=== block 1 ===
block_1/floorplan.png
Pins as bars on the die edge. Tap cells in grey.
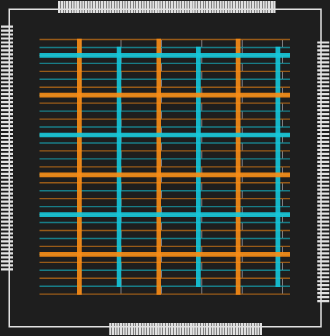

**src/rtl/mem_arb_pkg.sv**
```systemverilog
// Shared constants for the data-memory port arbiter: port IDs and default widths.
package mem_arb_pkg;

    localparam int ADDR_W_DEF     = 32;
    localparam int DATA_W_DEF     = 32;
    localparam int STARVE_MAX_DEF = 4;
    localparam int STARVE_CNT_W   = 4;

    typedef logic port_id_t;

    localparam port_id_t PORT_D = 1'b0;
    localparam port_id_t PORT_I = 1'b1;

endpackage

```
**src/rtl/mem_arb_policy.sv**
```systemverilog
// Conflict policy for the D/I memory ports; picks at most one winner per cycle.
// MEM_ARB_RR_EN selects round-robin, otherwise D-priority with an I starvation guard.
module mem_arb_policy
    import mem_arb_pkg::*;
#(
    parameter int STARVE_MAX = STARVE_MAX_DEF
) (
    input  logic clk,
    input  logic reset_n,
    input  logic d_req,
    input  logic i_req,
    output logic d_win,
    output logic i_win
);

`ifdef MEM_ARB_RR_EN
    port_id_t rr_last_q, rr_last_d;

    // On conflict the port that was not granted most recently goes next.
    always_comb begin
        i_win     = i_req & (~d_req | (rr_last_q == PORT_D));
        d_win     = d_req & ~i_win;
        rr_last_d = rr_last_q;
        if (i_win)      rr_last_d = PORT_I;
        else if (d_win) rr_last_d = PORT_D;
    end

    always_ff @(posedge clk or negedge reset_n) begin
        if (!reset_n) rr_last_q <= PORT_I;
        else          rr_last_q <= rr_last_d;
    end
`else
    logic [STARVE_CNT_W-1:0] starve_q, starve_d;
    logic                    conflict;

    // D wins conflicts until I has lost STARVE_MAX of them in a row.
    always_comb begin
        conflict = d_req & i_req;
        i_win    = i_req & (~d_req | (starve_q == STARVE_CNT_W'(STARVE_MAX)));
        d_win    = d_req & ~i_win;
        starve_d = starve_q;
        if (i_win)         starve_d = '0;
        else if (conflict) starve_d = starve_q + 1'b1;
    end

    always_ff @(posedge clk or negedge reset_n) begin
        if (!reset_n) starve_q <= '0;
        else          starve_q <= starve_d;
    end
`endif

endmodule

```
**src/rtl/mem_port_arbiter.sv**
```systemverilog
// Shares one single-port data memory between the load/store (D) and fetch (I) ports.
// Policy build option: MEM_ARB_RR_EN (round-robin); default is D-priority with starvation guard.
module mem_port_arbiter
    import mem_arb_pkg::*;
#(
    parameter int ADDR_W     = ADDR_W_DEF,
    parameter int DATA_W     = DATA_W_DEF,
    parameter int STARVE_MAX = STARVE_MAX_DEF
) (
    input  logic              clk,
    input  logic              reset_n,
    input  logic              d_req,
    input  logic              d_we,
    input  logic [ADDR_W-1:0] d_addr,
    input  logic [DATA_W-1:0] d_wdata,
    output logic              d_gnt,
    output logic              d_rvalid,
    output logic [DATA_W-1:0] d_rdata,
    input  logic              i_req,
    input  logic [ADDR_W-1:0] i_addr,
    output logic              i_gnt,
    output logic              i_rvalid,
    output logic [DATA_W-1:0] i_rdata,
    output logic [ADDR_W-1:0] mem_address,
    output logic [DATA_W-1:0] mem_write_data,
    output logic              mem_to_reg,
    input  logic [DATA_W-1:0] mem_read_data
);

    logic     d_win, i_win;
    logic     rd_pend_q, rd_pend_d;
    port_id_t rd_owner_q, rd_owner_d;

    mem_arb_policy #(
        .STARVE_MAX (STARVE_MAX)
    ) u_policy (
        .clk     (clk),
        .reset_n (reset_n),
        .d_req   (d_req),
        .i_req   (i_req),
        .d_win   (d_win),
        .i_win   (i_win)
    );

    // Grants are combinational, so they must also be masked while reset is held.
    assign d_gnt = d_win & reset_n;
    assign i_gnt = i_win & reset_n;

    // Idle cycles present a read of address 0 so the memory never writes by accident.
    always_comb begin
        mem_address    = '0;
        mem_write_data = '0;
        mem_to_reg     = 1'b1;
        if (i_gnt) begin
            mem_address = i_addr;
        end else if (d_gnt) begin
            mem_address    = d_addr;
            mem_write_data = d_wdata;
            mem_to_reg     = ~d_we;
        end
    end

    always_comb begin
        rd_pend_d  = i_gnt | (d_gnt & ~d_we);
        rd_owner_d = rd_owner_q;
        if (i_gnt)              rd_owner_d = PORT_I;
        else if (d_gnt & ~d_we) rd_owner_d = PORT_D;
    end

    always_ff @(posedge clk or negedge reset_n) begin
        if (!reset_n) begin
            rd_pend_q  <= 1'b0;
            rd_owner_q <= PORT_D;
        end else begin
            rd_pend_q  <= rd_pend_d;
            rd_owner_q <= rd_owner_d;
        end
    end

    assign d_rvalid = rd_pend_q & (rd_owner_q == PORT_D);
    assign i_rvalid = rd_pend_q & (rd_owner_q == PORT_I);
    assign d_rdata  = d_rvalid ? mem_read_data : '0;
    assign i_rdata  = i_rvalid ? mem_read_data : '0;

endmodule

```
**config.mk**
```make
export PLATFORM = sky130hd
export DESIGN_NAME = mem_port_arbiter
export DESIGN_NICKNAME = d
export VERILOG_FILES = /design/src/rtl/mem_arb_pkg.sv /design/src/rtl/mem_arb_policy.sv /design/src/rtl/mem_port_arbiter.sv
export SDC_FILE = /design/constraint.sdc
export NUM_CORES = 1
export LEC_CHECK = 0
export CAP_MARGIN = 20
export CORE_AREA = 10 10 96 98
export DETAILED_ROUTE_END_ITERATION = 8
export DIE_AREA = 0 0 106 108
export GPL_ROUTABILITY_DRIVEN = 0
export GPL_TIMING_DRIVEN = 1
export PLACE_DENSITY = 0.78
export SLEW_MARGIN = 20
export SYNTH_ARGS = -nofsm -noshare
export SYNTH_HDL_FRONTEND = slang
export SYNTH_SLANG_ARGS = --single-unit
```
**constraint.sdc**
```tcl
create_clock -name clk -period 2.8 [get_ports clk]
set_input_delay 0.84 -clock clk [delete_from_list [all_inputs] [get_ports clk]]
set_output_delay 0.84 -clock clk [all_outputs]
set_load 0.1 [all_outputs]
```
=== block 2 ===
**src/rtl/loader_pkg.sv**
```systemverilog
// Shared types and constants for the program loader: FSM state encoding and
// the processor register values that signal a finished test.
package loader_pkg;

    typedef enum logic [2:0] {
        IDLE,
        LOAD,
        RELEASE,
        RUN,
        DONE
    } state_t;

    localparam logic [31:0] ECALL_EXIT = 32'd93;
    localparam logic [31:0] PASS_VALUE = 32'd1;

endpackage

```
**src/rtl/byte_word_assembler.sv**
```systemverilog
// Packs a little-endian byte stream into 32-bit words; wordValid is a
// combinational one-cycle pulse on the handshake that delivers the 4th byte.
module byte_word_assembler (
    input  logic        clock,
    input  logic        reset,
    input  logic        clear,
    input  logic        byteValid,
    input  logic [7:0]  byteData,
    output logic        wordValid,
    output logic [31:0] word
);

    logic [1:0]  idx_q;
    logic [23:0] asm_q;

    // The top byte is never stored: it is taken straight from the bus so the
    // completed word is available on the same edge that accepts it.
    assign wordValid = byteValid && (idx_q == 2'd3);
    assign word      = {byteData, asm_q};

    always_ff @(posedge clock) begin
        if (reset || clear) begin
            idx_q <= '0;
        end else if (byteValid) begin
            idx_q <= idx_q + 2'd1;
        end
    end

    always_ff @(posedge clock) begin
        if (byteValid) begin
            case (idx_q)
                2'd0:    asm_q[7:0]   <= byteData;
                2'd1:    asm_q[15:8]  <= byteData;
                2'd2:    asm_q[23:16] <= byteData;
                default: ;
            endcase
        end
    end

endmodule

```
**src/rtl/program_loader.sv**
```systemverilog
// Loads a test program into the processor's instruction memory, then runs it
// out of reset and reports pass, fail or timeout from x17/x3.
module program_loader
    import loader_pkg::*;
#(
    parameter int MEM_DEPTH      = 512,
    parameter int TIMEOUT_CYCLES = 100000,
    parameter int CNT_W          = 17,
    localparam int WC_W          = $clog2(MEM_DEPTH) + 1
) (
    input  logic            clock,
    input  logic            reset,
    input  logic            start,
    input  logic            byteValid,
    input  logic [7:0]      byteData,
    output logic            byteReady,
    output logic            insMemEn,
    output logic [31:0]     insMemAddr,
    output logic [31:0]     insMemDataIn,
    output logic            cpuReset,
    input  logic [31:0]     exitReg,
    input  logic [31:0]     resultReg,
    output logic [WC_W-1:0] wordCount,
    output logic            busy,
    output logic            done,
    output logic            pass,
    output logic            timeout
);

    state_t           state_q, state_d;
    logic             accept;
    logic             asm_clear;
    logic             word_valid;
    logic [31:0]      word;
    logic             last_slot;
    logic             exit_hit;
    logic             run_expired;
    logic [CNT_W-1:0] run_cnt_q;

    assign byteReady   = (state_q == LOAD);
    assign accept      = byteValid && byteReady;
    assign asm_clear   = (state_q == IDLE) || (state_q == DONE);
    assign last_slot   = (wordCount == WC_W'(MEM_DEPTH - 1));
    assign exit_hit    = (exitReg == ECALL_EXIT);
    assign run_expired = (run_cnt_q == CNT_W'(TIMEOUT_CYCLES - 1));

    assign cpuReset = (state_q != RUN);
    assign busy     = (state_q == LOAD) || (state_q == RELEASE) || (state_q == RUN);
    assign done     = (state_q == DONE);

    byte_word_assembler u_asm (
        .clock     (clock),
        .reset     (reset),
        .clear     (asm_clear),
        .byteValid (accept),
        .byteData  (byteData),
        .wordValid (word_valid),
        .word      (word)
    );

    always_ff @(posedge clock) begin
        if (reset) begin
            state_q <= IDLE;
        end else begin
            state_q <= state_d;
        end
    end

    always_comb begin
        state_d = state_q;
        case (state_q)
            IDLE, DONE: begin
                if (start) state_d = LOAD;
            end
            LOAD: begin
                // The final slot's write happens during RELEASE, which keeps
                // the processor in reset until that write has landed.
                if (word_valid && ((word == 32'd0) || last_slot)) state_d = RELEASE;
            end
            RELEASE: state_d = RUN;
            RUN: begin
                if (exit_hit || run_expired) state_d = DONE;
            end
            default: state_d = IDLE;
        endcase
    end

    always_ff @(posedge clock) begin
        if (reset) begin
            insMemEn     <= 1'b0;
            insMemAddr   <= '0;
            insMemDataIn <= '0;
            wordCount    <= '0;
            pass         <= 1'b0;
            timeout      <= 1'b0;
            run_cnt_q    <= '0;
        end else begin
            insMemEn <= 1'b0;
            case (state_q)
                IDLE, DONE: begin
                    if (start) begin
                        wordCount <= '0;
                        pass      <= 1'b0;
                        timeout   <= 1'b0;
                    end
                end
                LOAD: begin
                    if (word_valid && (word != 32'd0)) begin
                        insMemEn     <= 1'b1;
                        insMemAddr   <= 32'(wordCount);
                        insMemDataIn <= word;
                        wordCount    <= wordCount + WC_W'(1);
                    end
                end
                RELEASE: run_cnt_q <= '0;
                RUN: begin
                    run_cnt_q <= run_cnt_q + CNT_W'(1);
                    if (exit_hit) begin
                        pass    <= (resultReg == PASS_VALUE);
                        timeout <= 1'b0;
                    end else if (run_expired) begin
                        pass    <= 1'b0;
                        timeout <= 1'b1;
                    end
                end
                default: ;
            endcase
        end
    end

endmodule

```
**config.mk**
```make
export PLATFORM = sky130hd
export DESIGN_NAME = program_loader
export DESIGN_NICKNAME = d
export VERILOG_FILES = /design/src/rtl/loader_pkg.sv /design/src/rtl/byte_word_assembler.sv /design/src/rtl/program_loader.sv
export SDC_FILE = /design/constraint.sdc
export NUM_CORES = 1
export LEC_CHECK = 0
export CAP_MARGIN = 5
export CORE_MARGIN = 3
export CORE_UTILIZATION = 30
export CTS_BUF_LIST = sky130_fd_sc_hd__clkbuf_4
export DETAILED_ROUTE_END_ITERATION = 7
export MAX_ROUTING_LAYER = met4
export PLACE_DENSITY_LB_ADDON = 0.2
export SLEW_MARGIN = 20
export SYNTH_ARGS = -nofsm -noshare
export SYNTH_HDL_FRONTEND = slang
export SYNTH_HIERARCHICAL = 1
export SYNTH_SLANG_ARGS = --single-unit
```
**constraint.sdc**
```tcl
create_clock -name clock -period 3.1 [get_ports clock]
set_input_delay 0.62 -clock clock [delete_from_list [all_inputs] [get_ports clock]]
set_output_delay 0.62 -clock clock [all_outputs]
set_load 0.005 [all_outputs]
```

==> screenshots <==
Clock network drawn from the DEF.
(a)
The bar under the picture is 50 microns long.
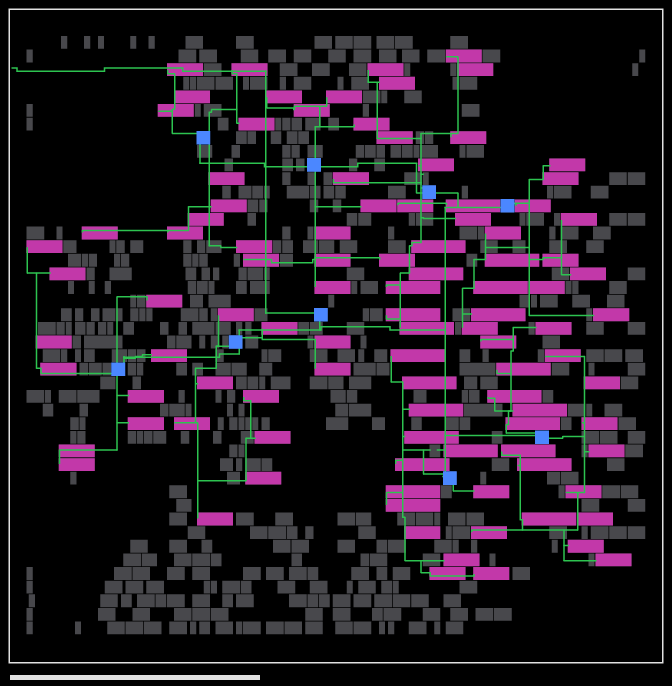
(b)
The bar under the picture is 20 microns long.
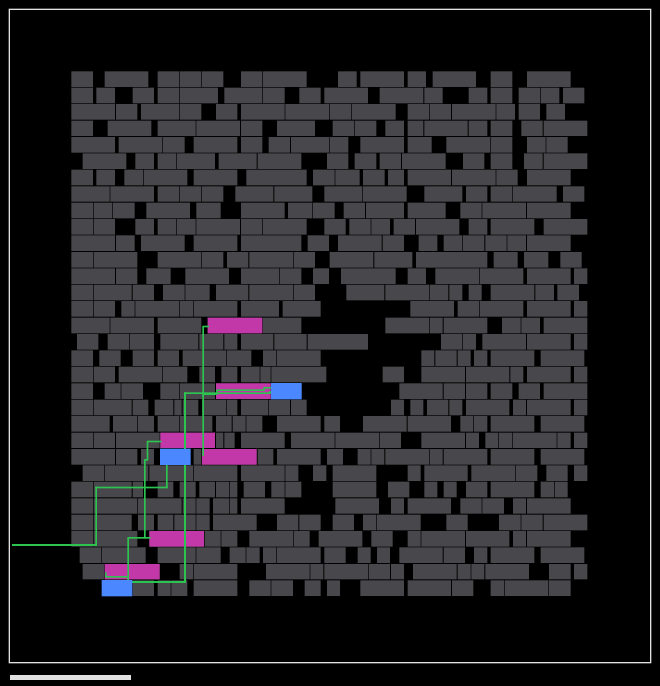
(a) -> block 2
(b) -> block 1

Key to (a):
Key: magenta = flip-flops [count 101]; blue = clock-net drivers [count 9]; green = clock wires [length 1260 microns]
There are 10 routed clock nets. Position of the flops: widely spread.

block_2/floorplan.png
Pins as bars on the die edge. Tap cells in grey.
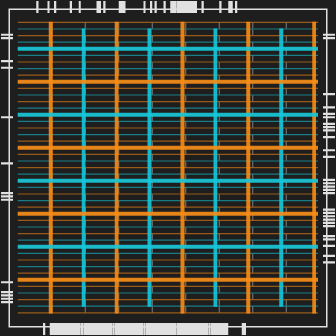
Key: cyan = VDD; orange = VSS
8 straps on met5. 9 straps on met4. The core has 44 rows. 157 signal pins sit on the boundary. 184 tap cells.
core area: 0.01481 sq mm
overall die width: 130.2 microns

==> flow_summary.json, block 2 <==
{
  "outcome": "finished, final reports clean",
  "cts-buffers-inserted": 9,
  "finalMaxSlewViolations": 0,
  "floorplan.tapcells": 184,
  "netlist_top_cells_count": "sky130_fd_sc_hd__dfxtp_1 (77), sky130_fd_sc_hd__nor2_1 (64), sky130_fd_sc_hd__mux2i_1 (44), sky130_fd_sc_hd__buf_4 (30), sky130_fd_sc_hd__nand2_1 (26)",
  "nets": 680,
  "final-nonclk-buf-share_pct": 23.47,
  "drive_gt1_share_pct": 7.297,
  "slew_headroom_pct": 59.93,
  "detail_route.first_pass.iterations": 5,
  "track_usage_pct": 15.11,
  "hold-path-cell-count": 2,
  "io_pins": 157,
  "area_growth_syn_to_layout_pct": 32.41,
  "drc_errors": 0,
  "vdd.ir_drop.worst_uv": 219.5,
  "warning_count": 29,
  "combPwrFrac_pct": 13.6,
  "maximum_number_of_pins_on_one_net_before_global_route_repair": 55,
  "seq_area_share_pct": 36.91,
  "placementRows": 44,
  "place.gp.congestion": 0.8093,
  "average_wire_per_standard_cell_microns": 15.63,
  "cp_slowest_stage_delay_ns": 0.53,
  "buffers": 146,
  "power.clock.fraction_pct": 27.5,
  "drt_first_iter_violations": 217,
  "yosys_register_bits": 101,
  "portBuffers": 134,
  "detailedPlacementHpwl_microns": 9169,
  "p_sw_share_pct": 27.61
}
block 2: state kept, by name (all words and copies together), names as in the netlist:
register	cells
insMemDataIn	32
timeout	1
insMemAddr	10
state_q	3
u_asm/idx_q	2
run_cnt_q	17
wordCount	10
insMemEn	1
u_asm/asm_q	24
pass	1
block 2: per-layer routing:
layer / GRT usage (%) / wire [microns]
met3: 3.643 / 691
met4: 4.156 / 121
met1: 18.02 / 5003
met5: - / 0
met2: 25.50 / 6487
block 2: per-stage QoR:
stage          hold slack (ns)  instances  setup slack, ns  utilization [%]  power [mW]
2_1_floorplan           0.4576        493           0.7176                -       1.569
5_1_grt                 0.5290        787           0.2343            41.39       2.458
3_5_place_dp            0.4878        771           0.2978            40.58       1.731
4_1_cts                 0.5142        787           0.3249            41.39       2.382
3_3_place_gp            0.4743        771           0.3189            40.58       1.727
6_report                0.5080        787           0.3891            41.39       2.346
block 2: logic make-up after synthesis:
kind of cell               after synthesis  synth area share (%)
DFF                                    101                 48.86
buffers and inverters                   61                 8.676
other                                    1               0.08100
adders and majority gates                6                 1.622
and+or+nand+nor                        198                 22.68
muxes                                   45                 9.757
AOI/OAI and AO/OA                       58                 7.946
xor gates and xnor gates                 2                0.3784
block_1/class_map.png
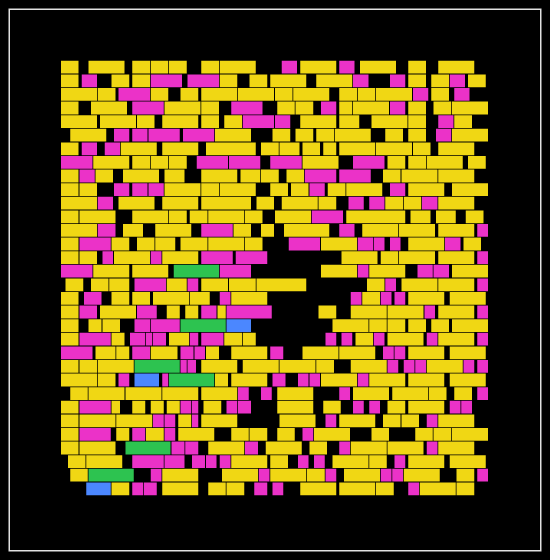
Key: magenta = remaining logic cells [cells 157]; yellow = remaining buffers and delay cells [cells 307]; blue = clock-net drivers [cells 3]; green = registers [cells 6]
standard-cell row count: 32
final instance area: 0.006309 sq mm
post-layout util: 84.71%
core area: 0.007447 sq mm

block_1/congestion_map.png
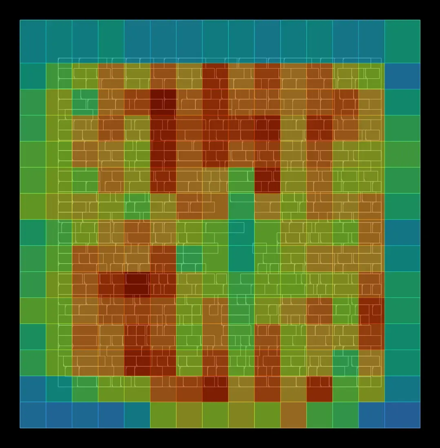
grt met1 use: 21.71%
average wire per standard cell: 25.78 microns
Most Used Layer, Global Route: met2
global routing usage on met2: 46.95%

About block_1/floorplan.png:
Key: cyan = VDD; orange = VSS
33 met1 rails follow the rows. 266 signal pins sit on the boundary. 6 straps on met5. The core has 32 rows.
Peak VDD IR: 376.2 uV
overall die width: 106 microns
height of the chip: 108 microns

==> flow_summary.json, block 1 <==
{
  "layout_top_cell_excl_fill_tap": "sky130_fd_sc_hd__buf_12",
  "most_common_cell": "sky130_fd_sc_hd__and2_1",
  "end_kind": "output pin",
  "final.min_clock_period_ns": 2.949,
  "insertedDiodeCount": 1,
  "final_critical_path_setup_slack_ns": -0.1490,
  "netlist_top_cells_count": "sky130_fd_sc_hd__and2_1 (65), sky130_fd_sc_hd__a22o_1 (32), sky130_fd_sc_hd__and3_1 (32), sky130_fd_sc_hd__clkbuf_1 (13), sky130_fd_sc_hd__dfrtp_1 (6)",
  "flop-count": 6,
  "first_pass_grt_wire_length_microns": 20370,
  "nets": 610,
  "instances_no_fill": 576,
  "cts_hold_repair.buffers": 0,
  "route.final.wire_length_microns": 14850,
  "synth_area_per_cell_sq_um": 7.330,
  "final_layout_top_logic_cells": "sky130_fd_sc_hd__buf_12 (138), sky130_fd_sc_hd__clkdlybuf4s50_1 (129), sky130_fd_sc_hd__and3_1 (32), sky130_fd_sc_hd__and2_4 (32), sky130_fd_sc_hd__a22o_4 (29)",
  "track_usage_pct": 23.01,
  "critical_path_most_common_cell": "sky130_fd_sc_hd__buf_12",
  "violations": "setup timing",
  "cts.reportedPaths.clkPinSlew_ns": 0.04,
  "path_class": "in -> out",
  "pre_cts_slack_ns": -0.4124,
  "worst_ep_required_time_ns": 1.96,
  "yosys_warnings": 0,
  "final_setup_violation_count": 49,
  "outcome": "finished, violations left",
  "io_pins": 266,
  "clock_area_share_pct": 0.6545,
  "detail_route.vias_per_cell": 4.726,
  "top_area_contributor_share_pct": 30.15,
  "register_area_sq_um": 150.1,
  "synth_instances": 184,
  "antenna_violating_nets_post_route": 0,
  "floorplan.tapcells": 102,
  "synth.net_count": 319,
  "fin_tns_setup_ns": -5.006,
  "final.fill_count": 369
}
block 1: state kept, by name, indices dropped and copies added, names as in the netlist:
register / count
u_policy.starve_q: 4
rd_owner_q: 1
rd_pend_q: 1
block 1: final timing paths:
path / start / endpoint / slack (ns) / depth (start not counted)
min: reset_n / u_policy.starve_q[0] / 0.57 / 2
max reg2reg: u_policy.starve_q[0] / rd_pend_q / 1.09 / 8
max in group asynchronous: reset_n / u_policy.starve_q[3] / 2.11 / 2
max: i_req / mem_write_data[15] / -0.15 / 8
min in group clk: u_policy.starve_q[0] / u_policy.starve_q[0] / 0.62 / 2
min reg2reg: u_policy.starve_q[0] / u_policy.starve_q[0] / 0.62 / 2
block 1: power by group:
part | switching (mW) | internal (mW)
Clock | 0.0478 | 0.0932
Combinational | 1.40 | 0.970
Sequential | 0.0253 | 0.109
Total | 1.47 | 1.17
block 1: logic make-up after synthesis:
group | count (synthesis) | synth area share, %
AOI/OAI and AO/OA | 38 | 24.12
and+or+nand+nor | 115 | 53.34
adders and majority gates | 2 | 1.855
buffers and inverters | 23 | 9.554
DFF | 6 | 11.13

=== block 3 ===
===== src/rtl/seq_pattern_detector_pkg.sv =====
// seq_det_pkg: shared types and constants for the programmable serial pattern detector.
//   state_e   : detector FSM state (ST_IDLE, ST_FILL, ST_ARMED)
//   PAT_W_MIN : smallest supported pattern/window width
//   PAT_W_MAX : largest supported pattern/window width
package seq_det_pkg;

   localparam int unsigned PAT_W_MIN = 2;
   localparam int unsigned PAT_W_MAX = 32;

   typedef enum logic [1:0] {
      ST_IDLE,
      ST_FILL,
      ST_ARMED
   } state_e;

endpackage


===== src/rtl/seq_pattern_detector_if.sv =====
// seq_pattern_detector_if: serial bit stream, control and status bundle of the detector.
//   x_valid, x            : qualified serial input bit
//   load, pattern_in,
//   mask_in               : pattern/mask capture strobe and values (bit 0 = newest bit)
//   overlap               : 1 = overlapping matches, 0 = restart window after a match
//   clear                 : empty window and zero the match count
//   out                   : registered one-cycle match pulse
//   hit_cnt               : saturating match count
// Modports: master drives stream/control (bit source, control logic); slave is the detector.
interface seq_pattern_detector_if #(
   parameter int unsigned PAT_W = 3,
   parameter int unsigned CNT_W = 8
) ();

   logic             x_valid;
   logic             x;
   logic             load;
   logic [PAT_W-1:0] pattern_in;
   logic [PAT_W-1:0] mask_in;
   logic             overlap;
   logic             clear;
   logic             out;
   logic [CNT_W-1:0] hit_cnt;

   modport master (
      output x_valid, x, load, pattern_in, mask_in, overlap, clear,
      input  out, hit_cnt
   );

   modport slave (
      input  x_valid, x, load, pattern_in, mask_in, overlap, clear,
      output out, hit_cnt
   );

endinterface


===== src/rtl/seq_det_window.sv =====
// seq_det_window: sliding window shift register plus fill counter.
//   clk, rst_n : clock, synchronous active-low reset
//   accept     : shift x into the window this cycle
//   flush      : empty the window (wins over accept)
//   x          : serial data bit
//   win        : the PAT_W-1 most recent accepted bits, bit 0 newest
//   fill       : number of valid bits in win, saturates at PAT_W-1
module seq_det_window #(
   parameter int unsigned PAT_W  = 3,
   parameter int unsigned FILL_W = $clog2(PAT_W)
) (
   input  logic              clk,
   input  logic              rst_n,
   input  logic              accept,
   input  logic              flush,
   input  logic              x,
   output logic [PAT_W-2:0]  win,
   output logic [FILL_W-1:0] fill
);

   logic [PAT_W-2:0]  win_q, win_d, win_shift;
   logic [FILL_W-1:0] fill_q, fill_d;

   // Only PAT_W-1 bits are stored; the completing bit is compared straight from x.
   if (PAT_W == 2) begin : g_shift_one
      assign win_shift = x;
   end else begin : g_shift_many
      assign win_shift = {win_q[PAT_W-3:0], x};
   end

   always_comb begin
      win_d  = win_q;
      fill_d = fill_q;
      if (flush) begin
         win_d  = '0;
         fill_d = '0;
      end else if (accept) begin
         win_d = win_shift;
         if (fill_q != FILL_W'(PAT_W - 1)) begin
            fill_d = fill_q + FILL_W'(1);
         end
      end
   end

   always_ff @(posedge clk) begin
      if (!rst_n) begin
         win_q  <= '0;
         fill_q <= '0;
      end else begin
         win_q  <= win_d;
         fill_q <= fill_d;
      end
   end

   assign win  = win_q;
   assign fill = fill_q;

endmodule


===== src/rtl/seq_pattern_detector.sv =====
// seq_pattern_detector: programmable serial pattern detector with don't-care mask.
//   clk   : clock, rising edge
//   rst_n : synchronous active-low reset
//   bus   : seq_pattern_detector_if.slave (stream in, load/clear/overlap, out pulse, hit_cnt)
// Optional build macro SEQ_DET_COUNT_EN: when defined the saturating hit_cnt counter is built;
// otherwise hit_cnt is tied to zero. out behaves identically in both builds.
module seq_pattern_detector
   import seq_det_pkg::*;
#(
   parameter int unsigned PAT_W = 3,
   parameter int unsigned CNT_W = 8
) (
   input  logic                  clk,
   input  logic                  rst_n,
   seq_pattern_detector_if.slave bus
);

   localparam int unsigned FILL_W = $clog2(PAT_W);

   state_e            state_q;
   logic [PAT_W-1:0]  pat_q;
   logic [PAT_W-1:0]  mask_q;
   logic              out_q;
   logic [PAT_W-2:0]  win;
   logic [FILL_W-1:0] fill;
   logic [PAT_W-1:0]  cand;
   logic              accept;
   logic              match;
   logic              flush;

   // load/clear outrank the data bit: a bit arriving with either strobe is dropped.
   assign accept = bus.x_valid & ~bus.load & ~bus.clear;
   assign cand   = {win, bus.x};
   assign match  = accept && (state_q == ST_ARMED) && (((cand ^ pat_q) & mask_q) == '0);
   assign flush  = bus.load | bus.clear | (match & ~bus.overlap);

   seq_det_window #(
      .PAT_W  (PAT_W),
      .FILL_W (FILL_W)
   ) u_window (
      .clk    (clk),
      .rst_n  (rst_n),
      .accept (accept),
      .flush  (flush),
      .x      (bus.x),
      .win    (win),
      .fill   (fill)
   );

   always_ff @(posedge clk) begin
      if (!rst_n) begin
         state_q <= ST_IDLE;
         pat_q   <= '1;
         mask_q  <= '1;
         out_q   <= 1'b0;
      end else begin
         out_q <= match;
         if (bus.load) begin
            pat_q  <= bus.pattern_in;
            mask_q <= bus.mask_in;
         end
         if (bus.load || bus.clear) begin
            state_q <= ST_IDLE;
         end else if (accept) begin
            unique case (state_q)
               ST_IDLE:  state_q <= (PAT_W == 2) ? ST_ARMED : ST_FILL;
               ST_FILL:  if (fill == FILL_W'(PAT_W - 2)) state_q <= ST_ARMED;
               ST_ARMED: if (match && !bus.overlap) state_q <= ST_IDLE;
               default:  state_q <= ST_IDLE;
            endcase
         end
      end
   end

   assign bus.out = out_q;

`ifdef SEQ_DET_COUNT_EN
   logic [CNT_W-1:0] cnt_q;

   always_ff @(posedge clk) begin
      if (!rst_n) begin
         cnt_q <= '0;
      end else if (bus.clear) begin
         cnt_q <= '0;
      end else if (match && (cnt_q != '1)) begin
         cnt_q <= cnt_q + CNT_W'(1);
      end
   end

   assign bus.hit_cnt = cnt_q;
`else
   assign bus.hit_cnt = '0;
`endif

endmodule


===== src/flat_wrapper.sv =====
// flat-port wrapper written by rule: the top's interface ports become plain ports
module seq_pattern_detector_flat import seq_det_pkg::*;
#(
   parameter int unsigned PAT_W = 3,
   parameter int unsigned CNT_W = 8
)
  (clk, rst_n, bus_x_valid, bus_x, bus_load, bus_pattern_in, bus_mask_in, bus_overlap, bus_clear, bus_out, bus_hit_cnt);
  seq_pattern_detector_if #(.PAT_W(PAT_W), .CNT_W(CNT_W)) bus_i ();
  input  logic clk;
  input  logic rst_n;
  input wire logic [$bits(bus_i.x_valid)-1:0] bus_x_valid;
  input wire logic [$bits(bus_i.x)-1:0] bus_x;
  input wire logic [$bits(bus_i.load)-1:0] bus_load;
  input wire logic [$bits(bus_i.pattern_in)-1:0] bus_pattern_in;
  input wire logic [$bits(bus_i.mask_in)-1:0] bus_mask_in;
  input wire logic [$bits(bus_i.overlap)-1:0] bus_overlap;
  input wire logic [$bits(bus_i.clear)-1:0] bus_clear;
  output wire logic [$bits(bus_i.out)-1:0] bus_out;
  output wire logic [$bits(bus_i.hit_cnt)-1:0] bus_hit_cnt;
  assign bus_i.x_valid = bus_x_valid;
  assign bus_i.x = bus_x;
  assign bus_i.load = bus_load;
  assign bus_i.pattern_in = bus_pattern_in;
  assign bus_i.mask_in = bus_mask_in;
  assign bus_i.overlap = bus_overlap;
  assign bus_i.clear = bus_clear;
  assign bus_out = bus_i.out;
  assign bus_hit_cnt = bus_i.hit_cnt;
  seq_pattern_detector #(.PAT_W(PAT_W), .CNT_W(CNT_W)) u_core (.clk(clk), .rst_n(rst_n), .bus(bus_i));
endmodule

===== config.mk =====
export PLATFORM = sky130hd
export DESIGN_NAME = seq_pattern_detector_flat
export DESIGN_NICKNAME = d
export VERILOG_FILES = /design/src/rtl/seq_pattern_detector_pkg.sv /design/src/rtl/seq_pattern_detector_if.sv /design/src/rtl/seq_det_window.sv /design/src/rtl/seq_pattern_detector.sv /design/src/flat_wrapper.sv
export SDC_FILE = /design/constraint.sdc
export NUM_CORES = 1
export LEC_CHECK = 0
export CORE_MARGIN = 1
export CORE_UTILIZATION = 43
export DETAILED_ROUTE_END_ITERATION = 8
export HOLD_SLACK_MARGIN = 0.12
export PLACE_DENSITY = 0.76
export SLEW_MARGIN = 40
export SYNTH_ARGS = -nofsm -noshare
export SYNTH_HDL_FRONTEND = slang
export SYNTH_SLANG_ARGS = --single-unit

===== constraint.sdc =====
create_clock -name clk -period 1.8 [get_ports clk]
set_input_delay 0.27 -clock clk [delete_from_list [all_inputs] [get_ports clk]]
set_output_delay 0.27 -clock clk [all_outputs]
set_load 0.005 [all_outputs]

=== block 4 ===
`config.mk`:
```
export PLATFORM = sky130hd
export DESIGN_NAME = cache_requester
export DESIGN_NICKNAME = d
export VERILOG_FILES = /design/src/rtl/cache_requester.sv
export SDC_FILE = /design/constraint.sdc
export NUM_CORES = 1
export LEC_CHECK = 0
export ABC_AREA = 1
export CAP_MARGIN = 40
export CORE_ASPECT_RATIO = 1.1
export CORE_MARGIN = 10
export CORE_UTILIZATION = 56
export CTS_BUF_LIST = sky130_fd_sc_hd__clkbuf_8
export DETAILED_ROUTE_END_ITERATION = 7
export PLACE_DENSITY = 0.83
export SETUP_SLACK_MARGIN = 0.1
export SLEW_MARGIN = 10
export SYNTH_ARGS = -nofsm -noshare
export SYNTH_HDL_FRONTEND = slang
export SYNTH_SLANG_ARGS = --single-unit
```
`constraint.sdc`:
```
create_clock -name clock -period 5.9 [get_ports clock]
set_input_delay 1.18 -clock clock [delete_from_list [all_inputs] [get_ports clock]]
set_output_delay 1.18 -clock clock [all_outputs]
set_load 0.05 [all_outputs]
```
`src/rtl/cache_requester.sv`:
```
// Processor-side initiator for the L1 cache up-interface.
// Queues commands, sequences enable/addr, times out hung requests.
module cache_requester #(
  parameter int ADDR_LENGTH = 11,
  parameter int RETURN_SIZE = 32,
  parameter int FIFO_DEPTH  = 4,
  parameter int TIMEOUT     = 255,
  parameter int GAP_CYCLES  = 1
) (
  input  logic                           clock,
  input  logic                           reset,
  input  logic                           cmdValid,
  output logic                           cmdReady,
  input  logic                           cmdWrite,
  input  logic [ADDR_LENGTH-1:0]         cmdAddr,
  input  logic [RETURN_SIZE-1:0]         cmdData,
  output logic [ADDR_LENGTH-1:0]         addrOut,
  output logic [RETURN_SIZE-1:0]         dataOut,
  output logic                           enableOut,
  output logic                           writeOut,
  input  logic [RETURN_SIZE-1:0]         dataIn,
  input  logic                           fetchComplete,
  input  logic                           writeComplete,
  output logic                           respValid,
  output logic                           respWrite,
  output logic [RETURN_SIZE-1:0]         respData,
  output logic [$clog2(TIMEOUT+1)-1:0]   respLatency,
  output logic                           respTimeout,
  output logic [15:0]                    doneCount,
  output logic [15:0]                    timeoutCount,
  output logic                           busy
);

  localparam int LW = $clog2(TIMEOUT+1);
  localparam int PW = $clog2(FIFO_DEPTH);
  localparam int GW = $clog2(GAP_CYCLES+1);

  localparam logic [1:0] IDLE    = 2'd0;
  localparam logic [1:0] ISSUE   = 2'd1;
  localparam logic [1:0] RELEASE = 2'd2;

  typedef struct packed {
    logic                   wr;
    logic [ADDR_LENGTH-1:0] addr;
    logic [RETURN_SIZE-1:0] data;
  } cmd_t;

  cmd_t mem_q [FIFO_DEPTH];

  logic [PW:0]   wp_q, wp_d, rp_q, rp_d;
  logic [1:0]    state_q, state_d;
  logic [LW-1:0] lat_q, lat_d;
  logic [GW-1:0] gap_q, gap_d;

  logic [ADDR_LENGTH-1:0] addr_q, addr_d;
  logic [RETURN_SIZE-1:0] data_q, data_d;
  logic                   en_q, en_d;
  logic                   wr_q, wr_d;
  logic                   rv_q, rv_d;
  logic                   rw_q, rw_d;
  logic [RETURN_SIZE-1:0] rd_q, rd_d;
  logic [LW-1:0]          rl_q, rl_d;
  logic                   rt_q, rt_d;
  logic [15:0]            dc_q, dc_d;
  logic [15:0]            tc_q, tc_d;
  logic                   busy_q, busy_d;

  logic empty, full, push, pop, launch;
  logic done, tmo_hit;
  cmd_t head, incoming;

  // Extra MSB on each pointer separates full from empty.
  assign empty = (wp_q == rp_q);
  assign full  = (wp_q[PW] != rp_q[PW]) &&
                 (wp_q[PW-1:0] == rp_q[PW-1:0]);

  assign cmdReady = ~full;
  assign push     = cmdValid & ~full;
  assign head     = mem_q[rp_q[PW-1:0]];
  assign incoming = '{wr: cmdWrite, addr: cmdAddr, data: cmdData};

  assign done = (state_q == ISSUE) &&
                (fetchComplete || (wr_q && writeComplete));
  assign tmo_hit = (state_q == ISSUE) && !done &&
                   (lat_q == LW'(TIMEOUT-1));

  always_comb begin
    state_d = state_q;
    lat_d   = lat_q;
    gap_d   = gap_q;
    addr_d  = addr_q;
    data_d  = data_q;
    en_d    = en_q;
    wr_d    = wr_q;
    rv_d    = 1'b0;
    rw_d    = rw_q;
    rd_d    = rd_q;
    rl_d    = rl_q;
    rt_d    = rt_q;
    dc_d    = dc_q;
    tc_d    = tc_q;
    launch  = 1'b0;
    unique case (1'b1)
      (state_q == IDLE): begin
        launch = !empty;
      end
      (state_q == ISSUE): begin
        if (done) begin
          rv_d    = 1'b1;
          rw_d    = wr_q;
          rd_d    = wr_q ? '0 : dataIn;
          rl_d    = lat_q + LW'(1);
          rt_d    = 1'b0;
          dc_d    = (dc_q == 16'hFFFF) ? dc_q : dc_q + 16'd1;
          en_d    = 1'b0;
          wr_d    = 1'b0;
          gap_d   = '0;
          state_d = RELEASE;
        end else if (tmo_hit) begin
          rv_d    = 1'b1;
          rw_d    = wr_q;
          rd_d    = '0;
          rl_d    = LW'(TIMEOUT);
          rt_d    = 1'b1;
          tc_d    = (tc_q == 16'hFFFF) ? tc_q : tc_q + 16'd1;
          en_d    = 1'b0;
          wr_d    = 1'b0;
          gap_d   = '0;
          state_d = RELEASE;
        end else if (lat_q != LW'(TIMEOUT)) begin
          lat_d = lat_q + LW'(1);
        end
      end
      (state_q == RELEASE): begin
        // Last gap cycle may launch directly so the low gap is exact.
        if (gap_q == GW'(GAP_CYCLES-1)) begin
          if (!empty) launch = 1'b1;
          else        state_d = IDLE;
        end else begin
          gap_d = gap_q + GW'(1);
        end
      end
      default: begin
        state_d = IDLE;
        en_d    = 1'b0;
        wr_d    = 1'b0;
      end
    endcase
    if (launch) begin
      en_d    = 1'b1;
      wr_d    = head.wr;
      addr_d  = head.addr;
      data_d  = head.data;
      lat_d   = '0;
      state_d = ISSUE;
    end
  end

  assign pop    = launch;
  assign wp_d   = wp_q + {{PW{1'b0}}, push};
  assign rp_d   = rp_q + {{PW{1'b0}}, pop};
  assign busy_d = !((state_d == IDLE) && (wp_d == rp_d));

  always_ff @(posedge clock) begin
    if (push) mem_q[wp_q[PW-1:0]] <= incoming;
  end

  always_ff @(posedge clock or negedge reset) begin
    if (!reset) begin
      wp_q    <= '0;
      rp_q    <= '0;
      state_q <= IDLE;
      lat_q   <= '0;
      gap_q   <= '0;
      addr_q  <= '0;
      data_q  <= '0;
      en_q    <= 1'b0;
      wr_q    <= 1'b0;
      rv_q    <= 1'b0;
      rw_q    <= 1'b0;
      rd_q    <= '0;
      rl_q    <= '0;
      rt_q    <= 1'b0;
      dc_q    <= '0;
      tc_q    <= '0;
      busy_q  <= 1'b0;
    end else begin
      wp_q    <= wp_d;
      rp_q    <= rp_d;
      state_q <= state_d;
      lat_q   <= lat_d;
      gap_q   <= gap_d;
      addr_q  <= addr_d;
      data_q  <= data_d;
      en_q    <= en_d;
      wr_q    <= wr_d;
      rv_q    <= rv_d;
      rw_q    <= rw_d;
      rd_q    <= rd_d;
      rl_q    <= rl_d;
      rt_q    <= rt_d;
      dc_q    <= dc_d;
      tc_q    <= tc_d;
      busy_q  <= busy_d;
    end
  end

  assign addrOut      = addr_q;
  assign dataOut      = data_q;
  assign enableOut    = en_q;
  assign writeOut     = wr_q;
  assign respValid    = rv_q;
  assign respWrite    = rw_q;
  assign respData     = rd_q;
  assign respLatency  = rl_q;
  assign respTimeout  = rt_q;
  assign doneCount    = dc_q;
  assign timeoutCount = tc_q;
  assign busy         = busy_q;

endmodule

```
=== block 5 ===
**config.mk**
```make
export PLATFORM = sky130hd
export DESIGN_NAME = adc_frame_receiver
export DESIGN_NICKNAME = d
export VERILOG_FILES = /design/src/rtl/adc_rx_pkg.sv /design/src/rtl/adc_frame_ram.sv /design/src/rtl/adc_frame_receiver.sv
export SDC_FILE = /design/constraint.sdc
export NUM_CORES = 2
export LEC_CHECK = 0
export CAP_MARGIN = 40
export CORE_ASPECT_RATIO = 0.7
export CORE_MARGIN = 3
export CORE_UTILIZATION = 41
export DETAILED_ROUTE_END_ITERATION = 6
export GPL_ROUTABILITY_DRIVEN = 0
export HOLD_SLACK_MARGIN = 0.08
export SLEW_MARGIN = 40
export SYNTH_ARGS = -nofsm -noshare
export SYNTH_HDL_FRONTEND = slang
export SYNTH_HIERARCHICAL = 1
export SYNTH_SLANG_ARGS = --single-unit
```
**constraint.sdc**
```tcl
create_clock -name clk -period 2.6 [get_ports clk]
set_input_delay 0.52 -clock clk [delete_from_list [all_inputs] [get_ports clk]]
set_output_delay 0.52 -clock clk [all_outputs]
set_load 0.02 [all_outputs]
```
**src/rtl/adc_rx_pkg.sv**
```systemverilog
// Shared types and constants for the ADC frame receiver.
package adc_rx_pkg;

   localparam int N_CH = 128;
   localparam int DW   = 8;
   localparam int AW   = 7;
   localparam int FCW  = 16;

   // Index is one bit wider than AW so it can hold N_CH itself.
   localparam logic [AW:0] N_CH_IDX = (AW+1)'(N_CH);

   typedef enum logic [1:0] {
      SYNC    = 2'd0,
      IDLE    = 2'd1,
      CAPTURE = 2'd2,
      COMMIT  = 2'd3
   } state_t;

   function automatic logic [7:0] sat8(input logic [7:0] v);
      return (v == 8'hFF) ? v : v + 8'd1;
   endfunction

endpackage

```
**src/rtl/adc_frame_ram.sv**
```systemverilog
// Ping-pong frame store: 2 banks x N_CH samples, one write port and one registered read port.
module adc_frame_ram
   import adc_rx_pkg::*;
(
   input  logic          clk,
   input  logic          reset,
   input  logic          we,
   input  logic          wbank,
   input  logic [AW-1:0] waddr,
   input  logic [DW-1:0] wdata,
   input  logic          rbank,
   input  logic [AW-1:0] raddr,
   output logic [DW-1:0] rdata
);

   logic [DW-1:0] mem [2*N_CH];

   always_ff @(posedge clk) begin
      if (we) mem[{wbank, waddr}] <= wdata;
   end

   // Read stage: one cycle from raddr to rdata.
   always_ff @(posedge clk) begin
      if (reset) rdata <= '0;
      else       rdata <= mem[{rbank, raddr}];
   end

endmodule

```
**src/rtl/adc_frame_receiver.sv**
```systemverilog
// Frame capture FSM, bank pointer and status counters for the ADC readout stream.
// Optional ramp pattern checker enabled by defining RAMP_CHECK_EN.
module adc_frame_receiver
   import adc_rx_pkg::*;
(
   input  logic           clk,
   input  logic           reset,
   input  logic [DW-1:0]  adc_data,
   input  logic           adc_update,
   output logic           frame_valid,
   input  logic           frame_ack,
   input  logic [AW-1:0]  rd_addr,
   output logic [DW-1:0]  rd_data,
   output logic [FCW-1:0] frame_cnt,
   output logic [7:0]     len_err_cnt,
   output logic [7:0]     ovr_cnt
`ifdef RAMP_CHECK_EN
   ,
   output logic           ramp_err
`endif
);

   state_t        state;
   logic          wbank;
   logic [AW:0]   index;
   logic          valid_after_ack;
   logic          swap;
   logic          we;
   logic          wsel;
   logic [AW-1:0] waddr;

   // A same-cycle ack frees the read bank before COMMIT decides whether to swap.
   always_comb begin
      valid_after_ack = frame_valid & ~frame_ack;
      swap            = (state == COMMIT) && !valid_after_ack;
      wsel            = swap ? ~wbank : wbank;
      we              = 1'b0;
      waddr           = '0;
      unique case (state)
         IDLE, COMMIT: we = adc_update;
         CAPTURE: begin
            we    = adc_update && (index < N_CH_IDX);
            waddr = index[AW-1:0];
         end
         default: we = 1'b0;
      endcase
   end

   always_ff @(posedge clk) begin
      if (reset) begin
         state       <= SYNC;
         wbank       <= 1'b0;
         index       <= '0;
         frame_valid <= 1'b0;
         frame_cnt   <= '0;
         len_err_cnt <= '0;
         ovr_cnt     <= '0;
      end else begin
         if (frame_ack) frame_valid <= 1'b0;
         unique case (state)
            SYNC: begin
               if (!adc_update) state <= IDLE;
            end
            IDLE: begin
               if (adc_update) begin
                  index <= (AW+1)'(1);
                  state <= CAPTURE;
               end
            end
            CAPTURE: begin
               if (adc_update) begin
                  if (index < N_CH_IDX) begin
                     index <= index + (AW+1)'(1);
                  end else begin
                     len_err_cnt <= sat8(len_err_cnt);
                     state       <= SYNC;
                  end
               end else if (index == N_CH_IDX) begin
                  state <= COMMIT;
               end else begin
                  len_err_cnt <= sat8(len_err_cnt);
                  state       <= IDLE;
               end
            end
            COMMIT: begin
               if (swap) begin
                  wbank       <= ~wbank;
                  frame_valid <= 1'b1;
                  frame_cnt   <= frame_cnt + FCW'(1);
               end else begin
                  ovr_cnt <= sat8(ovr_cnt);
               end
               if (adc_update) begin
                  index <= (AW+1)'(1);
                  state <= CAPTURE;
               end else begin
                  state <= IDLE;
               end
            end
            default: state <= SYNC;
         endcase
      end
   end

`ifdef RAMP_CHECK_EN
   logic ramp_bad;
   logic mismatch;

   assign mismatch = (adc_data != DW'(waddr));

   // ramp_bad accumulates over the frame; sample 0 restarts it.
   always_ff @(posedge clk) begin
      if (reset) begin
         ramp_bad <= 1'b0;
         ramp_err <= 1'b0;
      end else begin
         if (we) ramp_bad <= ((state == CAPTURE) ? ramp_bad : 1'b0) | mismatch;
         if (state == COMMIT && ramp_bad) ramp_err <= 1'b1;
      end
   end
`endif

   adc_frame_ram u_ram (
      .clk   (clk),
      .reset (reset),
      .we    (we),
      .wbank (wsel),
      .waddr (waddr),
      .wdata (adc_data),
      .rbank (~wbank),
      .raddr (rd_addr),
      .rdata (rd_data)
   );

endmodule

```

==> gallery <==
Wiring by layer.
shot_01.png
The bar under the picture is 50 microns long.
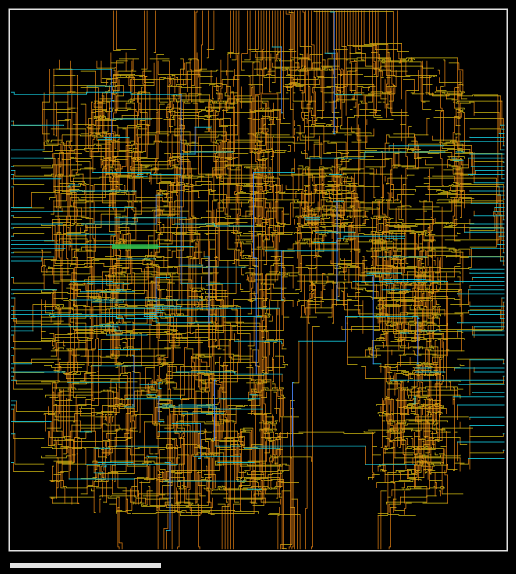
shot_02.png
The bar under the picture is 10 microns long.
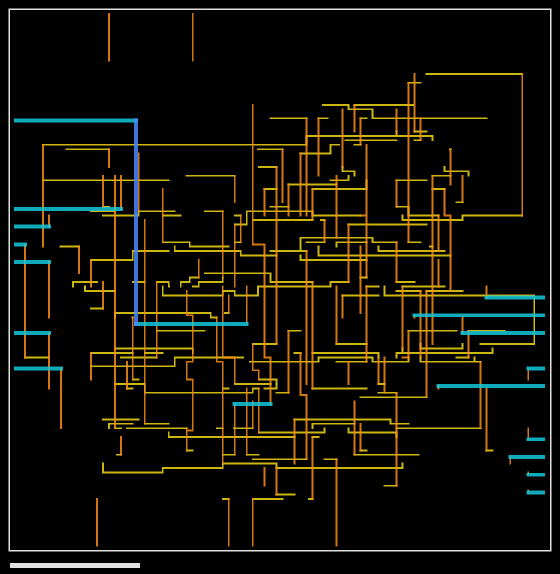
shot_03.png
The bar under the picture is 200 microns long.
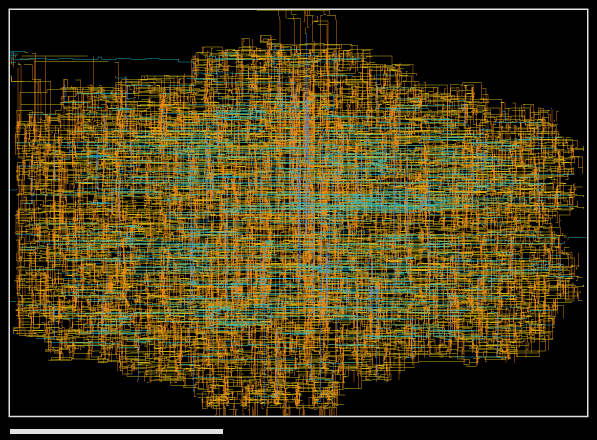
block 5 -> shot_03.png
block 4 -> shot_01.png
block 3 -> shot_02.png

block_5/class_map.png
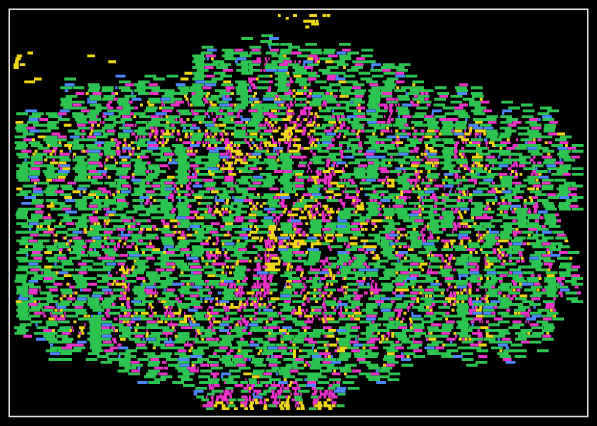
Key: green = registers [cells 2100]; magenta = remaining logic cells [cells 1922]; yellow = remaining buffers and delay cells [cells 1013]; blue = clock drivers and dummy loads [cells 362]
core area: 0.1999 sq mm
post-layout util: 50.32%
standard-cell row count: 137
sequential share of cell area: 62.18%

block_5/floorplan.png
Pins as bars on the die edge. Tap cells in grey.
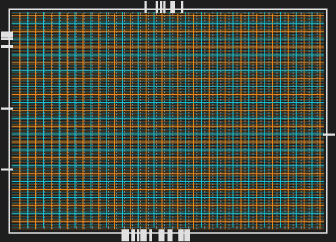
Key: orange = VSS; cyan = VDD
138 met1 rails follow the rows. 60 signal pins sit on the boundary. 27 straps on met5.
overall die width: 542.9 microns
Peak VDD IR: 570.3 uV
height of the chip: 381.8 microns

==> flow_summary.json, block 5 <==
{
  "rsz0062_at_grt": "false",
  "yosysUniqueCellTypes": 79,
  "clock_tree.root_cell": "sky130_fd_sc_hd__clkbuf_16",
  "track_usage_pct": 22.71,
  "final.fill_count": 16160,
  "hp-class": "in -> reg",
  "synth.yosys.seq_area_share_pct": 75.59,
  "antenna_violating_nets_post_route": 0,
  "clock_latency_ns": 0.84,
  "core_util_floorplan_pct": 41.39,
  "global_routing_usage_on_met2_pct": 30.74,
  "grt_pass1_vias": 45040,
  "detail_route.first_pass.iterations": 6,
  "final.min_clock_period_ns": 2.581,
  "number_of_antenna_violations_at_the_first_check_in_global_routing": 6,
  "synth_area_per_cell_sq_um": 19.35,
  "max_freq_mhz": 387.4,
  "cp_slowest_stage_delay_ns": 0.67,
  "dr.max_layer_used": "met4",
  "grt_util_met1_pct": 36.03,
  "yosys.area.top_type": "sky130_fd_sc_hd__edfxtp_1",
  "cts-htree-levels": 4,
  "drive_gt1_share_pct": 30.72,
  "drc_errors": 0,
  "layout_top_cell_excl_fill_tap": "sky130_fd_sc_hd__edfxtp_1",
  "slew_headroom_pct": 40.67,
  "outcome": "finished, final reports clean",
  "end_kind": "register"
}
==> block 5: state kept, by name (all words and copies together) (netlist names) <==
signal	count
u_ram/mem	2048
frame_cnt	16
index	8
len_err_cnt	8
ovr_cnt	8
u_ram/rdata	8
state	2
frame_valid	1
wbank	1
==> block 5: worst paths after layout <==
check,from,endpoint,slack (ns),cells after the start
setup reg to reg,u_ram/mem[185][1],u_ram/rdata[1],0.07,8
setup / recovery,rd_addr[0],u_ram/rdata[1],0.02,10
hold / removal,adc_data[4],u_ram/mem[216][4],0.16,1
hold reg to reg,frame_cnt[15],frame_cnt[15],0.49,2
==> block 5: area by class of cell <==
class                      instances  share of cell area (%)
antenna                            1                0.002488
multi-input combinational       1913                   18.47
sequential                      2100                   62.18
clock inverter                   109                  0.9803
inverter                           9                 0.03608
timing repair buffer            1013                   9.691
clock buffer                     253                   5.352
tap                             2641                   3.285
==> block 5: through the flow <==
step | TNS, ns | instance area, sq um | std cells
after floorplan | -63.33 | 82900 | 4275
after global placement | -349.57 | 94160 | 7675
after detailed placement | -379.74 | 94160 | 7675
after CTS | 0 | 100500 | 8038
after global routing | 0 | 100600 | 8038
final | 0 | 100600 | 8039
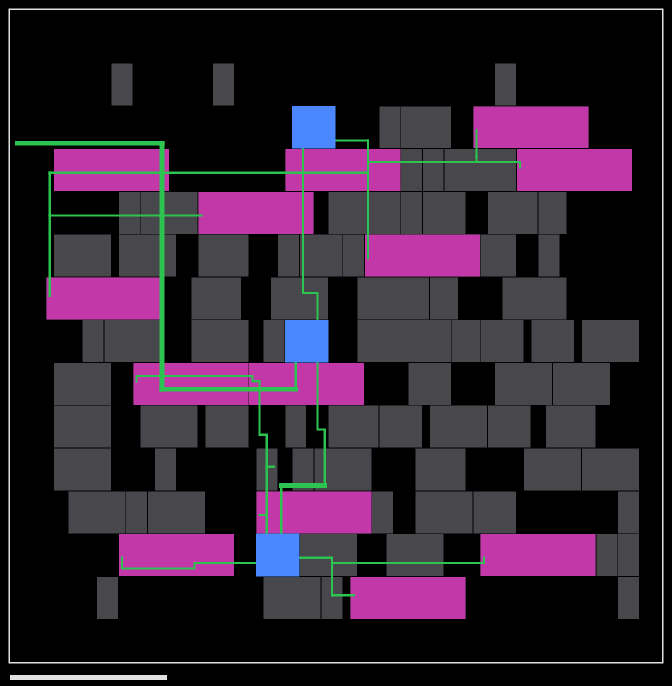
block_3/clock_wires.png
The bar under the picture is 10 microns long.
Key: magenta = flip-flops [count 13]; green = clock wires [length 178 microns]; blue = clock-net drivers [count 3]
There are 4 routed clock nets.
Post-Route Skew: 0.002999 ns
clock share of power: 31.7%

block_3/floorplan.png
Pins as bars on the die edge. Tap cells in grey.
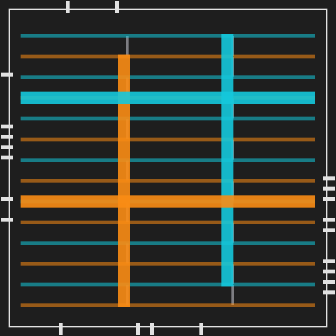
Key: orange = VSS; cyan = VDD
2 straps on met4. 15 tap cells. 2 straps on met5. The core has 13 rows. 14 met1 rails follow the rows.
core area: 0.001366 sq mm
height of the chip: 41.46 microns
Peak VDD IR: 406.1 uV
overall die width: 41.46 microns

==> flow_summary.json, block 3 <==
{
  "buffers": 20,
  "yosys_warnings": 0,
  "hold-path-cell-count": 2,
  "cts-buffers-inserted": 3,
  "finalMaxSlewViolations": 0,
  "warning_count": 27,
  "route.final.wire_length_microns": 1080,
  "power.total_mw": 0.5533,
  "final.min_clock_period_ns": 1.633,
  "worst_ep_required_time_ns": 1.96,
  "max_freq_mhz": 612.5,
  "final.fill_count": 130,
  "path_class": "in -> reg",
  "instances_no_fill": 104,
  "synth_area_per_cell_sq_um": 9.844,
  "maximum_number_of_pins_on_one_net_before_global_route_repair": 8,
  "non_clock_inverter_count": 3,
  "yosys_register_bits": 13,
  "hold-worst-slack_ns": 0.4704,
  "yosys.area.top_type": "sky130_fd_sc_hd__dfxtp_1",
  "synth_chip_area_sq_um": 669.4,
  "combPwrFrac_pct": 13.7,
  "p_comb_mw": 0.0760,
  "place.gp.congestion": 0.7614,
  "cts-htree-levels": 1,
  "critical_path.cell_chain": "clkdlybuf4s50_1, or3b_1, a211o_2, o21ai_4, o211ai_2",
  "postCtsSetupRepairBufs": 0,
  "grt_most_used_layer": "met2",
  "insertedDiodeCount": 0,
  "outcome": "finished, final reports clean"
}
-- block 3: critical path: cells and delay by family --
kind	cells	cell delay [ns]
AND/OR/NAND/NOR	1	0.45
buffers and inverters	1	0.45
AND-OR/OR-AND	3	0.61
-- block 3: registers in the layout, summed over array words and instances (netlist names) --
name,cells
u_core.state_q,2
u_core.pat_q,3
u_core.bus.out,1
u_core.u_window.win,2
u_core.mask_q,3
u_core.u_window.fill,2
-- block 3: per-layer routing --
metal  vias up  share of wire [%]
li1        256                  -
met4         0                1.4
met1       214                 47
met2        18                 44
met3         2                6.9
met5         -                  0
-- block 3: kinds of logic (layout without fill, tap and decap cells) --
| logic type | after synthesis | count (layout) | share of synthesized area [%] |
|---|---|---|---|
| muxes | 8 | 8 | 11.96 |
| AOI/OAI and AO/OA | 7 | 7 | 10.47 |
| buffers and inverters | 13 | 27 | 14.02 |
| xor gates and xnor gates | 4 | 4 | 5.235 |
| other | 1 | 8 | 0.5602 |
| adders and majority gates | 2 | 2 | 3.738 |
| and+or+nand+nor | 20 | 20 | 15.14 |
| DFF | 13 | 13 | 38.88 |
block_4/floorplan.png
Pins as bars on the die edge. Tap cells in grey.
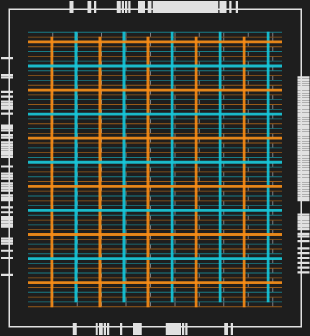
Key: cyan = VDD; orange = VSS
58 met1 rails follow the rows. 203 signal pins sit on the boundary.
Peak VDD IR: 402.5 uV
height of the chip: 178.5 microns
core area: 0.02225 sq mm

==> flow_summary.json, block 4 <==
{
  "final_setup_violation_count": 0,
  "mux_share_pct": 0,
  "average_wire_per_standard_cell_microns": 17.49,
  "clock-sinks": 313,
  "stdcell_area_sq_mm": 0.01607,
  "critical_path.cell_chain": "buf_4, inv_2, nand2_1, nand2_1, nand4_1, clkdlybuf4s50_1",
  "ys_cells": 1188,
  "insertedDiodeCount": 0,
  "warning_count": 27,
  "path_class": "reg -> out",
  "floorplan.tapcells": 295,
  "finalHoldViolCount": 0,
  "outcome": "finished, final reports clean",
  "core_util_floorplan_pct": 57.48,
  "p_per_area_mw_per_mm2": 560.1,
  "yosys_register_bits": 313,
  "worstMarginPinSlew_ns": 0.8969,
  "global_routing_usage_on_met2_pct": 36.33,
  "grt_util_met1_pct": 23.11,
  "synth.cell_area_sq_mm": 0.01279,
  "critical_path_most_common_cell": "sky130_fd_sc_hd__nand2_1",
  "final-nonclk-buf-share_pct": 13.35,
  "number_of_antenna_violations_at_the_first_check_in_global_routing": 1,
  "worstSetupEndpoint": "cmdReady",
  "comb_area_share_pct": 21.79,
  "globalRouteMet3Util_pct": 5.142,
  "adder_share_pct": 0.7826,
  "detail_route.first_pass.iterations": 5,
  "clock_area_share_pct": 6.437,
  "hold-worst-slack_ns": 0.4711,
  "grt_most_used_layer": "met2",
  "numPlacedInstances": 1646,
  "slew_headroom_pct": 40.12,
  "hp-class": "reg -> reg",
  "cts.reportedPaths.clkPinSlew_ns": 0.06,
  "n_clock_buffer": 56,
  "hold-path-cell-count": 2,
  "yosys_warnings": 0,
  "non_clock_inverter_count": 82,
  "worstReg2RegEnd": "busy",
  "die_width_microns": 164.1,
  "wl_met2_microns": 15710,
  "power_report.internal_total_mw": 5.176,
  "synth.net_count": 1277,
  "dr.max_layer_used": "met5",
  "cts_tree": "built",
  "portBuffers": 202
}
## block 4: registers in the layout (all words and copies together) (netlist names)
register,cells
lat_q,8
mem_q,176
busy,1
addrOut,11
respLatency,8
doneCount,16
timeoutCount,16
dataOut,32
rp_q,3
writeOut,1
respWrite,1
state_q,2
respValid,1
enableOut,1
respData,32
wp_q,3
respTimeout,1
## block 4: power by group through the flow
stage	registers (mW)	logic, mW	clock network (mW)
floorplan	4.32	1.60	0
global placement	3.29	3.73	0
detailed placement	3.32	3.86	0
CTS	3.29	3.89	1.92
global route	3.35	4.15	2.01
finish	3.29	3.84	1.88
## block 4: synthesized netlist by cell type (all sizes together)
master	n	share of area, %
clkbuf	22	0.65
o21bai	1	0.059
xnor2	16	1.1
a31oi	1	0.17
edfxtp	176	41
inv	82	2.4
dfrtp	137	27
nand4	9	0.44
buf	28	1.6
a21oi	7	0.27
o21a	5	0.29
xor2	12	0.82
or2	1	0.049
nand3b	1	0.059
o22ai	44	2.2
nand2	322	9.5
nand3	35	1.4
nor2	125	3.9
a21o	1	0.059
ha	8	0.78
o21ai	144	5.7
nor3	11	0.43

=== block 6 ===
block_6/class_map.png
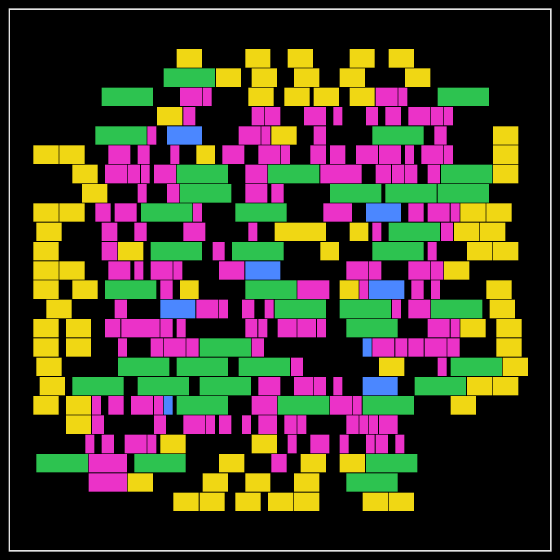

==> src/rtl/lfsr_pkg.sv <==
// lfsr_pkg: default tap masks per width, default seed, and the FILL/HOLD sample FSM encoding
package lfsr_pkg;
  localparam logic [31:0] TAPS_4 = 32'h0000_000C;
  localparam logic [31:0] TAPS_8 = 32'h0000_00B8;
  localparam logic [31:0] TAPS_16 = 32'h0000_D008;
  localparam logic [31:0] TAPS_32 = 32'h8000_0062;
  localparam logic [31:0] DEFAULT_SEED = 32'hFFFF_FFFF;
  typedef enum logic {FILL, HOLD} fsm_e;
  function automatic logic [31:0] default_taps(input int w);
    return w == 4 ? TAPS_4 : w == 8 ? TAPS_8 : w == 16 ? TAPS_16 : TAPS_32;
  endfunction
endpackage

==> src/rtl/lfsr_core.sv <==
// lfsr_core: Fibonacci LFSR register (clk, w_rst, step_i, load_i, seed_i -> state_o, fb_o); a zero seed loads SEED instead
module lfsr_core import lfsr_pkg::*; #(
  parameter int WIDTH = 32,
  parameter logic [31:0] TAPS = TAPS_32,
  parameter logic [31:0] SEED = DEFAULT_SEED
) (
  input  logic             clk,
  input  logic             w_rst,
  input  logic             step_i,
  input  logic             load_i,
  input  logic [WIDTH-1:0] seed_i,
  output logic [WIDTH-1:0] state_o,
  output logic             fb_o
);
  localparam logic [WIDTH-1:0] SEED_W = SEED[WIDTH-1:0];
  localparam logic [WIDTH-1:0] TAPS_W = TAPS[WIDTH-1:0];
  logic [WIDTH-1:0] state_q, state_d;
  assign fb_o = ^(state_q & TAPS_W);
  assign state_o = state_q;
  always_comb state_d = load_i ? (seed_i == '0 ? SEED_W : seed_i) : step_i ? {state_q[WIDTH-2:0], fb_o} : state_q;
  always_ff @(posedge clk) state_q <= w_rst ? SEED_W : state_d;
endmodule

==> src/rtl/lfsr_prng_gen.sv <==
// lfsr_prng_gen: LFSR sample generator (clk, w_rst, i_en, i_random, i_flag_width, i_load, i_seed, i_ready -> o_valid, o_sample, o_state)
module lfsr_prng_gen import lfsr_pkg::*; #(
  parameter int WIDTH = 32,
  parameter logic [31:0] TAPS = TAPS_32,
  parameter logic [31:0] SEED = DEFAULT_SEED,
  parameter int OUT_BITS = 4,
  parameter int FIXED_A = 4,
  parameter int FIXED_B = 3
) (
  input  logic                clk,
  input  logic                w_rst,
  input  logic                i_en,
  input  logic                i_random,
  input  logic                i_flag_width,
  input  logic                i_load,
  input  logic [WIDTH-1:0]    i_seed,
  input  logic                i_ready,
  output logic                o_valid,
  output logic [OUT_BITS-1:0] o_sample,
  output logic [WIDTH-1:0]    o_state
);
  localparam int CW = OUT_BITS > 1 ? $clog2(OUT_BITS) : 1;
  fsm_e fsm_q;
  logic [CW-1:0] cnt_q;
  logic [OUT_BITS-1:0] sample_q, sample_d, fixed_d;
  logic valid_q, fb, step, last;
  assign step = fsm_q == FILL && i_random && i_en;
  assign last = cnt_q == CW'(OUT_BITS - 1);
  assign o_valid = valid_q;
  assign o_sample = sample_q;
  always_comb begin
    sample_d = OUT_BITS'({sample_q, fb});
    fixed_d = i_flag_width ? OUT_BITS'(FIXED_A) : OUT_BITS'(FIXED_B);
  end
  lfsr_core #(.WIDTH(WIDTH), .TAPS(TAPS), .SEED(SEED)) u_core (
    .clk(clk), .w_rst(w_rst), .step_i(step), .load_i(i_load), .seed_i(i_seed), .state_o(o_state), .fb_o(fb)
  );
  always_ff @(posedge clk) begin
    if (w_rst || i_load) begin
      fsm_q <= FILL;
      cnt_q <= '0;
      sample_q <= '0;
      valid_q <= 1'b0;
    end else if (fsm_q == FILL) begin
      if (!i_random) begin
        sample_q <= fixed_d;
        valid_q <= 1'b1;
        cnt_q <= '0;
        fsm_q <= HOLD;
      end else if (i_en) begin
        sample_q <= sample_d;
        cnt_q <= last ? '0 : cnt_q + CW'(1);
        if (last) begin
          valid_q <= 1'b1;
          fsm_q <= HOLD;
        end
      end
    end else if (i_ready) begin
      valid_q <= 1'b0;
      fsm_q <= FILL;
    end
  end
endmodule

==> config.mk <==
export PLATFORM = sky130hd
export DESIGN_NAME = lfsr_prng_gen
export DESIGN_NICKNAME = d
export VERILOG_FILES = /design/src/rtl/lfsr_pkg.sv /design/src/rtl/lfsr_core.sv /design/src/rtl/lfsr_prng_gen.sv
export SDC_FILE = /design/constraint.sdc
export NUM_CORES = 1
export LEC_CHECK = 0
export CAP_MARGIN = 20
export CORE_MARGIN = 3
export CORE_UTILIZATION = 36
export DETAILED_ROUTE_END_ITERATION = 10
export GPL_ROUTABILITY_DRIVEN = 0
export PLACE_DENSITY = 0.7
export SYNTH_ARGS = -nofsm -noshare
export SYNTH_HDL_FRONTEND = slang
export SYNTH_SLANG_ARGS = --single-unit
==> constraint.sdc <==
create_clock -name clk -period 3.47 [get_ports clk]
set_clock_uncertainty 0.15 [all_clocks]
set_input_delay 1.041 -clock clk [delete_from_list [all_inputs] [get_ports clk]]
set_output_delay 1.041 -clock clk [all_outputs]
set_load 0.05 [all_outputs]
=== block 7 ===
==> src/rtl/muldiv_sequencer.sv <==
`default_nettype none
// ============================================================================
// Module      : muldiv_sequencer
// Description : Iterative RV32M multiply/divide unit. One shared add/subtract
//               datapath runs WIDTH steps: shift-add for multiplies, restoring
//               division for divides. MULDIV_FAST_PATH_EN enables a 2-cycle
//               short-cut for divide-by-zero, signed overflow and zero operands.
// Revision    : 1.0 - initial release
// ============================================================================
module muldiv_sequencer #(
    parameter int WIDTH = 32
) (
    input  logic             clk,
    input  logic             rstn,
    input  logic             start,
    input  logic [2:0]       op,
    input  logic [WIDTH-1:0] a,
    input  logic [WIDTH-1:0] b,
    output logic             busy,
    output logic             done,
    output logic [WIDTH-1:0] result
);

    localparam int CW = $clog2(WIDTH);
    localparam logic [CW-1:0] LAST_CNT = CW'(WIDTH - 1);
    localparam logic [CW-1:0] CNT_ONE  = CW'(1);

    localparam logic [2:0] OP_MUL    = 3'b000;
    localparam logic [2:0] OP_MULH   = 3'b001;
    localparam logic [2:0] OP_MULHSU = 3'b010;
    localparam logic [2:0] OP_MULHU  = 3'b011;
    localparam logic [2:0] OP_DIV    = 3'b100;
    localparam logic [2:0] OP_DIVU   = 3'b101;
    localparam logic [2:0] OP_REM    = 3'b110;
    localparam logic [2:0] OP_REMU   = 3'b111;

    typedef enum logic [1:0] {
        S_IDLE = 2'd0,
        S_ITER = 2'd1,
        S_FIX  = 2'd2
    } state_t;

    state_t state, state_nx;

    logic             accept, advance, step, finish;
    logic [CW-1:0]    count;
    logic [2:0]       op_q;
    logic             a_neg, b_neg, div_zero_q, skip;
    logic [WIDTH-1:0] hi, lo, opnd;

    // ------------------------------------------------------------------
    // Operand preparation at acceptance
    // ------------------------------------------------------------------
    logic             a_signed, b_signed, sa, sb, div_zero, shortcut;
    logic [WIDTH-1:0] a_mag, b_mag;

    assign a_signed = (op == OP_MULH) || (op == OP_MULHSU) || (op == OP_DIV) || (op == OP_REM);
    assign b_signed = (op == OP_MULH) || (op == OP_DIV) || (op == OP_REM);
    assign sa       = a_signed & a[WIDTH-1];
    assign sb       = b_signed & b[WIDTH-1];
    assign a_mag    = sa ? (~a + 1'b1) : a;
    assign b_mag    = sb ? (~b + 1'b1) : b;
    assign div_zero = op[2] && (b == '0);

`ifdef MULDIV_FAST_PATH_EN
    logic ovf;
    assign ovf      = ((op == OP_DIV) || (op == OP_REM)) &&
                      (a == {1'b1, {(WIDTH-1){1'b0}}}) && (b == '1);
    assign shortcut = div_zero || ovf || (!op[2] && ((a == '0) || (b == '0)));
`else
    assign shortcut = 1'b0;
`endif

    // ------------------------------------------------------------------
    // Shared adder: hi + multiplicand, or shifted remainder - divisor
    // ------------------------------------------------------------------
    logic             sub;
    logic [WIDTH:0]   add_x;
    logic [WIDTH+1:0] add_y, sum;

    assign sub   = op_q[2];
    assign add_x = sub ? {hi, lo[WIDTH-1]} : {1'b0, hi};
    assign add_y = sub ? ~{2'b00, opnd} : {2'b00, opnd};
    assign sum   = {1'b0, add_x} + add_y + {{(WIDTH+1){1'b0}}, sub};

    // ------------------------------------------------------------------
    // Sign correction and special cases
    // ------------------------------------------------------------------
    logic [2*WIDTH-1:0] prod, prod_fix;
    logic [WIDTH-1:0]   quo_fix, rem_fix, fixed;

    assign prod     = {hi, lo};
    assign prod_fix = (a_neg ^ b_neg) ? (~prod + 1'b1) : prod;
    assign quo_fix  = (a_neg ^ b_neg) ? (~lo + 1'b1) : lo;
    assign rem_fix  = a_neg ? (~hi + 1'b1) : hi;

    always_comb begin
        fixed = '0;
        unique case (op_q)
            OP_MUL:                       fixed = prod_fix[WIDTH-1:0];
            OP_MULH, OP_MULHSU, OP_MULHU: fixed = prod_fix[2*WIDTH-1:WIDTH];
            OP_DIV, OP_DIVU:              fixed = div_zero_q ? '1 : quo_fix;
            OP_REM, OP_REMU:              fixed = rem_fix;
            default:                      fixed = '0;
        endcase
    end

    // ------------------------------------------------------------------
    // Control FSM
    // ------------------------------------------------------------------
    always_ff @(posedge clk or negedge rstn) begin
        if (!rstn) state <= S_IDLE;
        else       state <= state_nx;
    end

    always_comb begin
        state_nx = state;
        busy     = 1'b0;
        accept   = 1'b0;
        advance  = 1'b0;
        finish   = 1'b0;
        unique case (state)
            S_IDLE: begin
                if (start) begin
                    accept   = 1'b1;
                    state_nx = S_ITER;
                end
            end
            S_ITER: begin
                busy    = 1'b1;
                advance = 1'b1;
                if (count == LAST_CNT) state_nx = S_FIX;
            end
            S_FIX: begin
                busy     = 1'b1;
                finish   = 1'b1;
                state_nx = S_IDLE;
            end
            default: state_nx = S_IDLE;
        endcase
    end

    // Short-cut operations pass through one frozen ITER cycle so that
    // completion still lands two edges after acceptance.
    assign step = advance && !skip;

    // ------------------------------------------------------------------
    // Datapath registers
    // ------------------------------------------------------------------
    always_ff @(posedge clk or negedge rstn) begin
        if (!rstn) begin
            count      <= '0;
            op_q       <= '0;
            a_neg      <= 1'b0;
            b_neg      <= 1'b0;
            div_zero_q <= 1'b0;
            skip       <= 1'b0;
            hi         <= '0;
            lo         <= '0;
            opnd       <= '0;
            done       <= 1'b0;
            result     <= '0;
        end else begin
            done <= finish;
            if (accept) begin
                op_q       <= op;
                a_neg      <= sa;
                b_neg      <= sb;
                div_zero_q <= div_zero;
                skip       <= shortcut;
                count      <= shortcut ? LAST_CNT : '0;
                hi         <= '0;
                lo         <= op[2] ? a_mag : b_mag;
                opnd       <= op[2] ? b_mag : a_mag;
                if (shortcut) begin
                    // Preload registers so the normal fix-up yields the answer
                    if (div_zero)    hi <= a_mag;
                    else if (!op[2]) lo <= '0;
                end
            end else if (advance) begin
                count <= count + CNT_ONE;
                if (step) begin
                    if (sub) begin
                        if (!sum[WIDTH+1]) begin
                            hi <= sum[WIDTH-1:0];
                            lo <= {lo[WIDTH-2:0], 1'b1};
                        end else begin
                            hi <= add_x[WIDTH-1:0];
                            lo <= {lo[WIDTH-2:0], 1'b0};
                        end
                    end else if (lo[0]) begin
                        {hi, lo} <= {sum[WIDTH:0], lo[WIDTH-1:1]};
                    end else begin
                        {hi, lo} <= {1'b0, hi, lo[WIDTH-1:1]};
                    end
                end
            end
            if (finish) result <= fixed;
        end
    end

endmodule
`default_nettype wire

==> config.mk <==
export PLATFORM = sky130hd
export DESIGN_NAME = muldiv_sequencer
export DESIGN_NICKNAME = d
export VERILOG_FILES = /design/src/rtl/muldiv_sequencer.sv
export SDC_FILE = /design/constraint.sdc
export NUM_CORES = 1
export LEC_CHECK = 0
export CAP_MARGIN = 15
export CORE_MARGIN = 2
export CORE_UTILIZATION = 50
export CTS_CLUSTER_SIZE = 14
export DETAILED_ROUTE_END_ITERATION = 16
export HOLD_SLACK_MARGIN = 0.12
export PLACE_DENSITY = 0.72
export SLEW_MARGIN = 20
export SYNTH_ARGS = -nofsm -noshare
export SYNTH_HDL_FRONTEND = slang
export SYNTH_SLANG_ARGS = --single-unit
==> constraint.sdc <==
create_clock -name clk -period 7.4 [get_ports clk]
set_input_delay 0.74 -clock clk [delete_from_list [all_inputs] [get_ports clk]]
set_output_delay 0.74 -clock clk [all_outputs]
set_load 0.02 [all_outputs]
=== block 8 ===
### config.mk
export PLATFORM = sky130hd
export DESIGN_NAME = conv_inst_loop_rx
export DESIGN_NICKNAME = d
export VERILOG_FILES = /design/src/rtl/conv_inst_loop_rx_pkg.sv /design/src/rtl/conv_skid_buf.sv /design/src/rtl/conv_inst_loop_rx.sv
export SDC_FILE = /design/constraint.sdc
export NUM_CORES = 1
export LEC_CHECK = 0
export ABC_AREA = 1
export CORE_MARGIN = 2
export CORE_UTILIZATION = 45
export DETAILED_ROUTE_END_ITERATION = 8
export GPL_ROUTABILITY_DRIVEN = 1
export GPL_TIMING_DRIVEN = 0
export PLACE_DENSITY = 0.66
export SKIP_CTS_REPAIR_TIMING = 1
export SLEW_MARGIN = 20
export SYNTH_ARGS = -nofsm -noshare
export SYNTH_HDL_FRONTEND = slang
export SYNTH_SLANG_ARGS = --single-unit
### constraint.sdc
create_clock -name clk -period 2.85 [get_ports clk]
set_input_delay 0.57 -clock clk [delete_from_list [all_inputs] [get_ports clk]]
set_output_delay 0.57 -clock clk [all_outputs]
set_load 0.05 [all_outputs]
### src/rtl/conv_inst_loop_rx_pkg.sv
// Shared definitions for the looped-instruction receive path.
package conv_inst_loop_rx_pkg;

  localparam int unsigned IRW_DEF    = 30;
  localparam int unsigned IN_DEF     = 3;
  localparam int unsigned LOOP_N_DEF = 10;
  localparam int unsigned FC_BIT     = 0;
  localparam int unsigned ITER_W     = 4;

  typedef enum logic {
    ST_IDLE = 1'b0,
    ST_LOOP = 1'b1
  } loop_state_e;

endpackage

### src/rtl/conv_skid_buf.sv
// Two-entry skid buffer with registered ready/valid on both sides.
module conv_skid_buf #(
  parameter int unsigned W = 8
) (
  input  logic         clk,
  input  logic         rst_n,
  input  logic [W-1:0] in_data,
  input  logic         in_valid,
  output logic         in_ready,
  output logic [W-1:0] out_data,
  output logic         out_valid,
  input  logic         out_ready
);

  logic [1:0]   cnt_q;
  logic [1:0]   cnt_d;
  logic [W-1:0] skid_q;
  logic         push_c;
  logic         pop_c;

  assign push_c = in_valid & in_ready;
  assign pop_c  = out_valid & out_ready;

  always_comb begin
    cnt_d = cnt_q;
    if (push_c && !pop_c)      cnt_d = cnt_q + 2'd1;
    else if (pop_c && !push_c) cnt_d = cnt_q - 2'd1;
  end

  // out_data is the head entry; skid_q only holds a second beat while the head is stalled
  always_ff @(posedge clk or negedge rst_n) begin
    if (!rst_n) begin
      cnt_q     <= 2'd0;
      in_ready  <= 1'b0;
      out_valid <= 1'b0;
      out_data  <= '0;
      skid_q    <= '0;
    end else begin
      cnt_q     <= cnt_d;
      in_ready  <= (cnt_d != 2'd2);
      out_valid <= (cnt_d != 2'd0);
      if (pop_c && (cnt_q == 2'd2))                 out_data <= skid_q;
      else if (push_c && ((cnt_q == 2'd0) || pop_c)) out_data <= in_data;
      if (push_c && !pop_c && (cnt_q == 2'd1))      skid_q   <= in_data;
    end
  end

endmodule

### src/rtl/conv_inst_loop_rx.sv
// Receives fc-looped instruction beats, tags iteration/last, checks loop consistency.
module conv_inst_loop_rx
  import conv_inst_loop_rx_pkg::*;
#(
  parameter int unsigned IRW    = IRW_DEF,
  parameter int unsigned IN     = IN_DEF,
  parameter int unsigned LOOP_N = LOOP_N_DEF
) (
  input  logic                clk,
  input  logic                rst_n,
  input  logic [IRW*IN-1:0]   m_inst,
  input  logic                m_valid,
  output logic                m_ready,
  output logic [IRW*IN-1:0]   s_inst,
  output logic [ITER_W-1:0]   s_iter,
  output logic                s_last,
  output logic                s_valid,
  input  logic                s_ready,
  output logic                err,
  input  logic                clr_err
);

  localparam int unsigned DW = IRW * IN;
  localparam int unsigned BW = DW + ITER_W + 1;

  loop_state_e       state_q;
  logic [ITER_W-1:0] cnt_q;
  logic [DW-1:0]     ref_q;
  logic              accept_c;
  logic [ITER_W-1:0] iter_c;
  logic              last_c;
  logic              mismatch_c;
  logic [BW-1:0]     buf_out;

  assign accept_c = m_valid & m_ready;

  // Tag for the beat presented now; inside a loop the fc bit is only part of the compare
  always_comb begin
    iter_c     = '0;
    last_c     = ~m_inst[FC_BIT];
    mismatch_c = 1'b0;
    if (state_q == ST_LOOP) begin
      iter_c     = cnt_q;
      last_c     = (cnt_q == ITER_W'(LOOP_N - 1));
      mismatch_c = accept_c & (m_inst != ref_q);
    end
  end

  always_ff @(posedge clk or negedge rst_n) begin
    if (!rst_n) begin
      state_q <= ST_IDLE;
      cnt_q   <= '0;
      ref_q   <= '0;
      err     <= 1'b0;
    end else begin
      if (mismatch_c)   err <= 1'b1;
      else if (clr_err) err <= 1'b0;
      if (accept_c) begin
        if (state_q == ST_IDLE) begin
          if (m_inst[FC_BIT]) begin
            ref_q   <= m_inst;
            cnt_q   <= ITER_W'(1);
            state_q <= ST_LOOP;
          end
        end else if (last_c) begin
          cnt_q   <= '0;
          state_q <= ST_IDLE;
        end else begin
          cnt_q <= cnt_q + ITER_W'(1);
        end
      end
    end
  end

  conv_skid_buf #(
    .W (BW)
  ) u_skid (
    .clk       (clk),
    .rst_n     (rst_n),
    .in_data   ({m_inst, iter_c, last_c}),
    .in_valid  (m_valid),
    .in_ready  (m_ready),
    .out_data  (buf_out),
    .out_valid (s_valid),
    .out_ready (s_ready)
  );

  assign {s_inst, s_iter, s_last} = buf_out;

endmodule
=== block 9 ===
### src/rtl/morse_letter_ctrl.sv
// Morse letter controller: latches a letter pattern on a debounced start key and sequences
// the downstream shift counter with a 0.5 s prescaler. Build option: MORSE_RESTART_EN.
module morse_letter_ctrl #(
    parameter int unsigned TICK_DIV = 25000000
) (
    input  logic       Clock,
    input  logic       reset,
    input  logic [2:0] letter,
    input  logic       start_n,
    input  logic       rollover,
    output logic [3:0] data,
    output logic [2:0] size,
    output logic       cnt_load_n,
    output logic       E,
    output logic       en_clk,
    output logic       busy
);

    localparam logic [24:0] TickMax = 25'(TICK_DIV - 1);

    typedef enum logic [1:0] {StIdle, StLoad, StRun, StDone} state_e;

    state_e      state_q, state_d;
    logic [3:0]  data_q, data_d;
    logic [2:0]  size_q, size_d;
    logic [24:0] presc_q, presc_d;
    logic        en_clk_q, en_clk_d;
    logic        e_q, load_n_q, busy_q;

    logic        sync1_q, sync2_q, prev_q;
    logic [1:0]  fill_q;
    logic        armed_q;
    logic        start_evt;

    function automatic logic [6:0] lookup(input logic [2:0] l);
        logic [6:0] r;
        case (l)
            3'd0:    r = {4'b0100, 3'd2};
            3'd1:    r = {4'b1000, 3'd4};
            3'd2:    r = {4'b1010, 3'd4};
            3'd3:    r = {4'b1000, 3'd3};
            3'd4:    r = {4'b0000, 3'd1};
            3'd5:    r = {4'b0010, 3'd4};
            3'd6:    r = {4'b1100, 3'd3};
            default: r = {4'b0000, 3'd4};
        endcase
        return r;
    endfunction

    // Arming waits until the pipeline holds real samples and the key has been seen released,
    // so a key held through reset cannot fake a press.
    always_ff @(posedge Clock or posedge reset) begin
        if (reset) begin
            sync1_q <= 1'b1;
            sync2_q <= 1'b1;
            prev_q  <= 1'b1;
            fill_q  <= 2'b00;
            armed_q <= 1'b0;
        end else begin
            sync1_q <= start_n;
            sync2_q <= sync1_q;
            prev_q  <= sync2_q;
            fill_q  <= {fill_q[0], 1'b1};
            if (fill_q[1] && sync2_q) begin
                armed_q <= 1'b1;
            end
        end
    end

    assign start_evt = armed_q & prev_q & ~sync2_q;

    always_comb begin
        state_d  = state_q;
        data_d   = data_q;
        size_d   = size_q;
        presc_d  = 25'd0;
        en_clk_d = 1'b0;
        case (state_q)
            StIdle: begin
                if (start_evt) begin
                    {data_d, size_d} = lookup(letter);
                    state_d          = StLoad;
                end
            end
            StLoad: state_d = StRun;
            StRun: begin
                if (rollover) begin
                    state_d = StDone;
                end
`ifdef MORSE_RESTART_EN
                else if (start_evt) begin
                    {data_d, size_d} = lookup(letter);
                    state_d          = StLoad;
                end
`endif
            end
            StDone:  state_d = StIdle;
            default: state_d = StIdle;
        endcase

        // Prescaler only advances while staying in RUN, so leaving RUN never emits a tick.
        if (state_q == StRun && state_d == StRun) begin
            if (presc_q == TickMax) begin
                en_clk_d = 1'b1;
            end else begin
                presc_d = presc_q + 25'd1;
            end
        end
    end

    always_ff @(posedge Clock or posedge reset) begin
        if (reset) begin
            state_q  <= StIdle;
            data_q   <= 4'd0;
            size_q   <= 3'd0;
            presc_q  <= 25'd0;
            en_clk_q <= 1'b0;
            e_q      <= 1'b0;
            load_n_q <= 1'b0;
            busy_q   <= 1'b0;
        end else begin
            state_q  <= state_d;
            data_q   <= data_d;
            size_q   <= size_d;
            presc_q  <= presc_d;
            en_clk_q <= en_clk_d;
            e_q      <= (state_d == StRun);
            load_n_q <= (state_d == StRun);
            busy_q   <= (state_d == StRun) || (state_d == StLoad);
        end
    end

    assign data       = data_q;
    assign size       = size_q;
    assign en_clk     = en_clk_q;
    assign E          = e_q;
    assign cnt_load_n = load_n_q;
    assign busy       = busy_q;

endmodule

### config.mk
export PLATFORM = sky130hd
export DESIGN_NAME = morse_letter_ctrl
export DESIGN_NICKNAME = d
export VERILOG_FILES = /design/src/rtl/morse_letter_ctrl.sv
export SDC_FILE = /design/constraint.sdc
export NUM_CORES = 1
export LEC_CHECK = 0
export CAP_MARGIN = 15
export CORE_ASPECT_RATIO = 1.4
export CORE_MARGIN = 5
export CORE_UTILIZATION = 28
export DETAILED_ROUTE_END_ITERATION = 10
export PLACE_DENSITY = 0.53
export SYNTH_ARGS = -nofsm -noshare
export SYNTH_HDL_FRONTEND = slang
export SYNTH_SLANG_ARGS = --single-unit
### constraint.sdc
create_clock -name Clock -period 3.5 [get_ports Clock]
set_input_delay 0.35 -clock Clock [delete_from_list [all_inputs] [get_ports Clock]]
set_output_delay 0.35 -clock Clock [all_outputs]
set_load 0.005 [all_outputs]
block_7/congestion_map.png
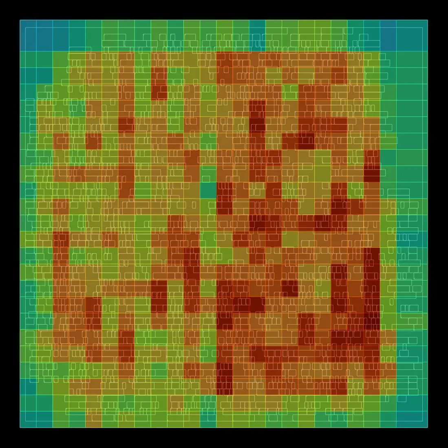
Most Used Layer, Global Route: met2
grt met1 use: 46.95%

block_7/class_map.png
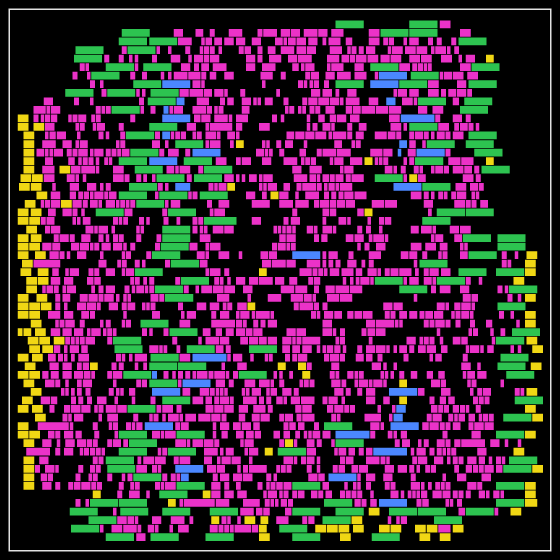
Key: magenta = remaining logic cells [cells 1558]; blue = clock drivers and dummy loads [cells 32]; green = registers [cells 142]; yellow = remaining buffers and delay cells [cells 128]
sequential share of cell area: 22.47%
standard-cell row count: 61
post-layout util: 56.97%

==> flow_summary.json, block 7 <==
{
  "hp-class": "in -> async",
  "yosys.area.top_type": "sky130_fd_sc_hd__dfrtp_1",
  "cp_num_cells": 12,
  "synth.yosys.seq_area_share_pct": 25.22,
  "grt_overflow_total": 0,
  "multi_input_comb_cells": 1516,
  "slew_headroom_pct": 23.62,
  "synth_instances": 1862,
  "globalRouteMet3Util_pct": 6.981,
  "global_routing_usage_on_met2_pct": 48.91,
  "final_setup_violation_count": 0,
  "wl_met1_microns": 21030,
  "detailedPlacementHpwl_microns": 35560,
  "synth.cell_area_sq_mm": 0.01409,
  "combPwrFrac_pct": 67.3,
  "track_usage_pct": 33.11,
  "start_kind": "register",
  "yosysUniqueCellTypes": 81,
  "placedInstanceArea_sq_mm": 0.01520,
  "post_synth_edffs": 0,
  "detail_route.first_pass.iterations": 7,
  "synth.net_count": 1974,
  "outcome": "finished, final reports clean",
  "rr_startpoint": "op_q[2]",
  "worstMarginPinSlew_ns": 1.135,
  "floorplan.tapcells": 378,
  "number_of_antenna_violations_at_the_first_check_in_global_routing": 0,
  "worst_ep_required_time_ns": 7.76,
  "warning_count": 31,
  "rsz0062_at_grt": "false"
}
## block 7: logic make-up (layout without fill, tap and decap cells)
group                      Yosys count  in the layout  synth area share (%)
DFF                                142            142                 25.22
xor gates and xnor gates           196            196                 12.18
buffers and inverters              204            202                 5.586
AOI/OAI and AO/OA                  605            605                 26.77
and+or+nand+nor                    567            567                 18.62
muxes                              106            106                 7.833
adders and majority gates           42             42                 3.783
## block 7: power by group through the flow
stage                     Combinational (mW)  Clock [mW]  Sequential (mW)
after floorplan                         3.94           0             1.32
after global placement                  5.17           0             1.66
after detailed placement                5.21           0             1.67
after CTS                               5.24       0.957             1.66
after global routing                    5.87       0.993             1.72
final                                   5.42       0.950             1.68
## block 7: registers in the layout, indices dropped and copies added, names as in the netlist, 2 cells and up
name / count
hi: 32
lo: 32
opnd: 32
result: 32
count: 5
op_q: 3
state: 2
## block 7: layout by cell type (no fill, tap or decap), drive strengths merged, types with 34 or more instances in the layout
cell type and count:
xor2 106, o211ai 40, ha 41, a21oi 143, o31ai 34, nor3 43
dfrtp 142, nor2 161, xnor2 90, inv 42, nand2 225, clkdlybuf4s50 101
mux2i 72, mux2 34, o21ai 224
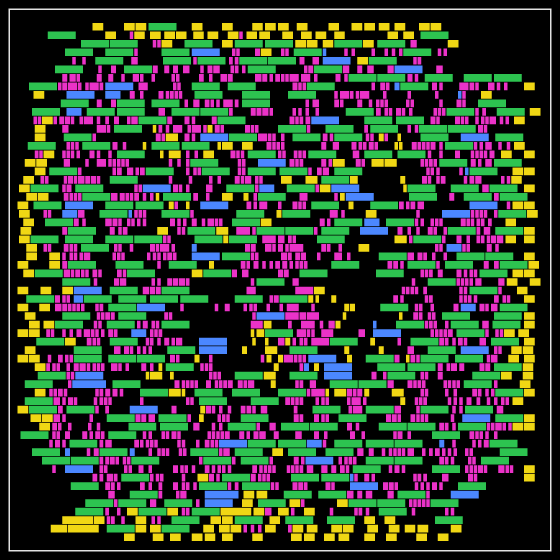
block_8/class_map.png
Key: green = registers [cells 290]; magenta = remaining logic cells [cells 1158]; blue = clock drivers and dummy loads [cells 61]; yellow = remaining buffers and delay cells [cells 265]
sequential share of cell area: 44.12%
standard-cell row count: 61
final instance area: 0.01645 sq mm
post-layout util: 59.05%

==> flow_summary.json, block 8 <==
{
  "cts.reportedPaths.clkPinSlew_ns": 0.06,
  "average_wire_per_standard_cell_microns": 16.48,
  "final.min_clock_period_ns": 2.310,
  "finalMaxSlewViolations": 0,
  "cp_slowest_stage_delay_ns": 0.84,
  "slew_headroom_pct": 53.54,
  "worstMarginPinSlew_ns": 0.6969,
  "insertedDiodeCount": 0,
  "final.period_utilization_pct": 81.06,
  "globalRouteMet3Util_pct": 3.408,
  "wl_met1_microns": 16280,
  "detailedPlacementHpwl_microns": 24210,
  "final_setup_violation_count": 0,
  "core_util_floorplan_pct": 45.93,
  "die_width_microns": 172.6,
  "seqPwrFrac_pct": 35.3,
  "cp_num_cells": 1,
  "io_pins": 193,
  "met3_length_microns": 1751,
  "post_synth_edffs": 0,
  "instances_no_fill": 2152,
  "outcome": "finished, final reports clean",
  "worstReg2RegEnd": "u_skid.skid_q[90]",
  "portBuffers": 192,
  "numPlacedInstances": 2091,
  "drive_gt1_share_pct": 6.933,
  "drt_first_iter_violations": 906,
  "floorplan.die.height_microns": 172.6,
  "area_growth_syn_to_layout_pct": 28.55,
  "p_sw_share_pct": 42.21,
  "cts-buffers-inserted": 34,
  "synth.top_cells.by_area": "sky130_fd_sc_hd__dfrtp_1 (57%), sky130_fd_sc_hd__nand2_1 (13%), sky130_fd_sc_hd__inv_1 (5.1%)",
  "yosysUniqueCellTypes": 29,
  "global_routing_usage_on_met2_pct": 38.94,
  "clock_latency_ns": 0.50,
  "synth.yosys.seq_area_share_pct": 56.71,
  "wl_met2_microns": 16660,
  "max_cap_violations": 0,
  "most_common_cell": "sky130_fd_sc_hd__nand2_1",
  "finalHoldViolCount": 0
}
==> block 8: stage by stage <==
stage	hold WS, ns	area, sq um	TNS (ns)	power, mW
finish	0.02529	16450	0	20.67
global route	0.06781	16450	0	21.96
CTS	0.03747	16450	0	20.81
detailed placement	0.4732	15280	0	16.27
global placement	0.4653	15190	-3381.28	16.03
floorplan	0.2744	12800	0	13.15
==> block 8: cell type report <==
type                    count  area (sq um)
plain buffers              70         417.9
clock buffers              52          1072
clock inverters             9         98.84
fillers                  2508         11410
inverters                 180         680.7
multi-input cells         978          4441
flip-flops and latches    290          7257
well taps                 378         473.0
repair buffers            195          2009
==> block 8: state kept, by name, summed over array words and instances (netlist names) <==
signal / flops
u_skid.out_valid: 1
ref_q: 90
u_skid.cnt_q: 2
u_skid.in_ready: 1
cnt_q: 4
u_skid.skid_q: 95
state_q: 1
u_skid.out_data: 95
err: 1
==> block 8: cells by family after synthesis <==
family | after synthesis | synth area share [%]
flops | 290 | 56.71
simple gates | 621 | 18.62
compound gates | 332 | 14.23
buf+inv | 250 | 8.585
xor+xnor | 20 | 1.369
fa+ha+maj | 5 | 0.4889
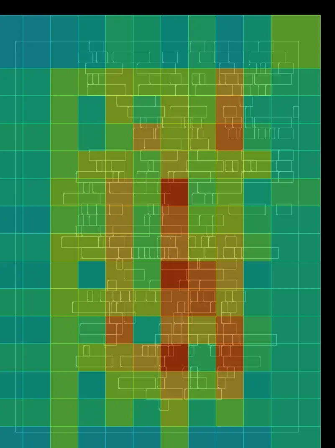
block_9/congestion_map.png
global routing usage on met2: 15.38%
All-Layer GR Usage: 9.071%
Most Used Layer, Global Route: met2
grt met3 use: 1.721%
grt met1 use: 10.87%

==> flow_summary.json, block 9 <==
{
  "cts-htree-levels": 2,
  "worstReg2RegEnd": "presc_q[24]",
  "reg2reg_slack_ns": 1.39,
  "leakage_power_summed_over_all_cells_nw": 0.9057,
  "synth.cell_area_sq_mm": 0.001994,
  "postCtsSetupRepairBufs": 0,
  "non_clock_inverter_count": 12,
  "routed-via-count": 1443,
  "antenna_violating_nets_post_route": 0,
  "met3_length_microns": 84,
  "hold-worst-slack_ns": 0.3523,
  "outcome": "finished, final reports clean",
  "worstSetupStartpoint": "presc_q[0]",
  "ys_cells": 198,
  "floorplan.tapcells": 95,
  "buffers": 17
}
-- block 9: flip-flops by register name, indices dropped and copies added, names as in the netlist, 2 cells and up --
register,count
data,3
fill_q,2
presc_q,25
size,3
state_q,2
-- block 9: cell families (layout without fill, tap and decap cells) --
logic type                 after synthesis  in the layout  synth area share (%)
AOI/OAI and AO/OA                       32             32                 9.223
adders and majority gates                5              5                 3.137
xor gates and xnor gates                15             15                 6.587
other                                    2              2                0.3766
and+or+nand+nor                         80             80                 22.58
muxes                                    2              2                 1.004
DFF                                     42             42                 52.89
buffers and inverters                   20             37                 4.203
-- block 9: how the worst min path moves through the flow --
stage	end	start
2_1_floorplan	fill_q[1]	fill_q[0]
3_3_place_gp	fill_q[1]	fill_q[0]
3_5_place_dp	fill_q[1]	fill_q[0]
4_1_cts	fill_q[1]	fill_q[0]
5_1_grt	sync2_q	sync1_q
6_report	fill_q[1]	fill_q[0]
-- block 9: where the power goes --
group | leakage, nW | switching [mW] | internal (mW)
combinational | 0.305 | 0.160 | 0.149
clock | 0.0504 | 0.172 | 0.212
sequential | 0.551 | 0.0367 | 0.555
total | 0.906 | 0.369 | 0.916
block_6/layers.png
The bar under the picture is 20 microns long.
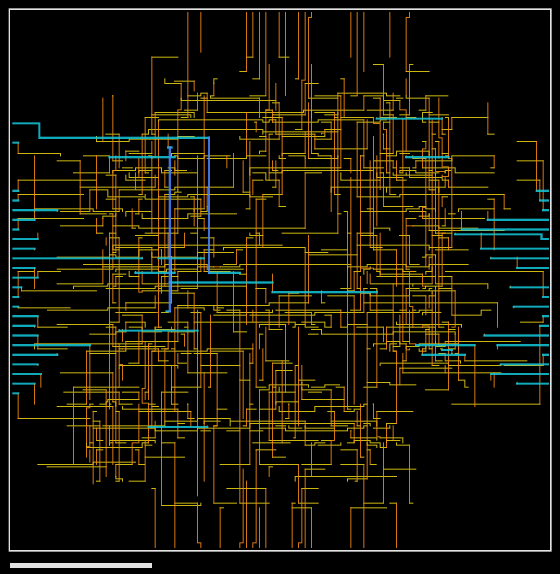
Key: cyan = M3 [wire length 327 microns]; yellow = M1 [wire length 2240 microns]; blue = M4 [wire length 42.2 microns]; orange = M2 [wire length 2290 microns]
DRT Wirelength: 4896 microns
average wire per standard cell: 14.53 microns
routed vias: 1755

## Picture notes: block_6/class_map.png
Key: yellow = remaining buffers and delay cells [cells 81]; magenta = remaining logic cells [cells 143]; green = registers [cells 40]; blue = clock drivers and dummy loads [cells 8]
final instance area: 0.002660 sq mm
core area: 0.004564 sq mm

==> flow_summary.json, block 6 <==
{
  "outcome": "finished, final reports clean",
  "comb_area_sq_um": 872.1,
  "power.clock.fraction_pct": 25.9,
  "vdd.ir_drop.worst_uv": 265.7,
  "floorplan.tapcells": 65,
  "synth_area_per_cell_sq_um": 8.909,
  "cts-buffers-inserted": 5,
  "core_util_floorplan_pct": 38.84,
  "ys_cells": 199,
  "asyncSetResetFlopFracSynth_pct": 0,
  "warning_count": 26,
  "nets": 311,
  "path_class": "in -> reg",
  "cts-htree-levels": 2,
  "top_power_group": "sequential cells",
  "power_report.internal_total_mw": 0.8114,
  "area_growth_syn_to_layout_pct": 50.04,
  "die_width_microns": 76.18,
  "buffers": 81,
  "final_setup_violation_count": 0,
  "finalMaxSlewViolations": 0,
  "drc_errors": 0,
  "netlist_top_cells_count": "sky130_fd_sc_hd__dfxtp_1 (40), sky130_fd_sc_hd__a21oi_1 (37), sky130_fd_sc_hd__nand2_1 (35), sky130_fd_sc_hd__a2bb2oi_1 (28)",
  "track_usage_pct": 16.54,
  "final_critical_path_setup_slack_ns": 0.6555,
  "final.period_utilization_pct": 81.11,
  "combPwrFrac_pct": 30.4,
  "io_pins": 76,
  "insertedDiodeCount": 0,
  "cell_with_the_largest_stage_delay_on_the_worst_path": "sky130_fd_sc_hd__clkdlybuf4s50_1",
  "cts-resized-gates": 0,
  "detailedPlacementHpwl_microns": 3606,
  "synth-main-ff-cell": "sky130_fd_sc_hd__dfxtp_1",
  "fin_tns_setup_ns": 0,
  "synth.top_cells.by_area": "sky130_fd_sc_hd__dfxtp_1 (45%), sky130_fd_sc_hd__a2bb2oi_1 (14%), sky130_fd_sc_hd__a21oi_1 (10%)",
  "placedInstanceArea_sq_mm": 0.002570,
  "detail_route.vias_per_cell": 5.208,
  "first_pass_grt_wire_length_microns": 7893,
  "yosys_warnings": 0
}
-- block 6: kinds of logic after synthesis --
group                    share of synthesized area (%)
AND-OR/OR-AND                                    30.91
AND/OR/NAND/NOR                                  15.53
flip-flops                                       45.17
buffers and inverters                            5.646
XOR/XNOR                                         1.482
multiplexers                                    0.5646
adder cells (fa/ha/maj)                         0.7056
-- block 6: layer usage --
layer | part of all wire, % | global-route usage, % | vias to the layer above
met5 | 0 | 0 | -
li1 | - | - | 866
met3 | 6.7 | 4.137 | 5
met4 | 0.86 | 4.891 | 0
met2 | 47 | 27.13 | 70
met1 | 46 | 21.50 | 814
-- block 6: how the worst max path moves through the flow --
stage,from,end,slack (ns),cells after the start
2_1_floorplan,i_random,u_core.state_o[23],1.25,7
3_3_place_gp,i_seed[21],u_core.state_o[12],0.31,6
3_5_place_dp,i_seed[21],u_core.state_o[8],0.33,6
4_1_cts,i_seed[21],u_core.state_o[18],0.62,6
5_1_grt,i_seed[20],u_core.state_o[19],0.51,6
6_report,i_seed[21],u_core.state_o[7],0.66,6
-- block 6: critical path, delay by kind of cell --
family	cells	cell delay (ns)
simple gates	2	0.61
buf+inv	2	0.66
compound gates	2	0.56

=== block 10 ===
block_10/congestion_map.png
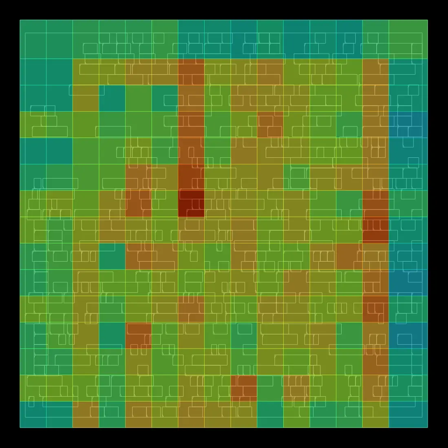

### config.mk
export PLATFORM = sky130hd
export DESIGN_NAME = pl_mem_wb
export DESIGN_NICKNAME = d
export VERILOG_FILES = /design/src/rtl/pl_mem_wb.sv
export SDC_FILE = /design/constraint.sdc
export NUM_CORES = 1
export LEC_CHECK = 0
export CAP_MARGIN = 20
export CELL_PAD_IN_SITES_DETAIL_PLACEMENT = 0
export CELL_PAD_IN_SITES_GLOBAL_PLACEMENT = 1
export CORE_UTILIZATION = 33
export DETAILED_ROUTE_END_ITERATION = 7
export GPL_TIMING_DRIVEN = 1
export PLACE_DENSITY_LB_ADDON = 0.1
export SLEW_MARGIN = 20
export SYNTH_ARGS = -nofsm -noshare
export SYNTH_HDL_FRONTEND = slang
export SYNTH_SLANG_ARGS = --single-unit
### constraint.sdc
create_clock -name clk -period 2.6 [get_ports clk]
set_clock_uncertainty 0.1 [all_clocks]
set_input_delay 0.39 -clock clk [delete_from_list [all_inputs] [get_ports clk]]
set_output_delay 0.39 -clock clk [all_outputs]
set_load 0.1 [all_outputs]
### src/rtl/pl_mem_wb.sv
// Memory / writeback pipeline stage: runs data-memory accesses with a bounded
// wait and drives register-file writes and output-port strobes.
module pl_mem_wb #(
  parameter int NUM_DOMAINS = 2,
  parameter int MEM_TIMEOUT = 16
) (
  input  logic                     clk,
  input  logic                     reset,
  input  logic [0:9]               EX_reg,
  input  logic [NUM_DOMAINS*8-1:0] operation_result,
  input  logic [3:0]               destination_reg_addr,
  input  logic [15:0]              data_wr_addr,
  input  logic [15:0]              data_rd_addr,
  input  logic [7:0]               IO_port_ID,
  output logic                     mem_req,
  output logic                     mem_we,
  output logic [15:0]              mem_addr,
  output logic [7:0]               mem_wdata,
  input  logic                     mem_ack,
  input  logic [7:0]               mem_rdata,
  output logic                     stall,
  output logic                     rf_wr_en,
  output logic [3:0]               rf_wr_addr,
  output logic [NUM_DOMAINS*8-1:0] rf_wr_data,
  output logic                     out_port_we,
  output logic [7:0]               out_port_id,
  output logic [7:0]               out_port_data,
  output logic                     mem_err
);

  localparam int W = NUM_DOMAINS * 8;

  typedef enum logic [1:0] {IDLE, MEM_WAIT, WB_LOAD} state_t;

  state_t       state, next_state;
  logic [7:0]   wait_count;
  logic [3:0]   dest_q;
  logic         is_load_q;

  logic         valid, is_store, is_load, mem_op, alu_wr, port_wr, timeout_now;
  logic [W-1:0] alu_data;
  logic         unused_ex;

  assign valid       = !EX_reg[3];
  assign is_store    = EX_reg[0];
  assign is_load     = EX_reg[4];
  assign mem_op      = valid && (is_store || is_load);
  assign port_wr     = valid && EX_reg[8];
  // An output-port instruction never also writes the register file, so the
  // two strobes can never fire together.
  assign alu_wr      = valid && (EX_reg[1] || EX_reg[9]) && !mem_op && !EX_reg[8];
  assign alu_data    = destination_reg_addr[3] ? operation_result : W'(operation_result[7:0]);
  assign timeout_now = (wait_count == 8'(MEM_TIMEOUT - 1));
  assign unused_ex   = ^{EX_reg[2], EX_reg[5:7]};

  always_ff @(posedge clk or negedge reset) begin
    if (!reset) state <= IDLE;
    else        state <= next_state;
  end

  always_comb begin
    next_state = state;
    stall      = 1'b0;
    case (state)
      IDLE: begin
        stall = mem_op;
        if (mem_op) next_state = MEM_WAIT;
      end
      MEM_WAIT: begin
        stall = 1'b1;
        // An acknowledge on the final allowed cycle still completes the access.
        if (mem_ack)          next_state = is_load_q ? WB_LOAD : IDLE;
        else if (timeout_now) next_state = IDLE;
      end
      WB_LOAD: begin
        stall      = 1'b1;
        next_state = IDLE;
      end
      default: next_state = IDLE;
    endcase
  end

  always_ff @(posedge clk or negedge reset) begin
    if (!reset) begin
      mem_req       <= 1'b0;
      mem_we        <= 1'b0;
      mem_addr      <= '0;
      mem_wdata     <= '0;
      rf_wr_en      <= 1'b0;
      rf_wr_addr    <= '0;
      rf_wr_data    <= '0;
      out_port_we   <= 1'b0;
      out_port_id   <= '0;
      out_port_data <= '0;
      mem_err       <= 1'b0;
      wait_count    <= '0;
      dest_q        <= '0;
      is_load_q     <= 1'b0;
    end else begin
      rf_wr_en    <= 1'b0;
      out_port_we <= 1'b0;
      mem_err     <= 1'b0;
      case (state)
        IDLE: begin
          if (mem_op) begin
            mem_req    <= 1'b1;
            mem_we     <= is_store;
            mem_addr   <= is_store ? data_wr_addr : data_rd_addr;
            mem_wdata  <= operation_result[7:0];
            dest_q     <= destination_reg_addr;
            is_load_q  <= !is_store;
            wait_count <= '0;
          end
          if (alu_wr) begin
            rf_wr_en   <= 1'b1;
            rf_wr_addr <= destination_reg_addr;
            rf_wr_data <= alu_data;
          end
          if (port_wr) begin
            out_port_we   <= 1'b1;
            out_port_id   <= IO_port_ID;
            out_port_data <= operation_result[7:0];
          end
        end
        MEM_WAIT: begin
          wait_count <= wait_count + 8'd1;
          // The load result is registered here so rf_wr_en is high during WB_LOAD.
          if (mem_ack) begin
            mem_req <= 1'b0;
            mem_we  <= 1'b0;
            if (is_load_q) begin
              rf_wr_en   <= 1'b1;
              rf_wr_addr <= dest_q;
              rf_wr_data <= W'(mem_rdata);
            end
          end else if (timeout_now) begin
            mem_req <= 1'b0;
            mem_we  <= 1'b0;
            mem_err <= 1'b1;
          end
        end
        default: ;
      endcase
    end
  end

endmodule

=== block 11 ===
--- src/rtl/coin_acceptor_fsm.sv ---
// Coin acceptor / payment front-end for the change dispenser: accumulates credit and runs the money/price/start/done handshake.
// Optional refund path enabled by defining COIN_CANCEL_EN (adds the cancel input).
module coin_acceptor_fsm #(
  parameter int unsigned MAX_MONEY    = 100,
  parameter int unsigned START_CYCLES = 2
) (
  input  logic       clk,
  input  logic       reset,
  input  logic       coin_Q,
  input  logic       coin_D,
  input  logic       coin_N,
  input  logic       coin_P,
  input  logic [6:0] sel_price,
  input  logic       buy,
  input  logic       done,
`ifdef COIN_CANCEL_EN
  input  logic       cancel,
`endif
  output logic [6:0] money,
  output logic [6:0] price,
  output logic       start,
  output logic       busy,
  output logic       coin_reject,
  output logic       insufficient
);

  localparam int unsigned CNT_W = (START_CYCLES > 1) ? $clog2(START_CYCLES) : 1;
  localparam logic [CNT_W-1:0] LAST_CNT = CNT_W'(START_CYCLES - 1);
  localparam logic [7:0] MAX_SUM = 8'(MAX_MONEY);

  typedef enum logic [1:0] {
    IDLE      = 2'd0,
    START     = 2'd1,
    WAIT_DONE = 2'd2
  } state_t;

  state_t           state_q, state_d;
  logic [6:0]       money_q, money_d;
  logic [6:0]       price_q, price_d;
  logic             start_q, start_d;
  logic             busy_q, busy_d;
  logic             coin_reject_q, coin_reject_d;
  logic             insufficient_q, insufficient_d;
  logic [CNT_W-1:0] cnt_q, cnt_d;

  logic [2:0] n_coins;
  logic       any_coin;
  logic [7:0] coin_val;
  logic [7:0] coin_sum;
  logic       cancel_go;

  // Coin decode; the 8-bit sum cannot wrap so the ceiling compare is exact.
  always_comb begin
    n_coins  = 3'(coin_Q) + 3'(coin_D) + 3'(coin_N) + 3'(coin_P);
    any_coin = coin_Q | coin_D | coin_N | coin_P;
    coin_val = 8'd0;
    if (coin_Q)      coin_val = 8'd25;
    else if (coin_D) coin_val = 8'd10;
    else if (coin_N) coin_val = 8'd5;
    else if (coin_P) coin_val = 8'd1;
    coin_sum = {1'b0, money_q} + coin_val;
`ifdef COIN_CANCEL_EN
    cancel_go = cancel && (money_q != 7'd0);
`else
    cancel_go = 1'b0;
`endif
  end

  // Next-state and registered-output logic.
  always_comb begin
    state_d        = state_q;
    money_d        = money_q;
    price_d        = price_q;
    start_d        = 1'b0;
    cnt_d          = cnt_q;
    coin_reject_d  = 1'b0;
    insufficient_d = 1'b0;

    unique case (state_q)
      IDLE: begin
        if (cancel_go) begin
          // Refund: dispenser returns the whole credit as change for a zero price.
          price_d       = 7'd0;
          state_d       = START;
          start_d       = 1'b1;
          cnt_d         = '0;
          coin_reject_d = any_coin;
        end else if (buy) begin
          if ((sel_price != 7'd0) && (money_q >= sel_price)) begin
            price_d = sel_price;
            state_d = START;
            start_d = 1'b1;
            cnt_d   = '0;
          end else begin
            insufficient_d = 1'b1;
          end
          coin_reject_d = any_coin;
        end else if (any_coin) begin
          if ((n_coins == 3'd1) && (coin_sum <= MAX_SUM)) begin
            money_d = coin_sum[6:0];
          end else begin
            coin_reject_d = 1'b1;
          end
        end
      end
      START: begin
        coin_reject_d = any_coin;
        if (cnt_q == LAST_CNT) begin
          state_d = WAIT_DONE;
        end else begin
          start_d = 1'b1;
          cnt_d   = cnt_q + CNT_W'(1);
        end
      end
      WAIT_DONE: begin
        coin_reject_d = any_coin;
        if (done) begin
          money_d = 7'd0;
          price_d = 7'd0;
          state_d = IDLE;
        end
      end
      default: begin
        state_d = IDLE;
      end
    endcase

    busy_d = (state_d != IDLE);
  end

  always_ff @(posedge clk) begin
    if (!reset) begin
      state_q        <= IDLE;
      money_q        <= 7'd0;
      price_q        <= 7'd0;
      start_q        <= 1'b0;
      busy_q         <= 1'b0;
      coin_reject_q  <= 1'b0;
      insufficient_q <= 1'b0;
      cnt_q          <= '0;
    end else begin
      state_q        <= state_d;
      money_q        <= money_d;
      price_q        <= price_d;
      start_q        <= start_d;
      busy_q         <= busy_d;
      coin_reject_q  <= coin_reject_d;
      insufficient_q <= insufficient_d;
      cnt_q          <= cnt_d;
    end
  end

  assign money        = money_q;
  assign price        = price_q;
  assign start        = start_q;
  assign busy         = busy_q;
  assign coin_reject  = coin_reject_q;
  assign insufficient = insufficient_q;

endmodule

--- config.mk ---
export PLATFORM = sky130hd
export DESIGN_NAME = coin_acceptor_fsm
export DESIGN_NICKNAME = d
export VERILOG_FILES = /design/src/rtl/coin_acceptor_fsm.sv
export SDC_FILE = /design/constraint.sdc
export NUM_CORES = 1
export LEC_CHECK = 0
export ABC_CLOCK_PERIOD_IN_PS = 2800
export CAP_MARGIN = 20
export CELL_PAD_IN_SITES_DETAIL_PLACEMENT = 2
export CELL_PAD_IN_SITES_GLOBAL_PLACEMENT = 2
export CORE_MARGIN = 8
export CORE_UTILIZATION = 27
export DETAILED_ROUTE_END_ITERATION = 7
export GPL_TIMING_DRIVEN = 0
export MAX_ROUTING_LAYER = met4
export PLACE_DENSITY = 0.79
export SETUP_SLACK_MARGIN = 0.05
export SLEW_MARGIN = 10
export SYNTH_ARGS = -nofsm -noshare
export SYNTH_HDL_FRONTEND = slang
export SYNTH_SLANG_ARGS = --single-unit
export TNS_END_PERCENT = 5
--- constraint.sdc ---
create_clock -name clk -period 2.8 [get_ports clk]
set_input_delay 0.42 -clock clk [delete_from_list [all_inputs] [get_ports clk]]
set_output_delay 0.42 -clock clk [all_outputs]
set_load 0.01 [all_outputs]

## Gallery

Placement by cell class.
panel A
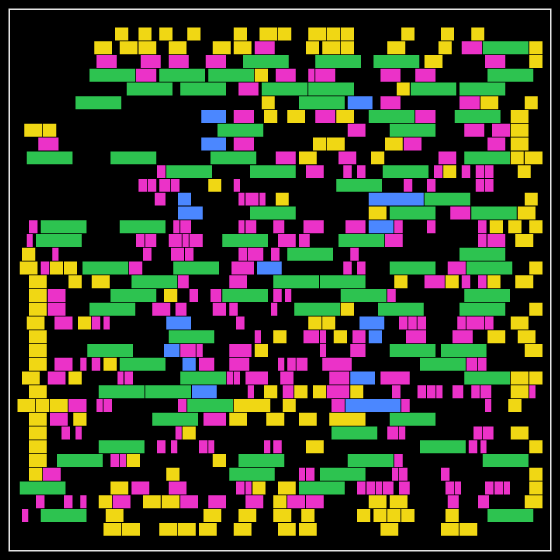
panel B
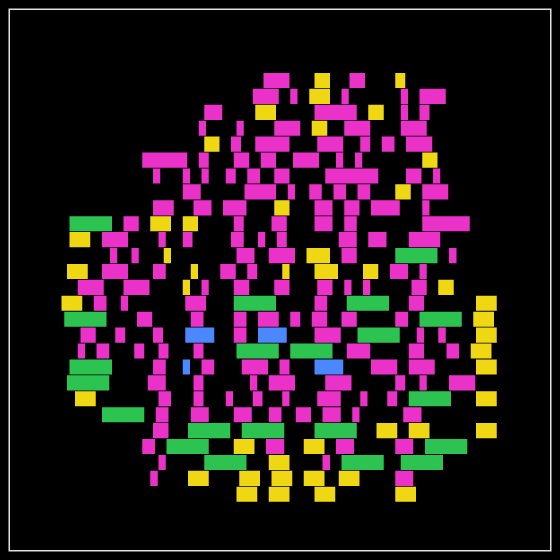
Panel A is block 10.
Panel B is block 11.

block_11/congestion_map.png
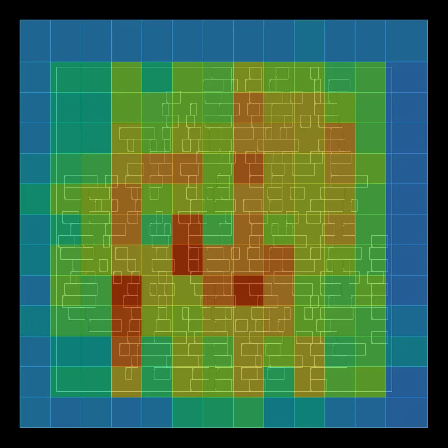
grt met1 use: 12.75%
average wire per standard cell: 15.76 microns

==> flow_summary.json, block 11 <==
{
  "outcome": "finished, final reports clean",
  "cpLargestDelayFamily": "AND-OR/OR-AND gates",
  "design.die.area_sq_mm": 0.008517,
  "detail_route.vias_per_cell": 4.926,
  "detail_route.first_pass.iterations": 3,
  "synth.net_count": 219,
  "drc_errors": 0,
  "critical_path.max_fanout": 5,
  "start_kind": "primary input",
  "reg2reg_slack_ns": 0.27,
  "finalHoldViolCount": 0,
  "placedInstanceArea_sq_mm": 0.001982,
  "post_synth_edffs": 0,
  "post_route_skew_ns": 0.004487,
  "globalRouteMet3Util_pct": 2.341,
  "die_width_microns": 92.29,
  "cp_slowest_stage_delay_ns": 0.37,
  "yosysUniqueCellTypes": 49,
  "deepest_clock_path_buffer_count": 2,
  "grt_pass1_vias": 1625
}
==> block 11: area by class of cell <==
class | instances | area [sq um] | area share, %
Buffer | 5 | 26.28 | 1.227
Inverter | 22 | 85.08 | 3.972
Tap cell | 72 | 90.09 | 4.206
Sequential cell | 21 | 420.4 | 19.63
Clock buffer | 4 | 45.04 | 2.103
Multi-Input combinational cell | 133 | 1104 | 51.52
Timing Repair Buffer | 40 | 371.6 | 17.35
==> block 11: through the flow <==
stage | utilization, % | setup TNS [ns] | cells | hold WS (ns)
6_report | 38.43 | 0 | 297 | 0.4885
5_1_grt | 38.43 | 0 | 297 | 0.5130
4_1_cts | 37.93 | 0 | 296 | 0.4939
3_5_place_dp | 35.56 | -5.252 | 285 | 0.4696
3_3_place_gp | 35.56 | -4.620 | 285 | 0.4655
2_1_floorplan | - | 0 | 181 | 0.4799
==> block 11: cell families after synthesis <==
kind of cell	share of synthesized area (%)
simple gates	19.35
compound gates	23.73
buf+inv	6.926
fa+ha+maj	19.27
flops	26.75
mux	2.866
xor+xnor	1.115
block_10/clock_wires.png
The bar under the picture is 20 microns long.
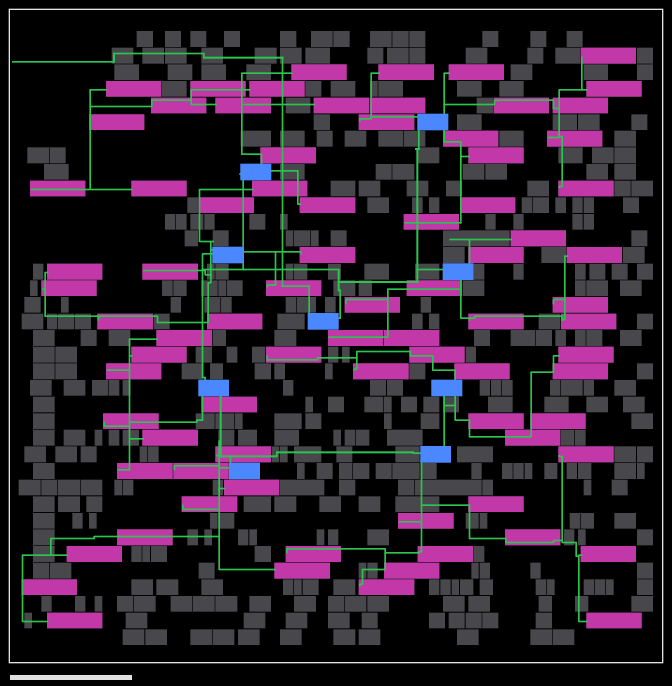
Key: green = clock wires [length 1070 microns]; magenta = flip-flops [count 80]; blue = clock-net drivers [count 9]
There are 10 routed clock nets.
Late-Pin Clk Latency: 0.35 ns

block_10/floorplan.png
Pins as bars on the die edge. Tap cells in grey.
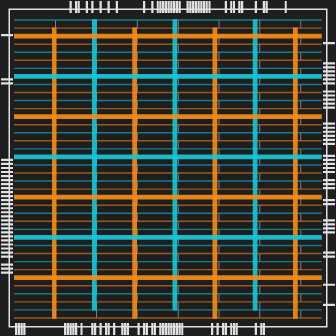
Key: orange = VSS; cyan = VDD
7 straps on met5. 136 tap cells. The core has 37 rows.
overall die width: 106.8 microns
core area: 0.01046 sq mm
height of the chip: 106.8 microns

Notes on block_10/congestion_map.png above:
grt met1 use: 21.55%
grt met3 use: 4.438%
post-layout util: 50.43%
global routing usage on met2: 26.73%
All-Layer GR Usage: 16.58%

==> flow_summary.json, block 10 <==
{
  "warning_count": 32,
  "synth.cell_area_sq_mm": 0.003621,
  "clock-sinks": 80,
  "outcome": "finished, final reports clean",
  "numPlacedInstances": 586,
  "detailedPlacementHpwl_microns": 6521,
  "rr_startpoint": "state[1]",
  "nets": 547,
  "critical_path_arrival_ns": 1.87,
  "yosys_register_bits": 80,
  "critical_path.cell_chain": "inv_1, ha_1, nor2b_1, and2_2, nor2_1, nor2_4, buf_12",
  "cts-htree-levels": 3,
  "number_of_antenna_violations_at_the_first_check_in_global_routing": 0,
  "cts.reportedPaths.clkPinSlew_ns": 0.09,
  "worst_ep_required_time_ns": 2.11,
  "placedInstanceArea_sq_mm": 0.005037,
  "average_wire_per_standard_cell_microns": 14.92,
  "reg2reg_slack_ns": 0.51,
  "max_freq_mhz": 423.7,
  "design.die.area_sq_mm": 0.01140,
  "start_kind": "register",
  "critical_path.max_fanout": 5,
  "final_setup_violation_count": 0,
  "dr.max_layer_used": "met4",
  "hold-path-cell-count": 1,
  "netlist_top_cells_count": "sky130_fd_sc_hd__dfrtp_1 (80), sky130_fd_sc_hd__a21oi_1 (47), sky130_fd_sc_hd__mux2_2 (28), sky130_fd_sc_hd__mux2i_1 (27), sky130_fd_sc_hd__nor2_1 (21)",
  "holdPathEnd": "mem_req",
  "most_common_cell": "sky130_fd_sc_hd__dfrtp_1",
  "mux_share_pct": 16.17,
  "detail_route.vias_per_cell": 4.919
}
## block 10: final cells by class
cell class / instances / area, sq um / area share (%)
inverter: 4 / 15.01 / 0.2846
tap: 136 / 170.2 / 3.225
clock inverter: 6 / 91.34 / 1.731
timing repair buffer: 156 / 1386 / 26.27
multi-input combinational: 211 / 1474 / 27.93
sequential: 80 / 2002 / 37.94
clock buffer: 10 / 137.6 / 2.608
## block 10: state kept, by name, summed over array words and instances, names as in the netlist
name           flops
mem_addr          16
rf_wr_data        16
mem_wdata          8
out_port_data      8
out_port_id        8
wait_count         8
dest_q             4
rf_wr_addr         4
state              2
is_load_q          1
mem_err            1
mem_req            1
mem_we             1
out_port_we        1
rf_wr_en           1
## block 10: how the worst max path moves through the flow
stage / endpoint / slack (ns) / cells past startpoint
finish: stall / 0.24 / 7
CTS: stall / 0.21 / 7
detailed placement: rf_wr_data[1] / 0.14 / 5
floorplan: stall / 0.09 / 9
global route: stall / 0.05 / 7
global placement: rf_wr_data[4] / 0.17 / 5


## Gallery

Clock network drawn from the DEF.
picture 1
The bar under the picture is 50 microns long.
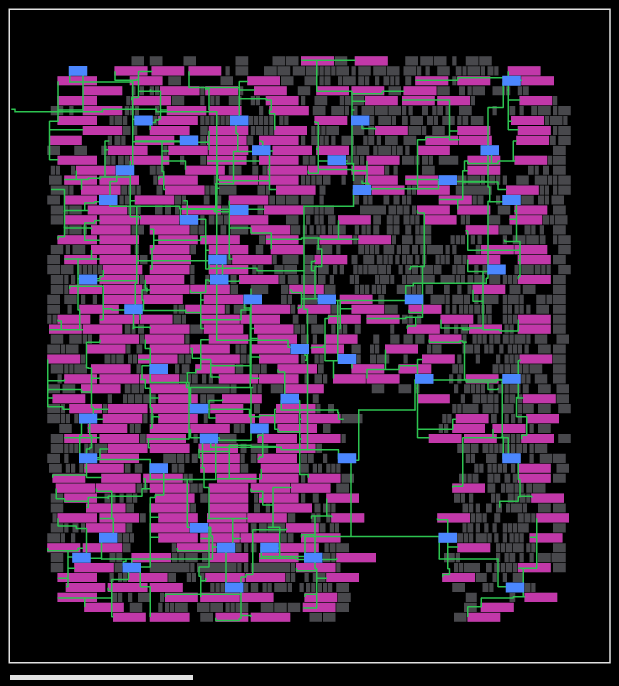
picture 2
The bar under the picture is 20 microns long.
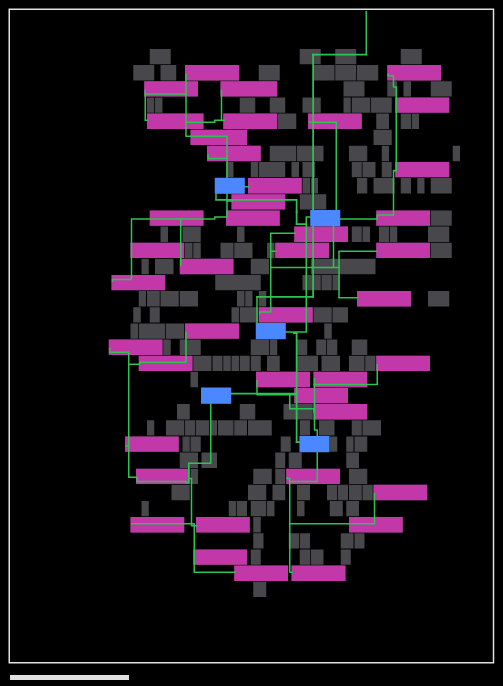
picture 3
The bar under the picture is 50 microns long.
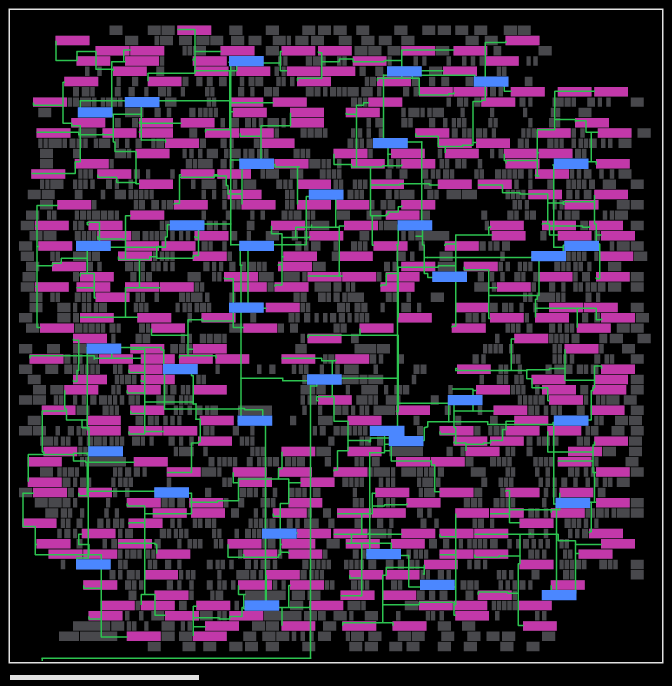
picture 4
The bar under the picture is 50 microns long.
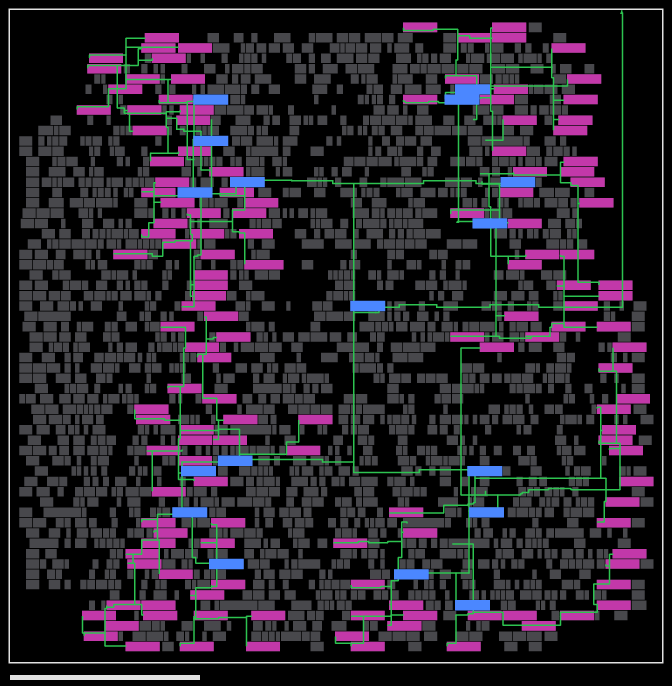
picture 5
The bar under the picture is 20 microns long.
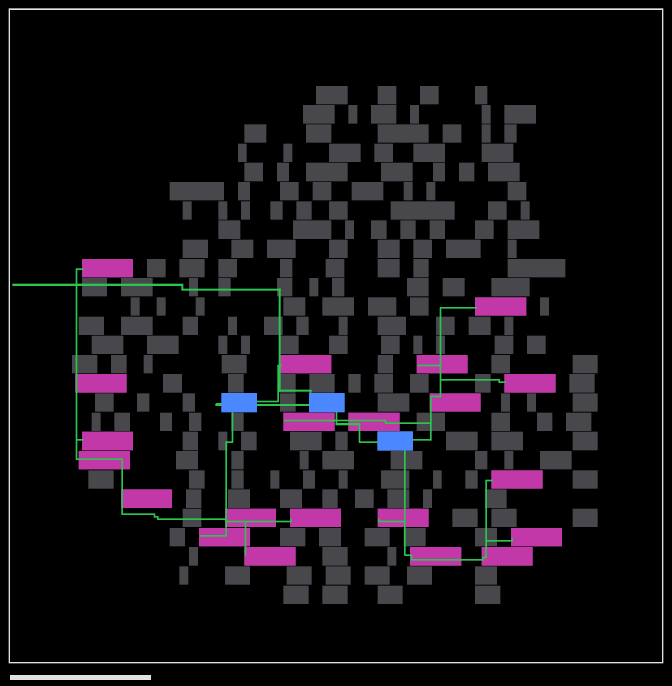
picture 6
The bar under the picture is 20 microns long.
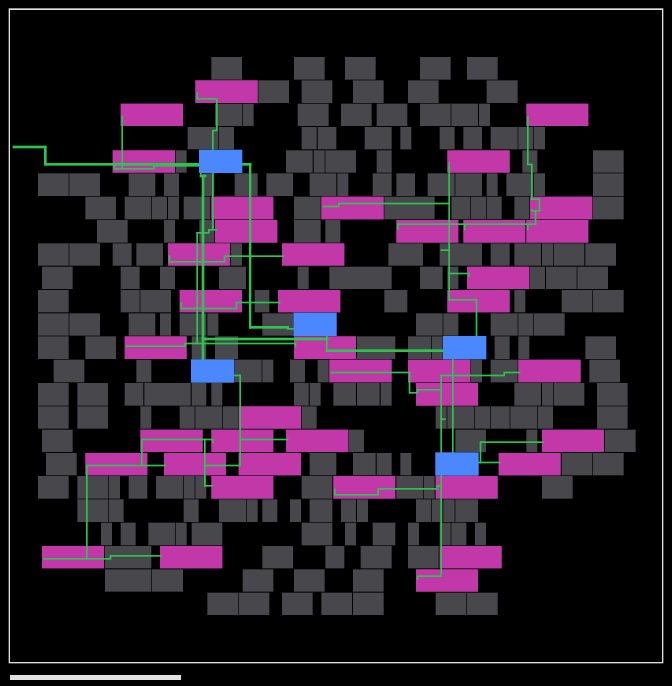
picture 4 -> block 7
picture 1 -> block 4
picture 2 -> block 9
picture 6 -> block 6
picture 5 -> block 11
picture 3 -> block 8
- fewest sequential cells: picture 5
- smallest die: picture 6


==> gallery <==
Placement by cell class.
Plate I
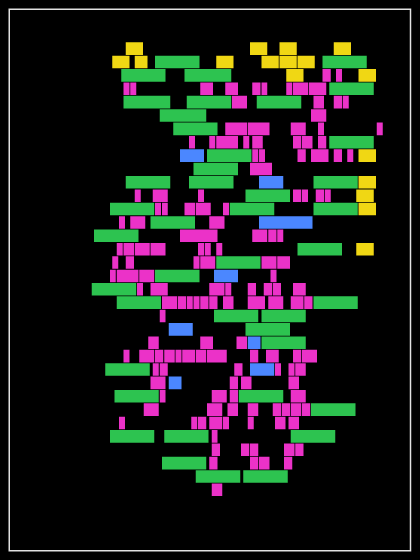
Plate II
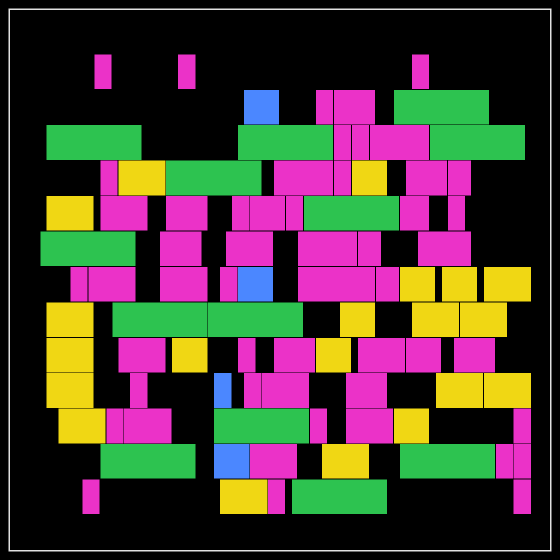
Plate III
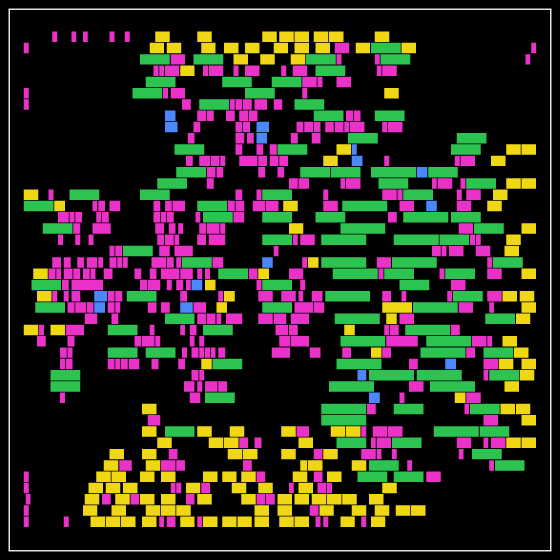
Plate IV
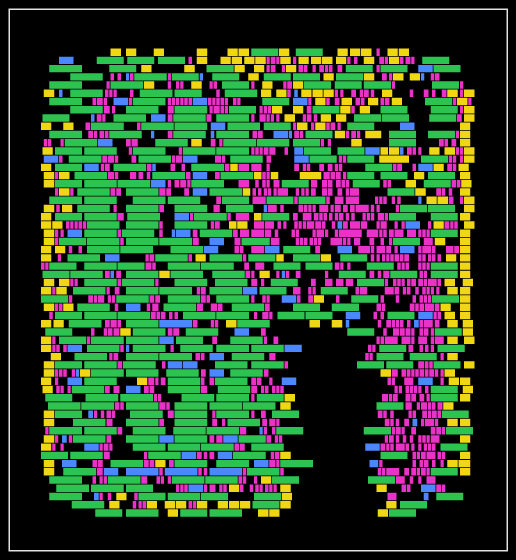
Plate III: block 2
Plate II: block 3
Plate I: block 9
Plate IV: block 4
- most sequential cells: Plate IV
- most cells: Plate IV

Key to Plate IV:
Key: green = registers [cells 313]; blue = clock drivers and dummy loads [cells 90]; yellow = remaining buffers and delay cells [cells 213]; magenta = remaining logic cells [cells 825]

Power and IR drop assume default switching activity.
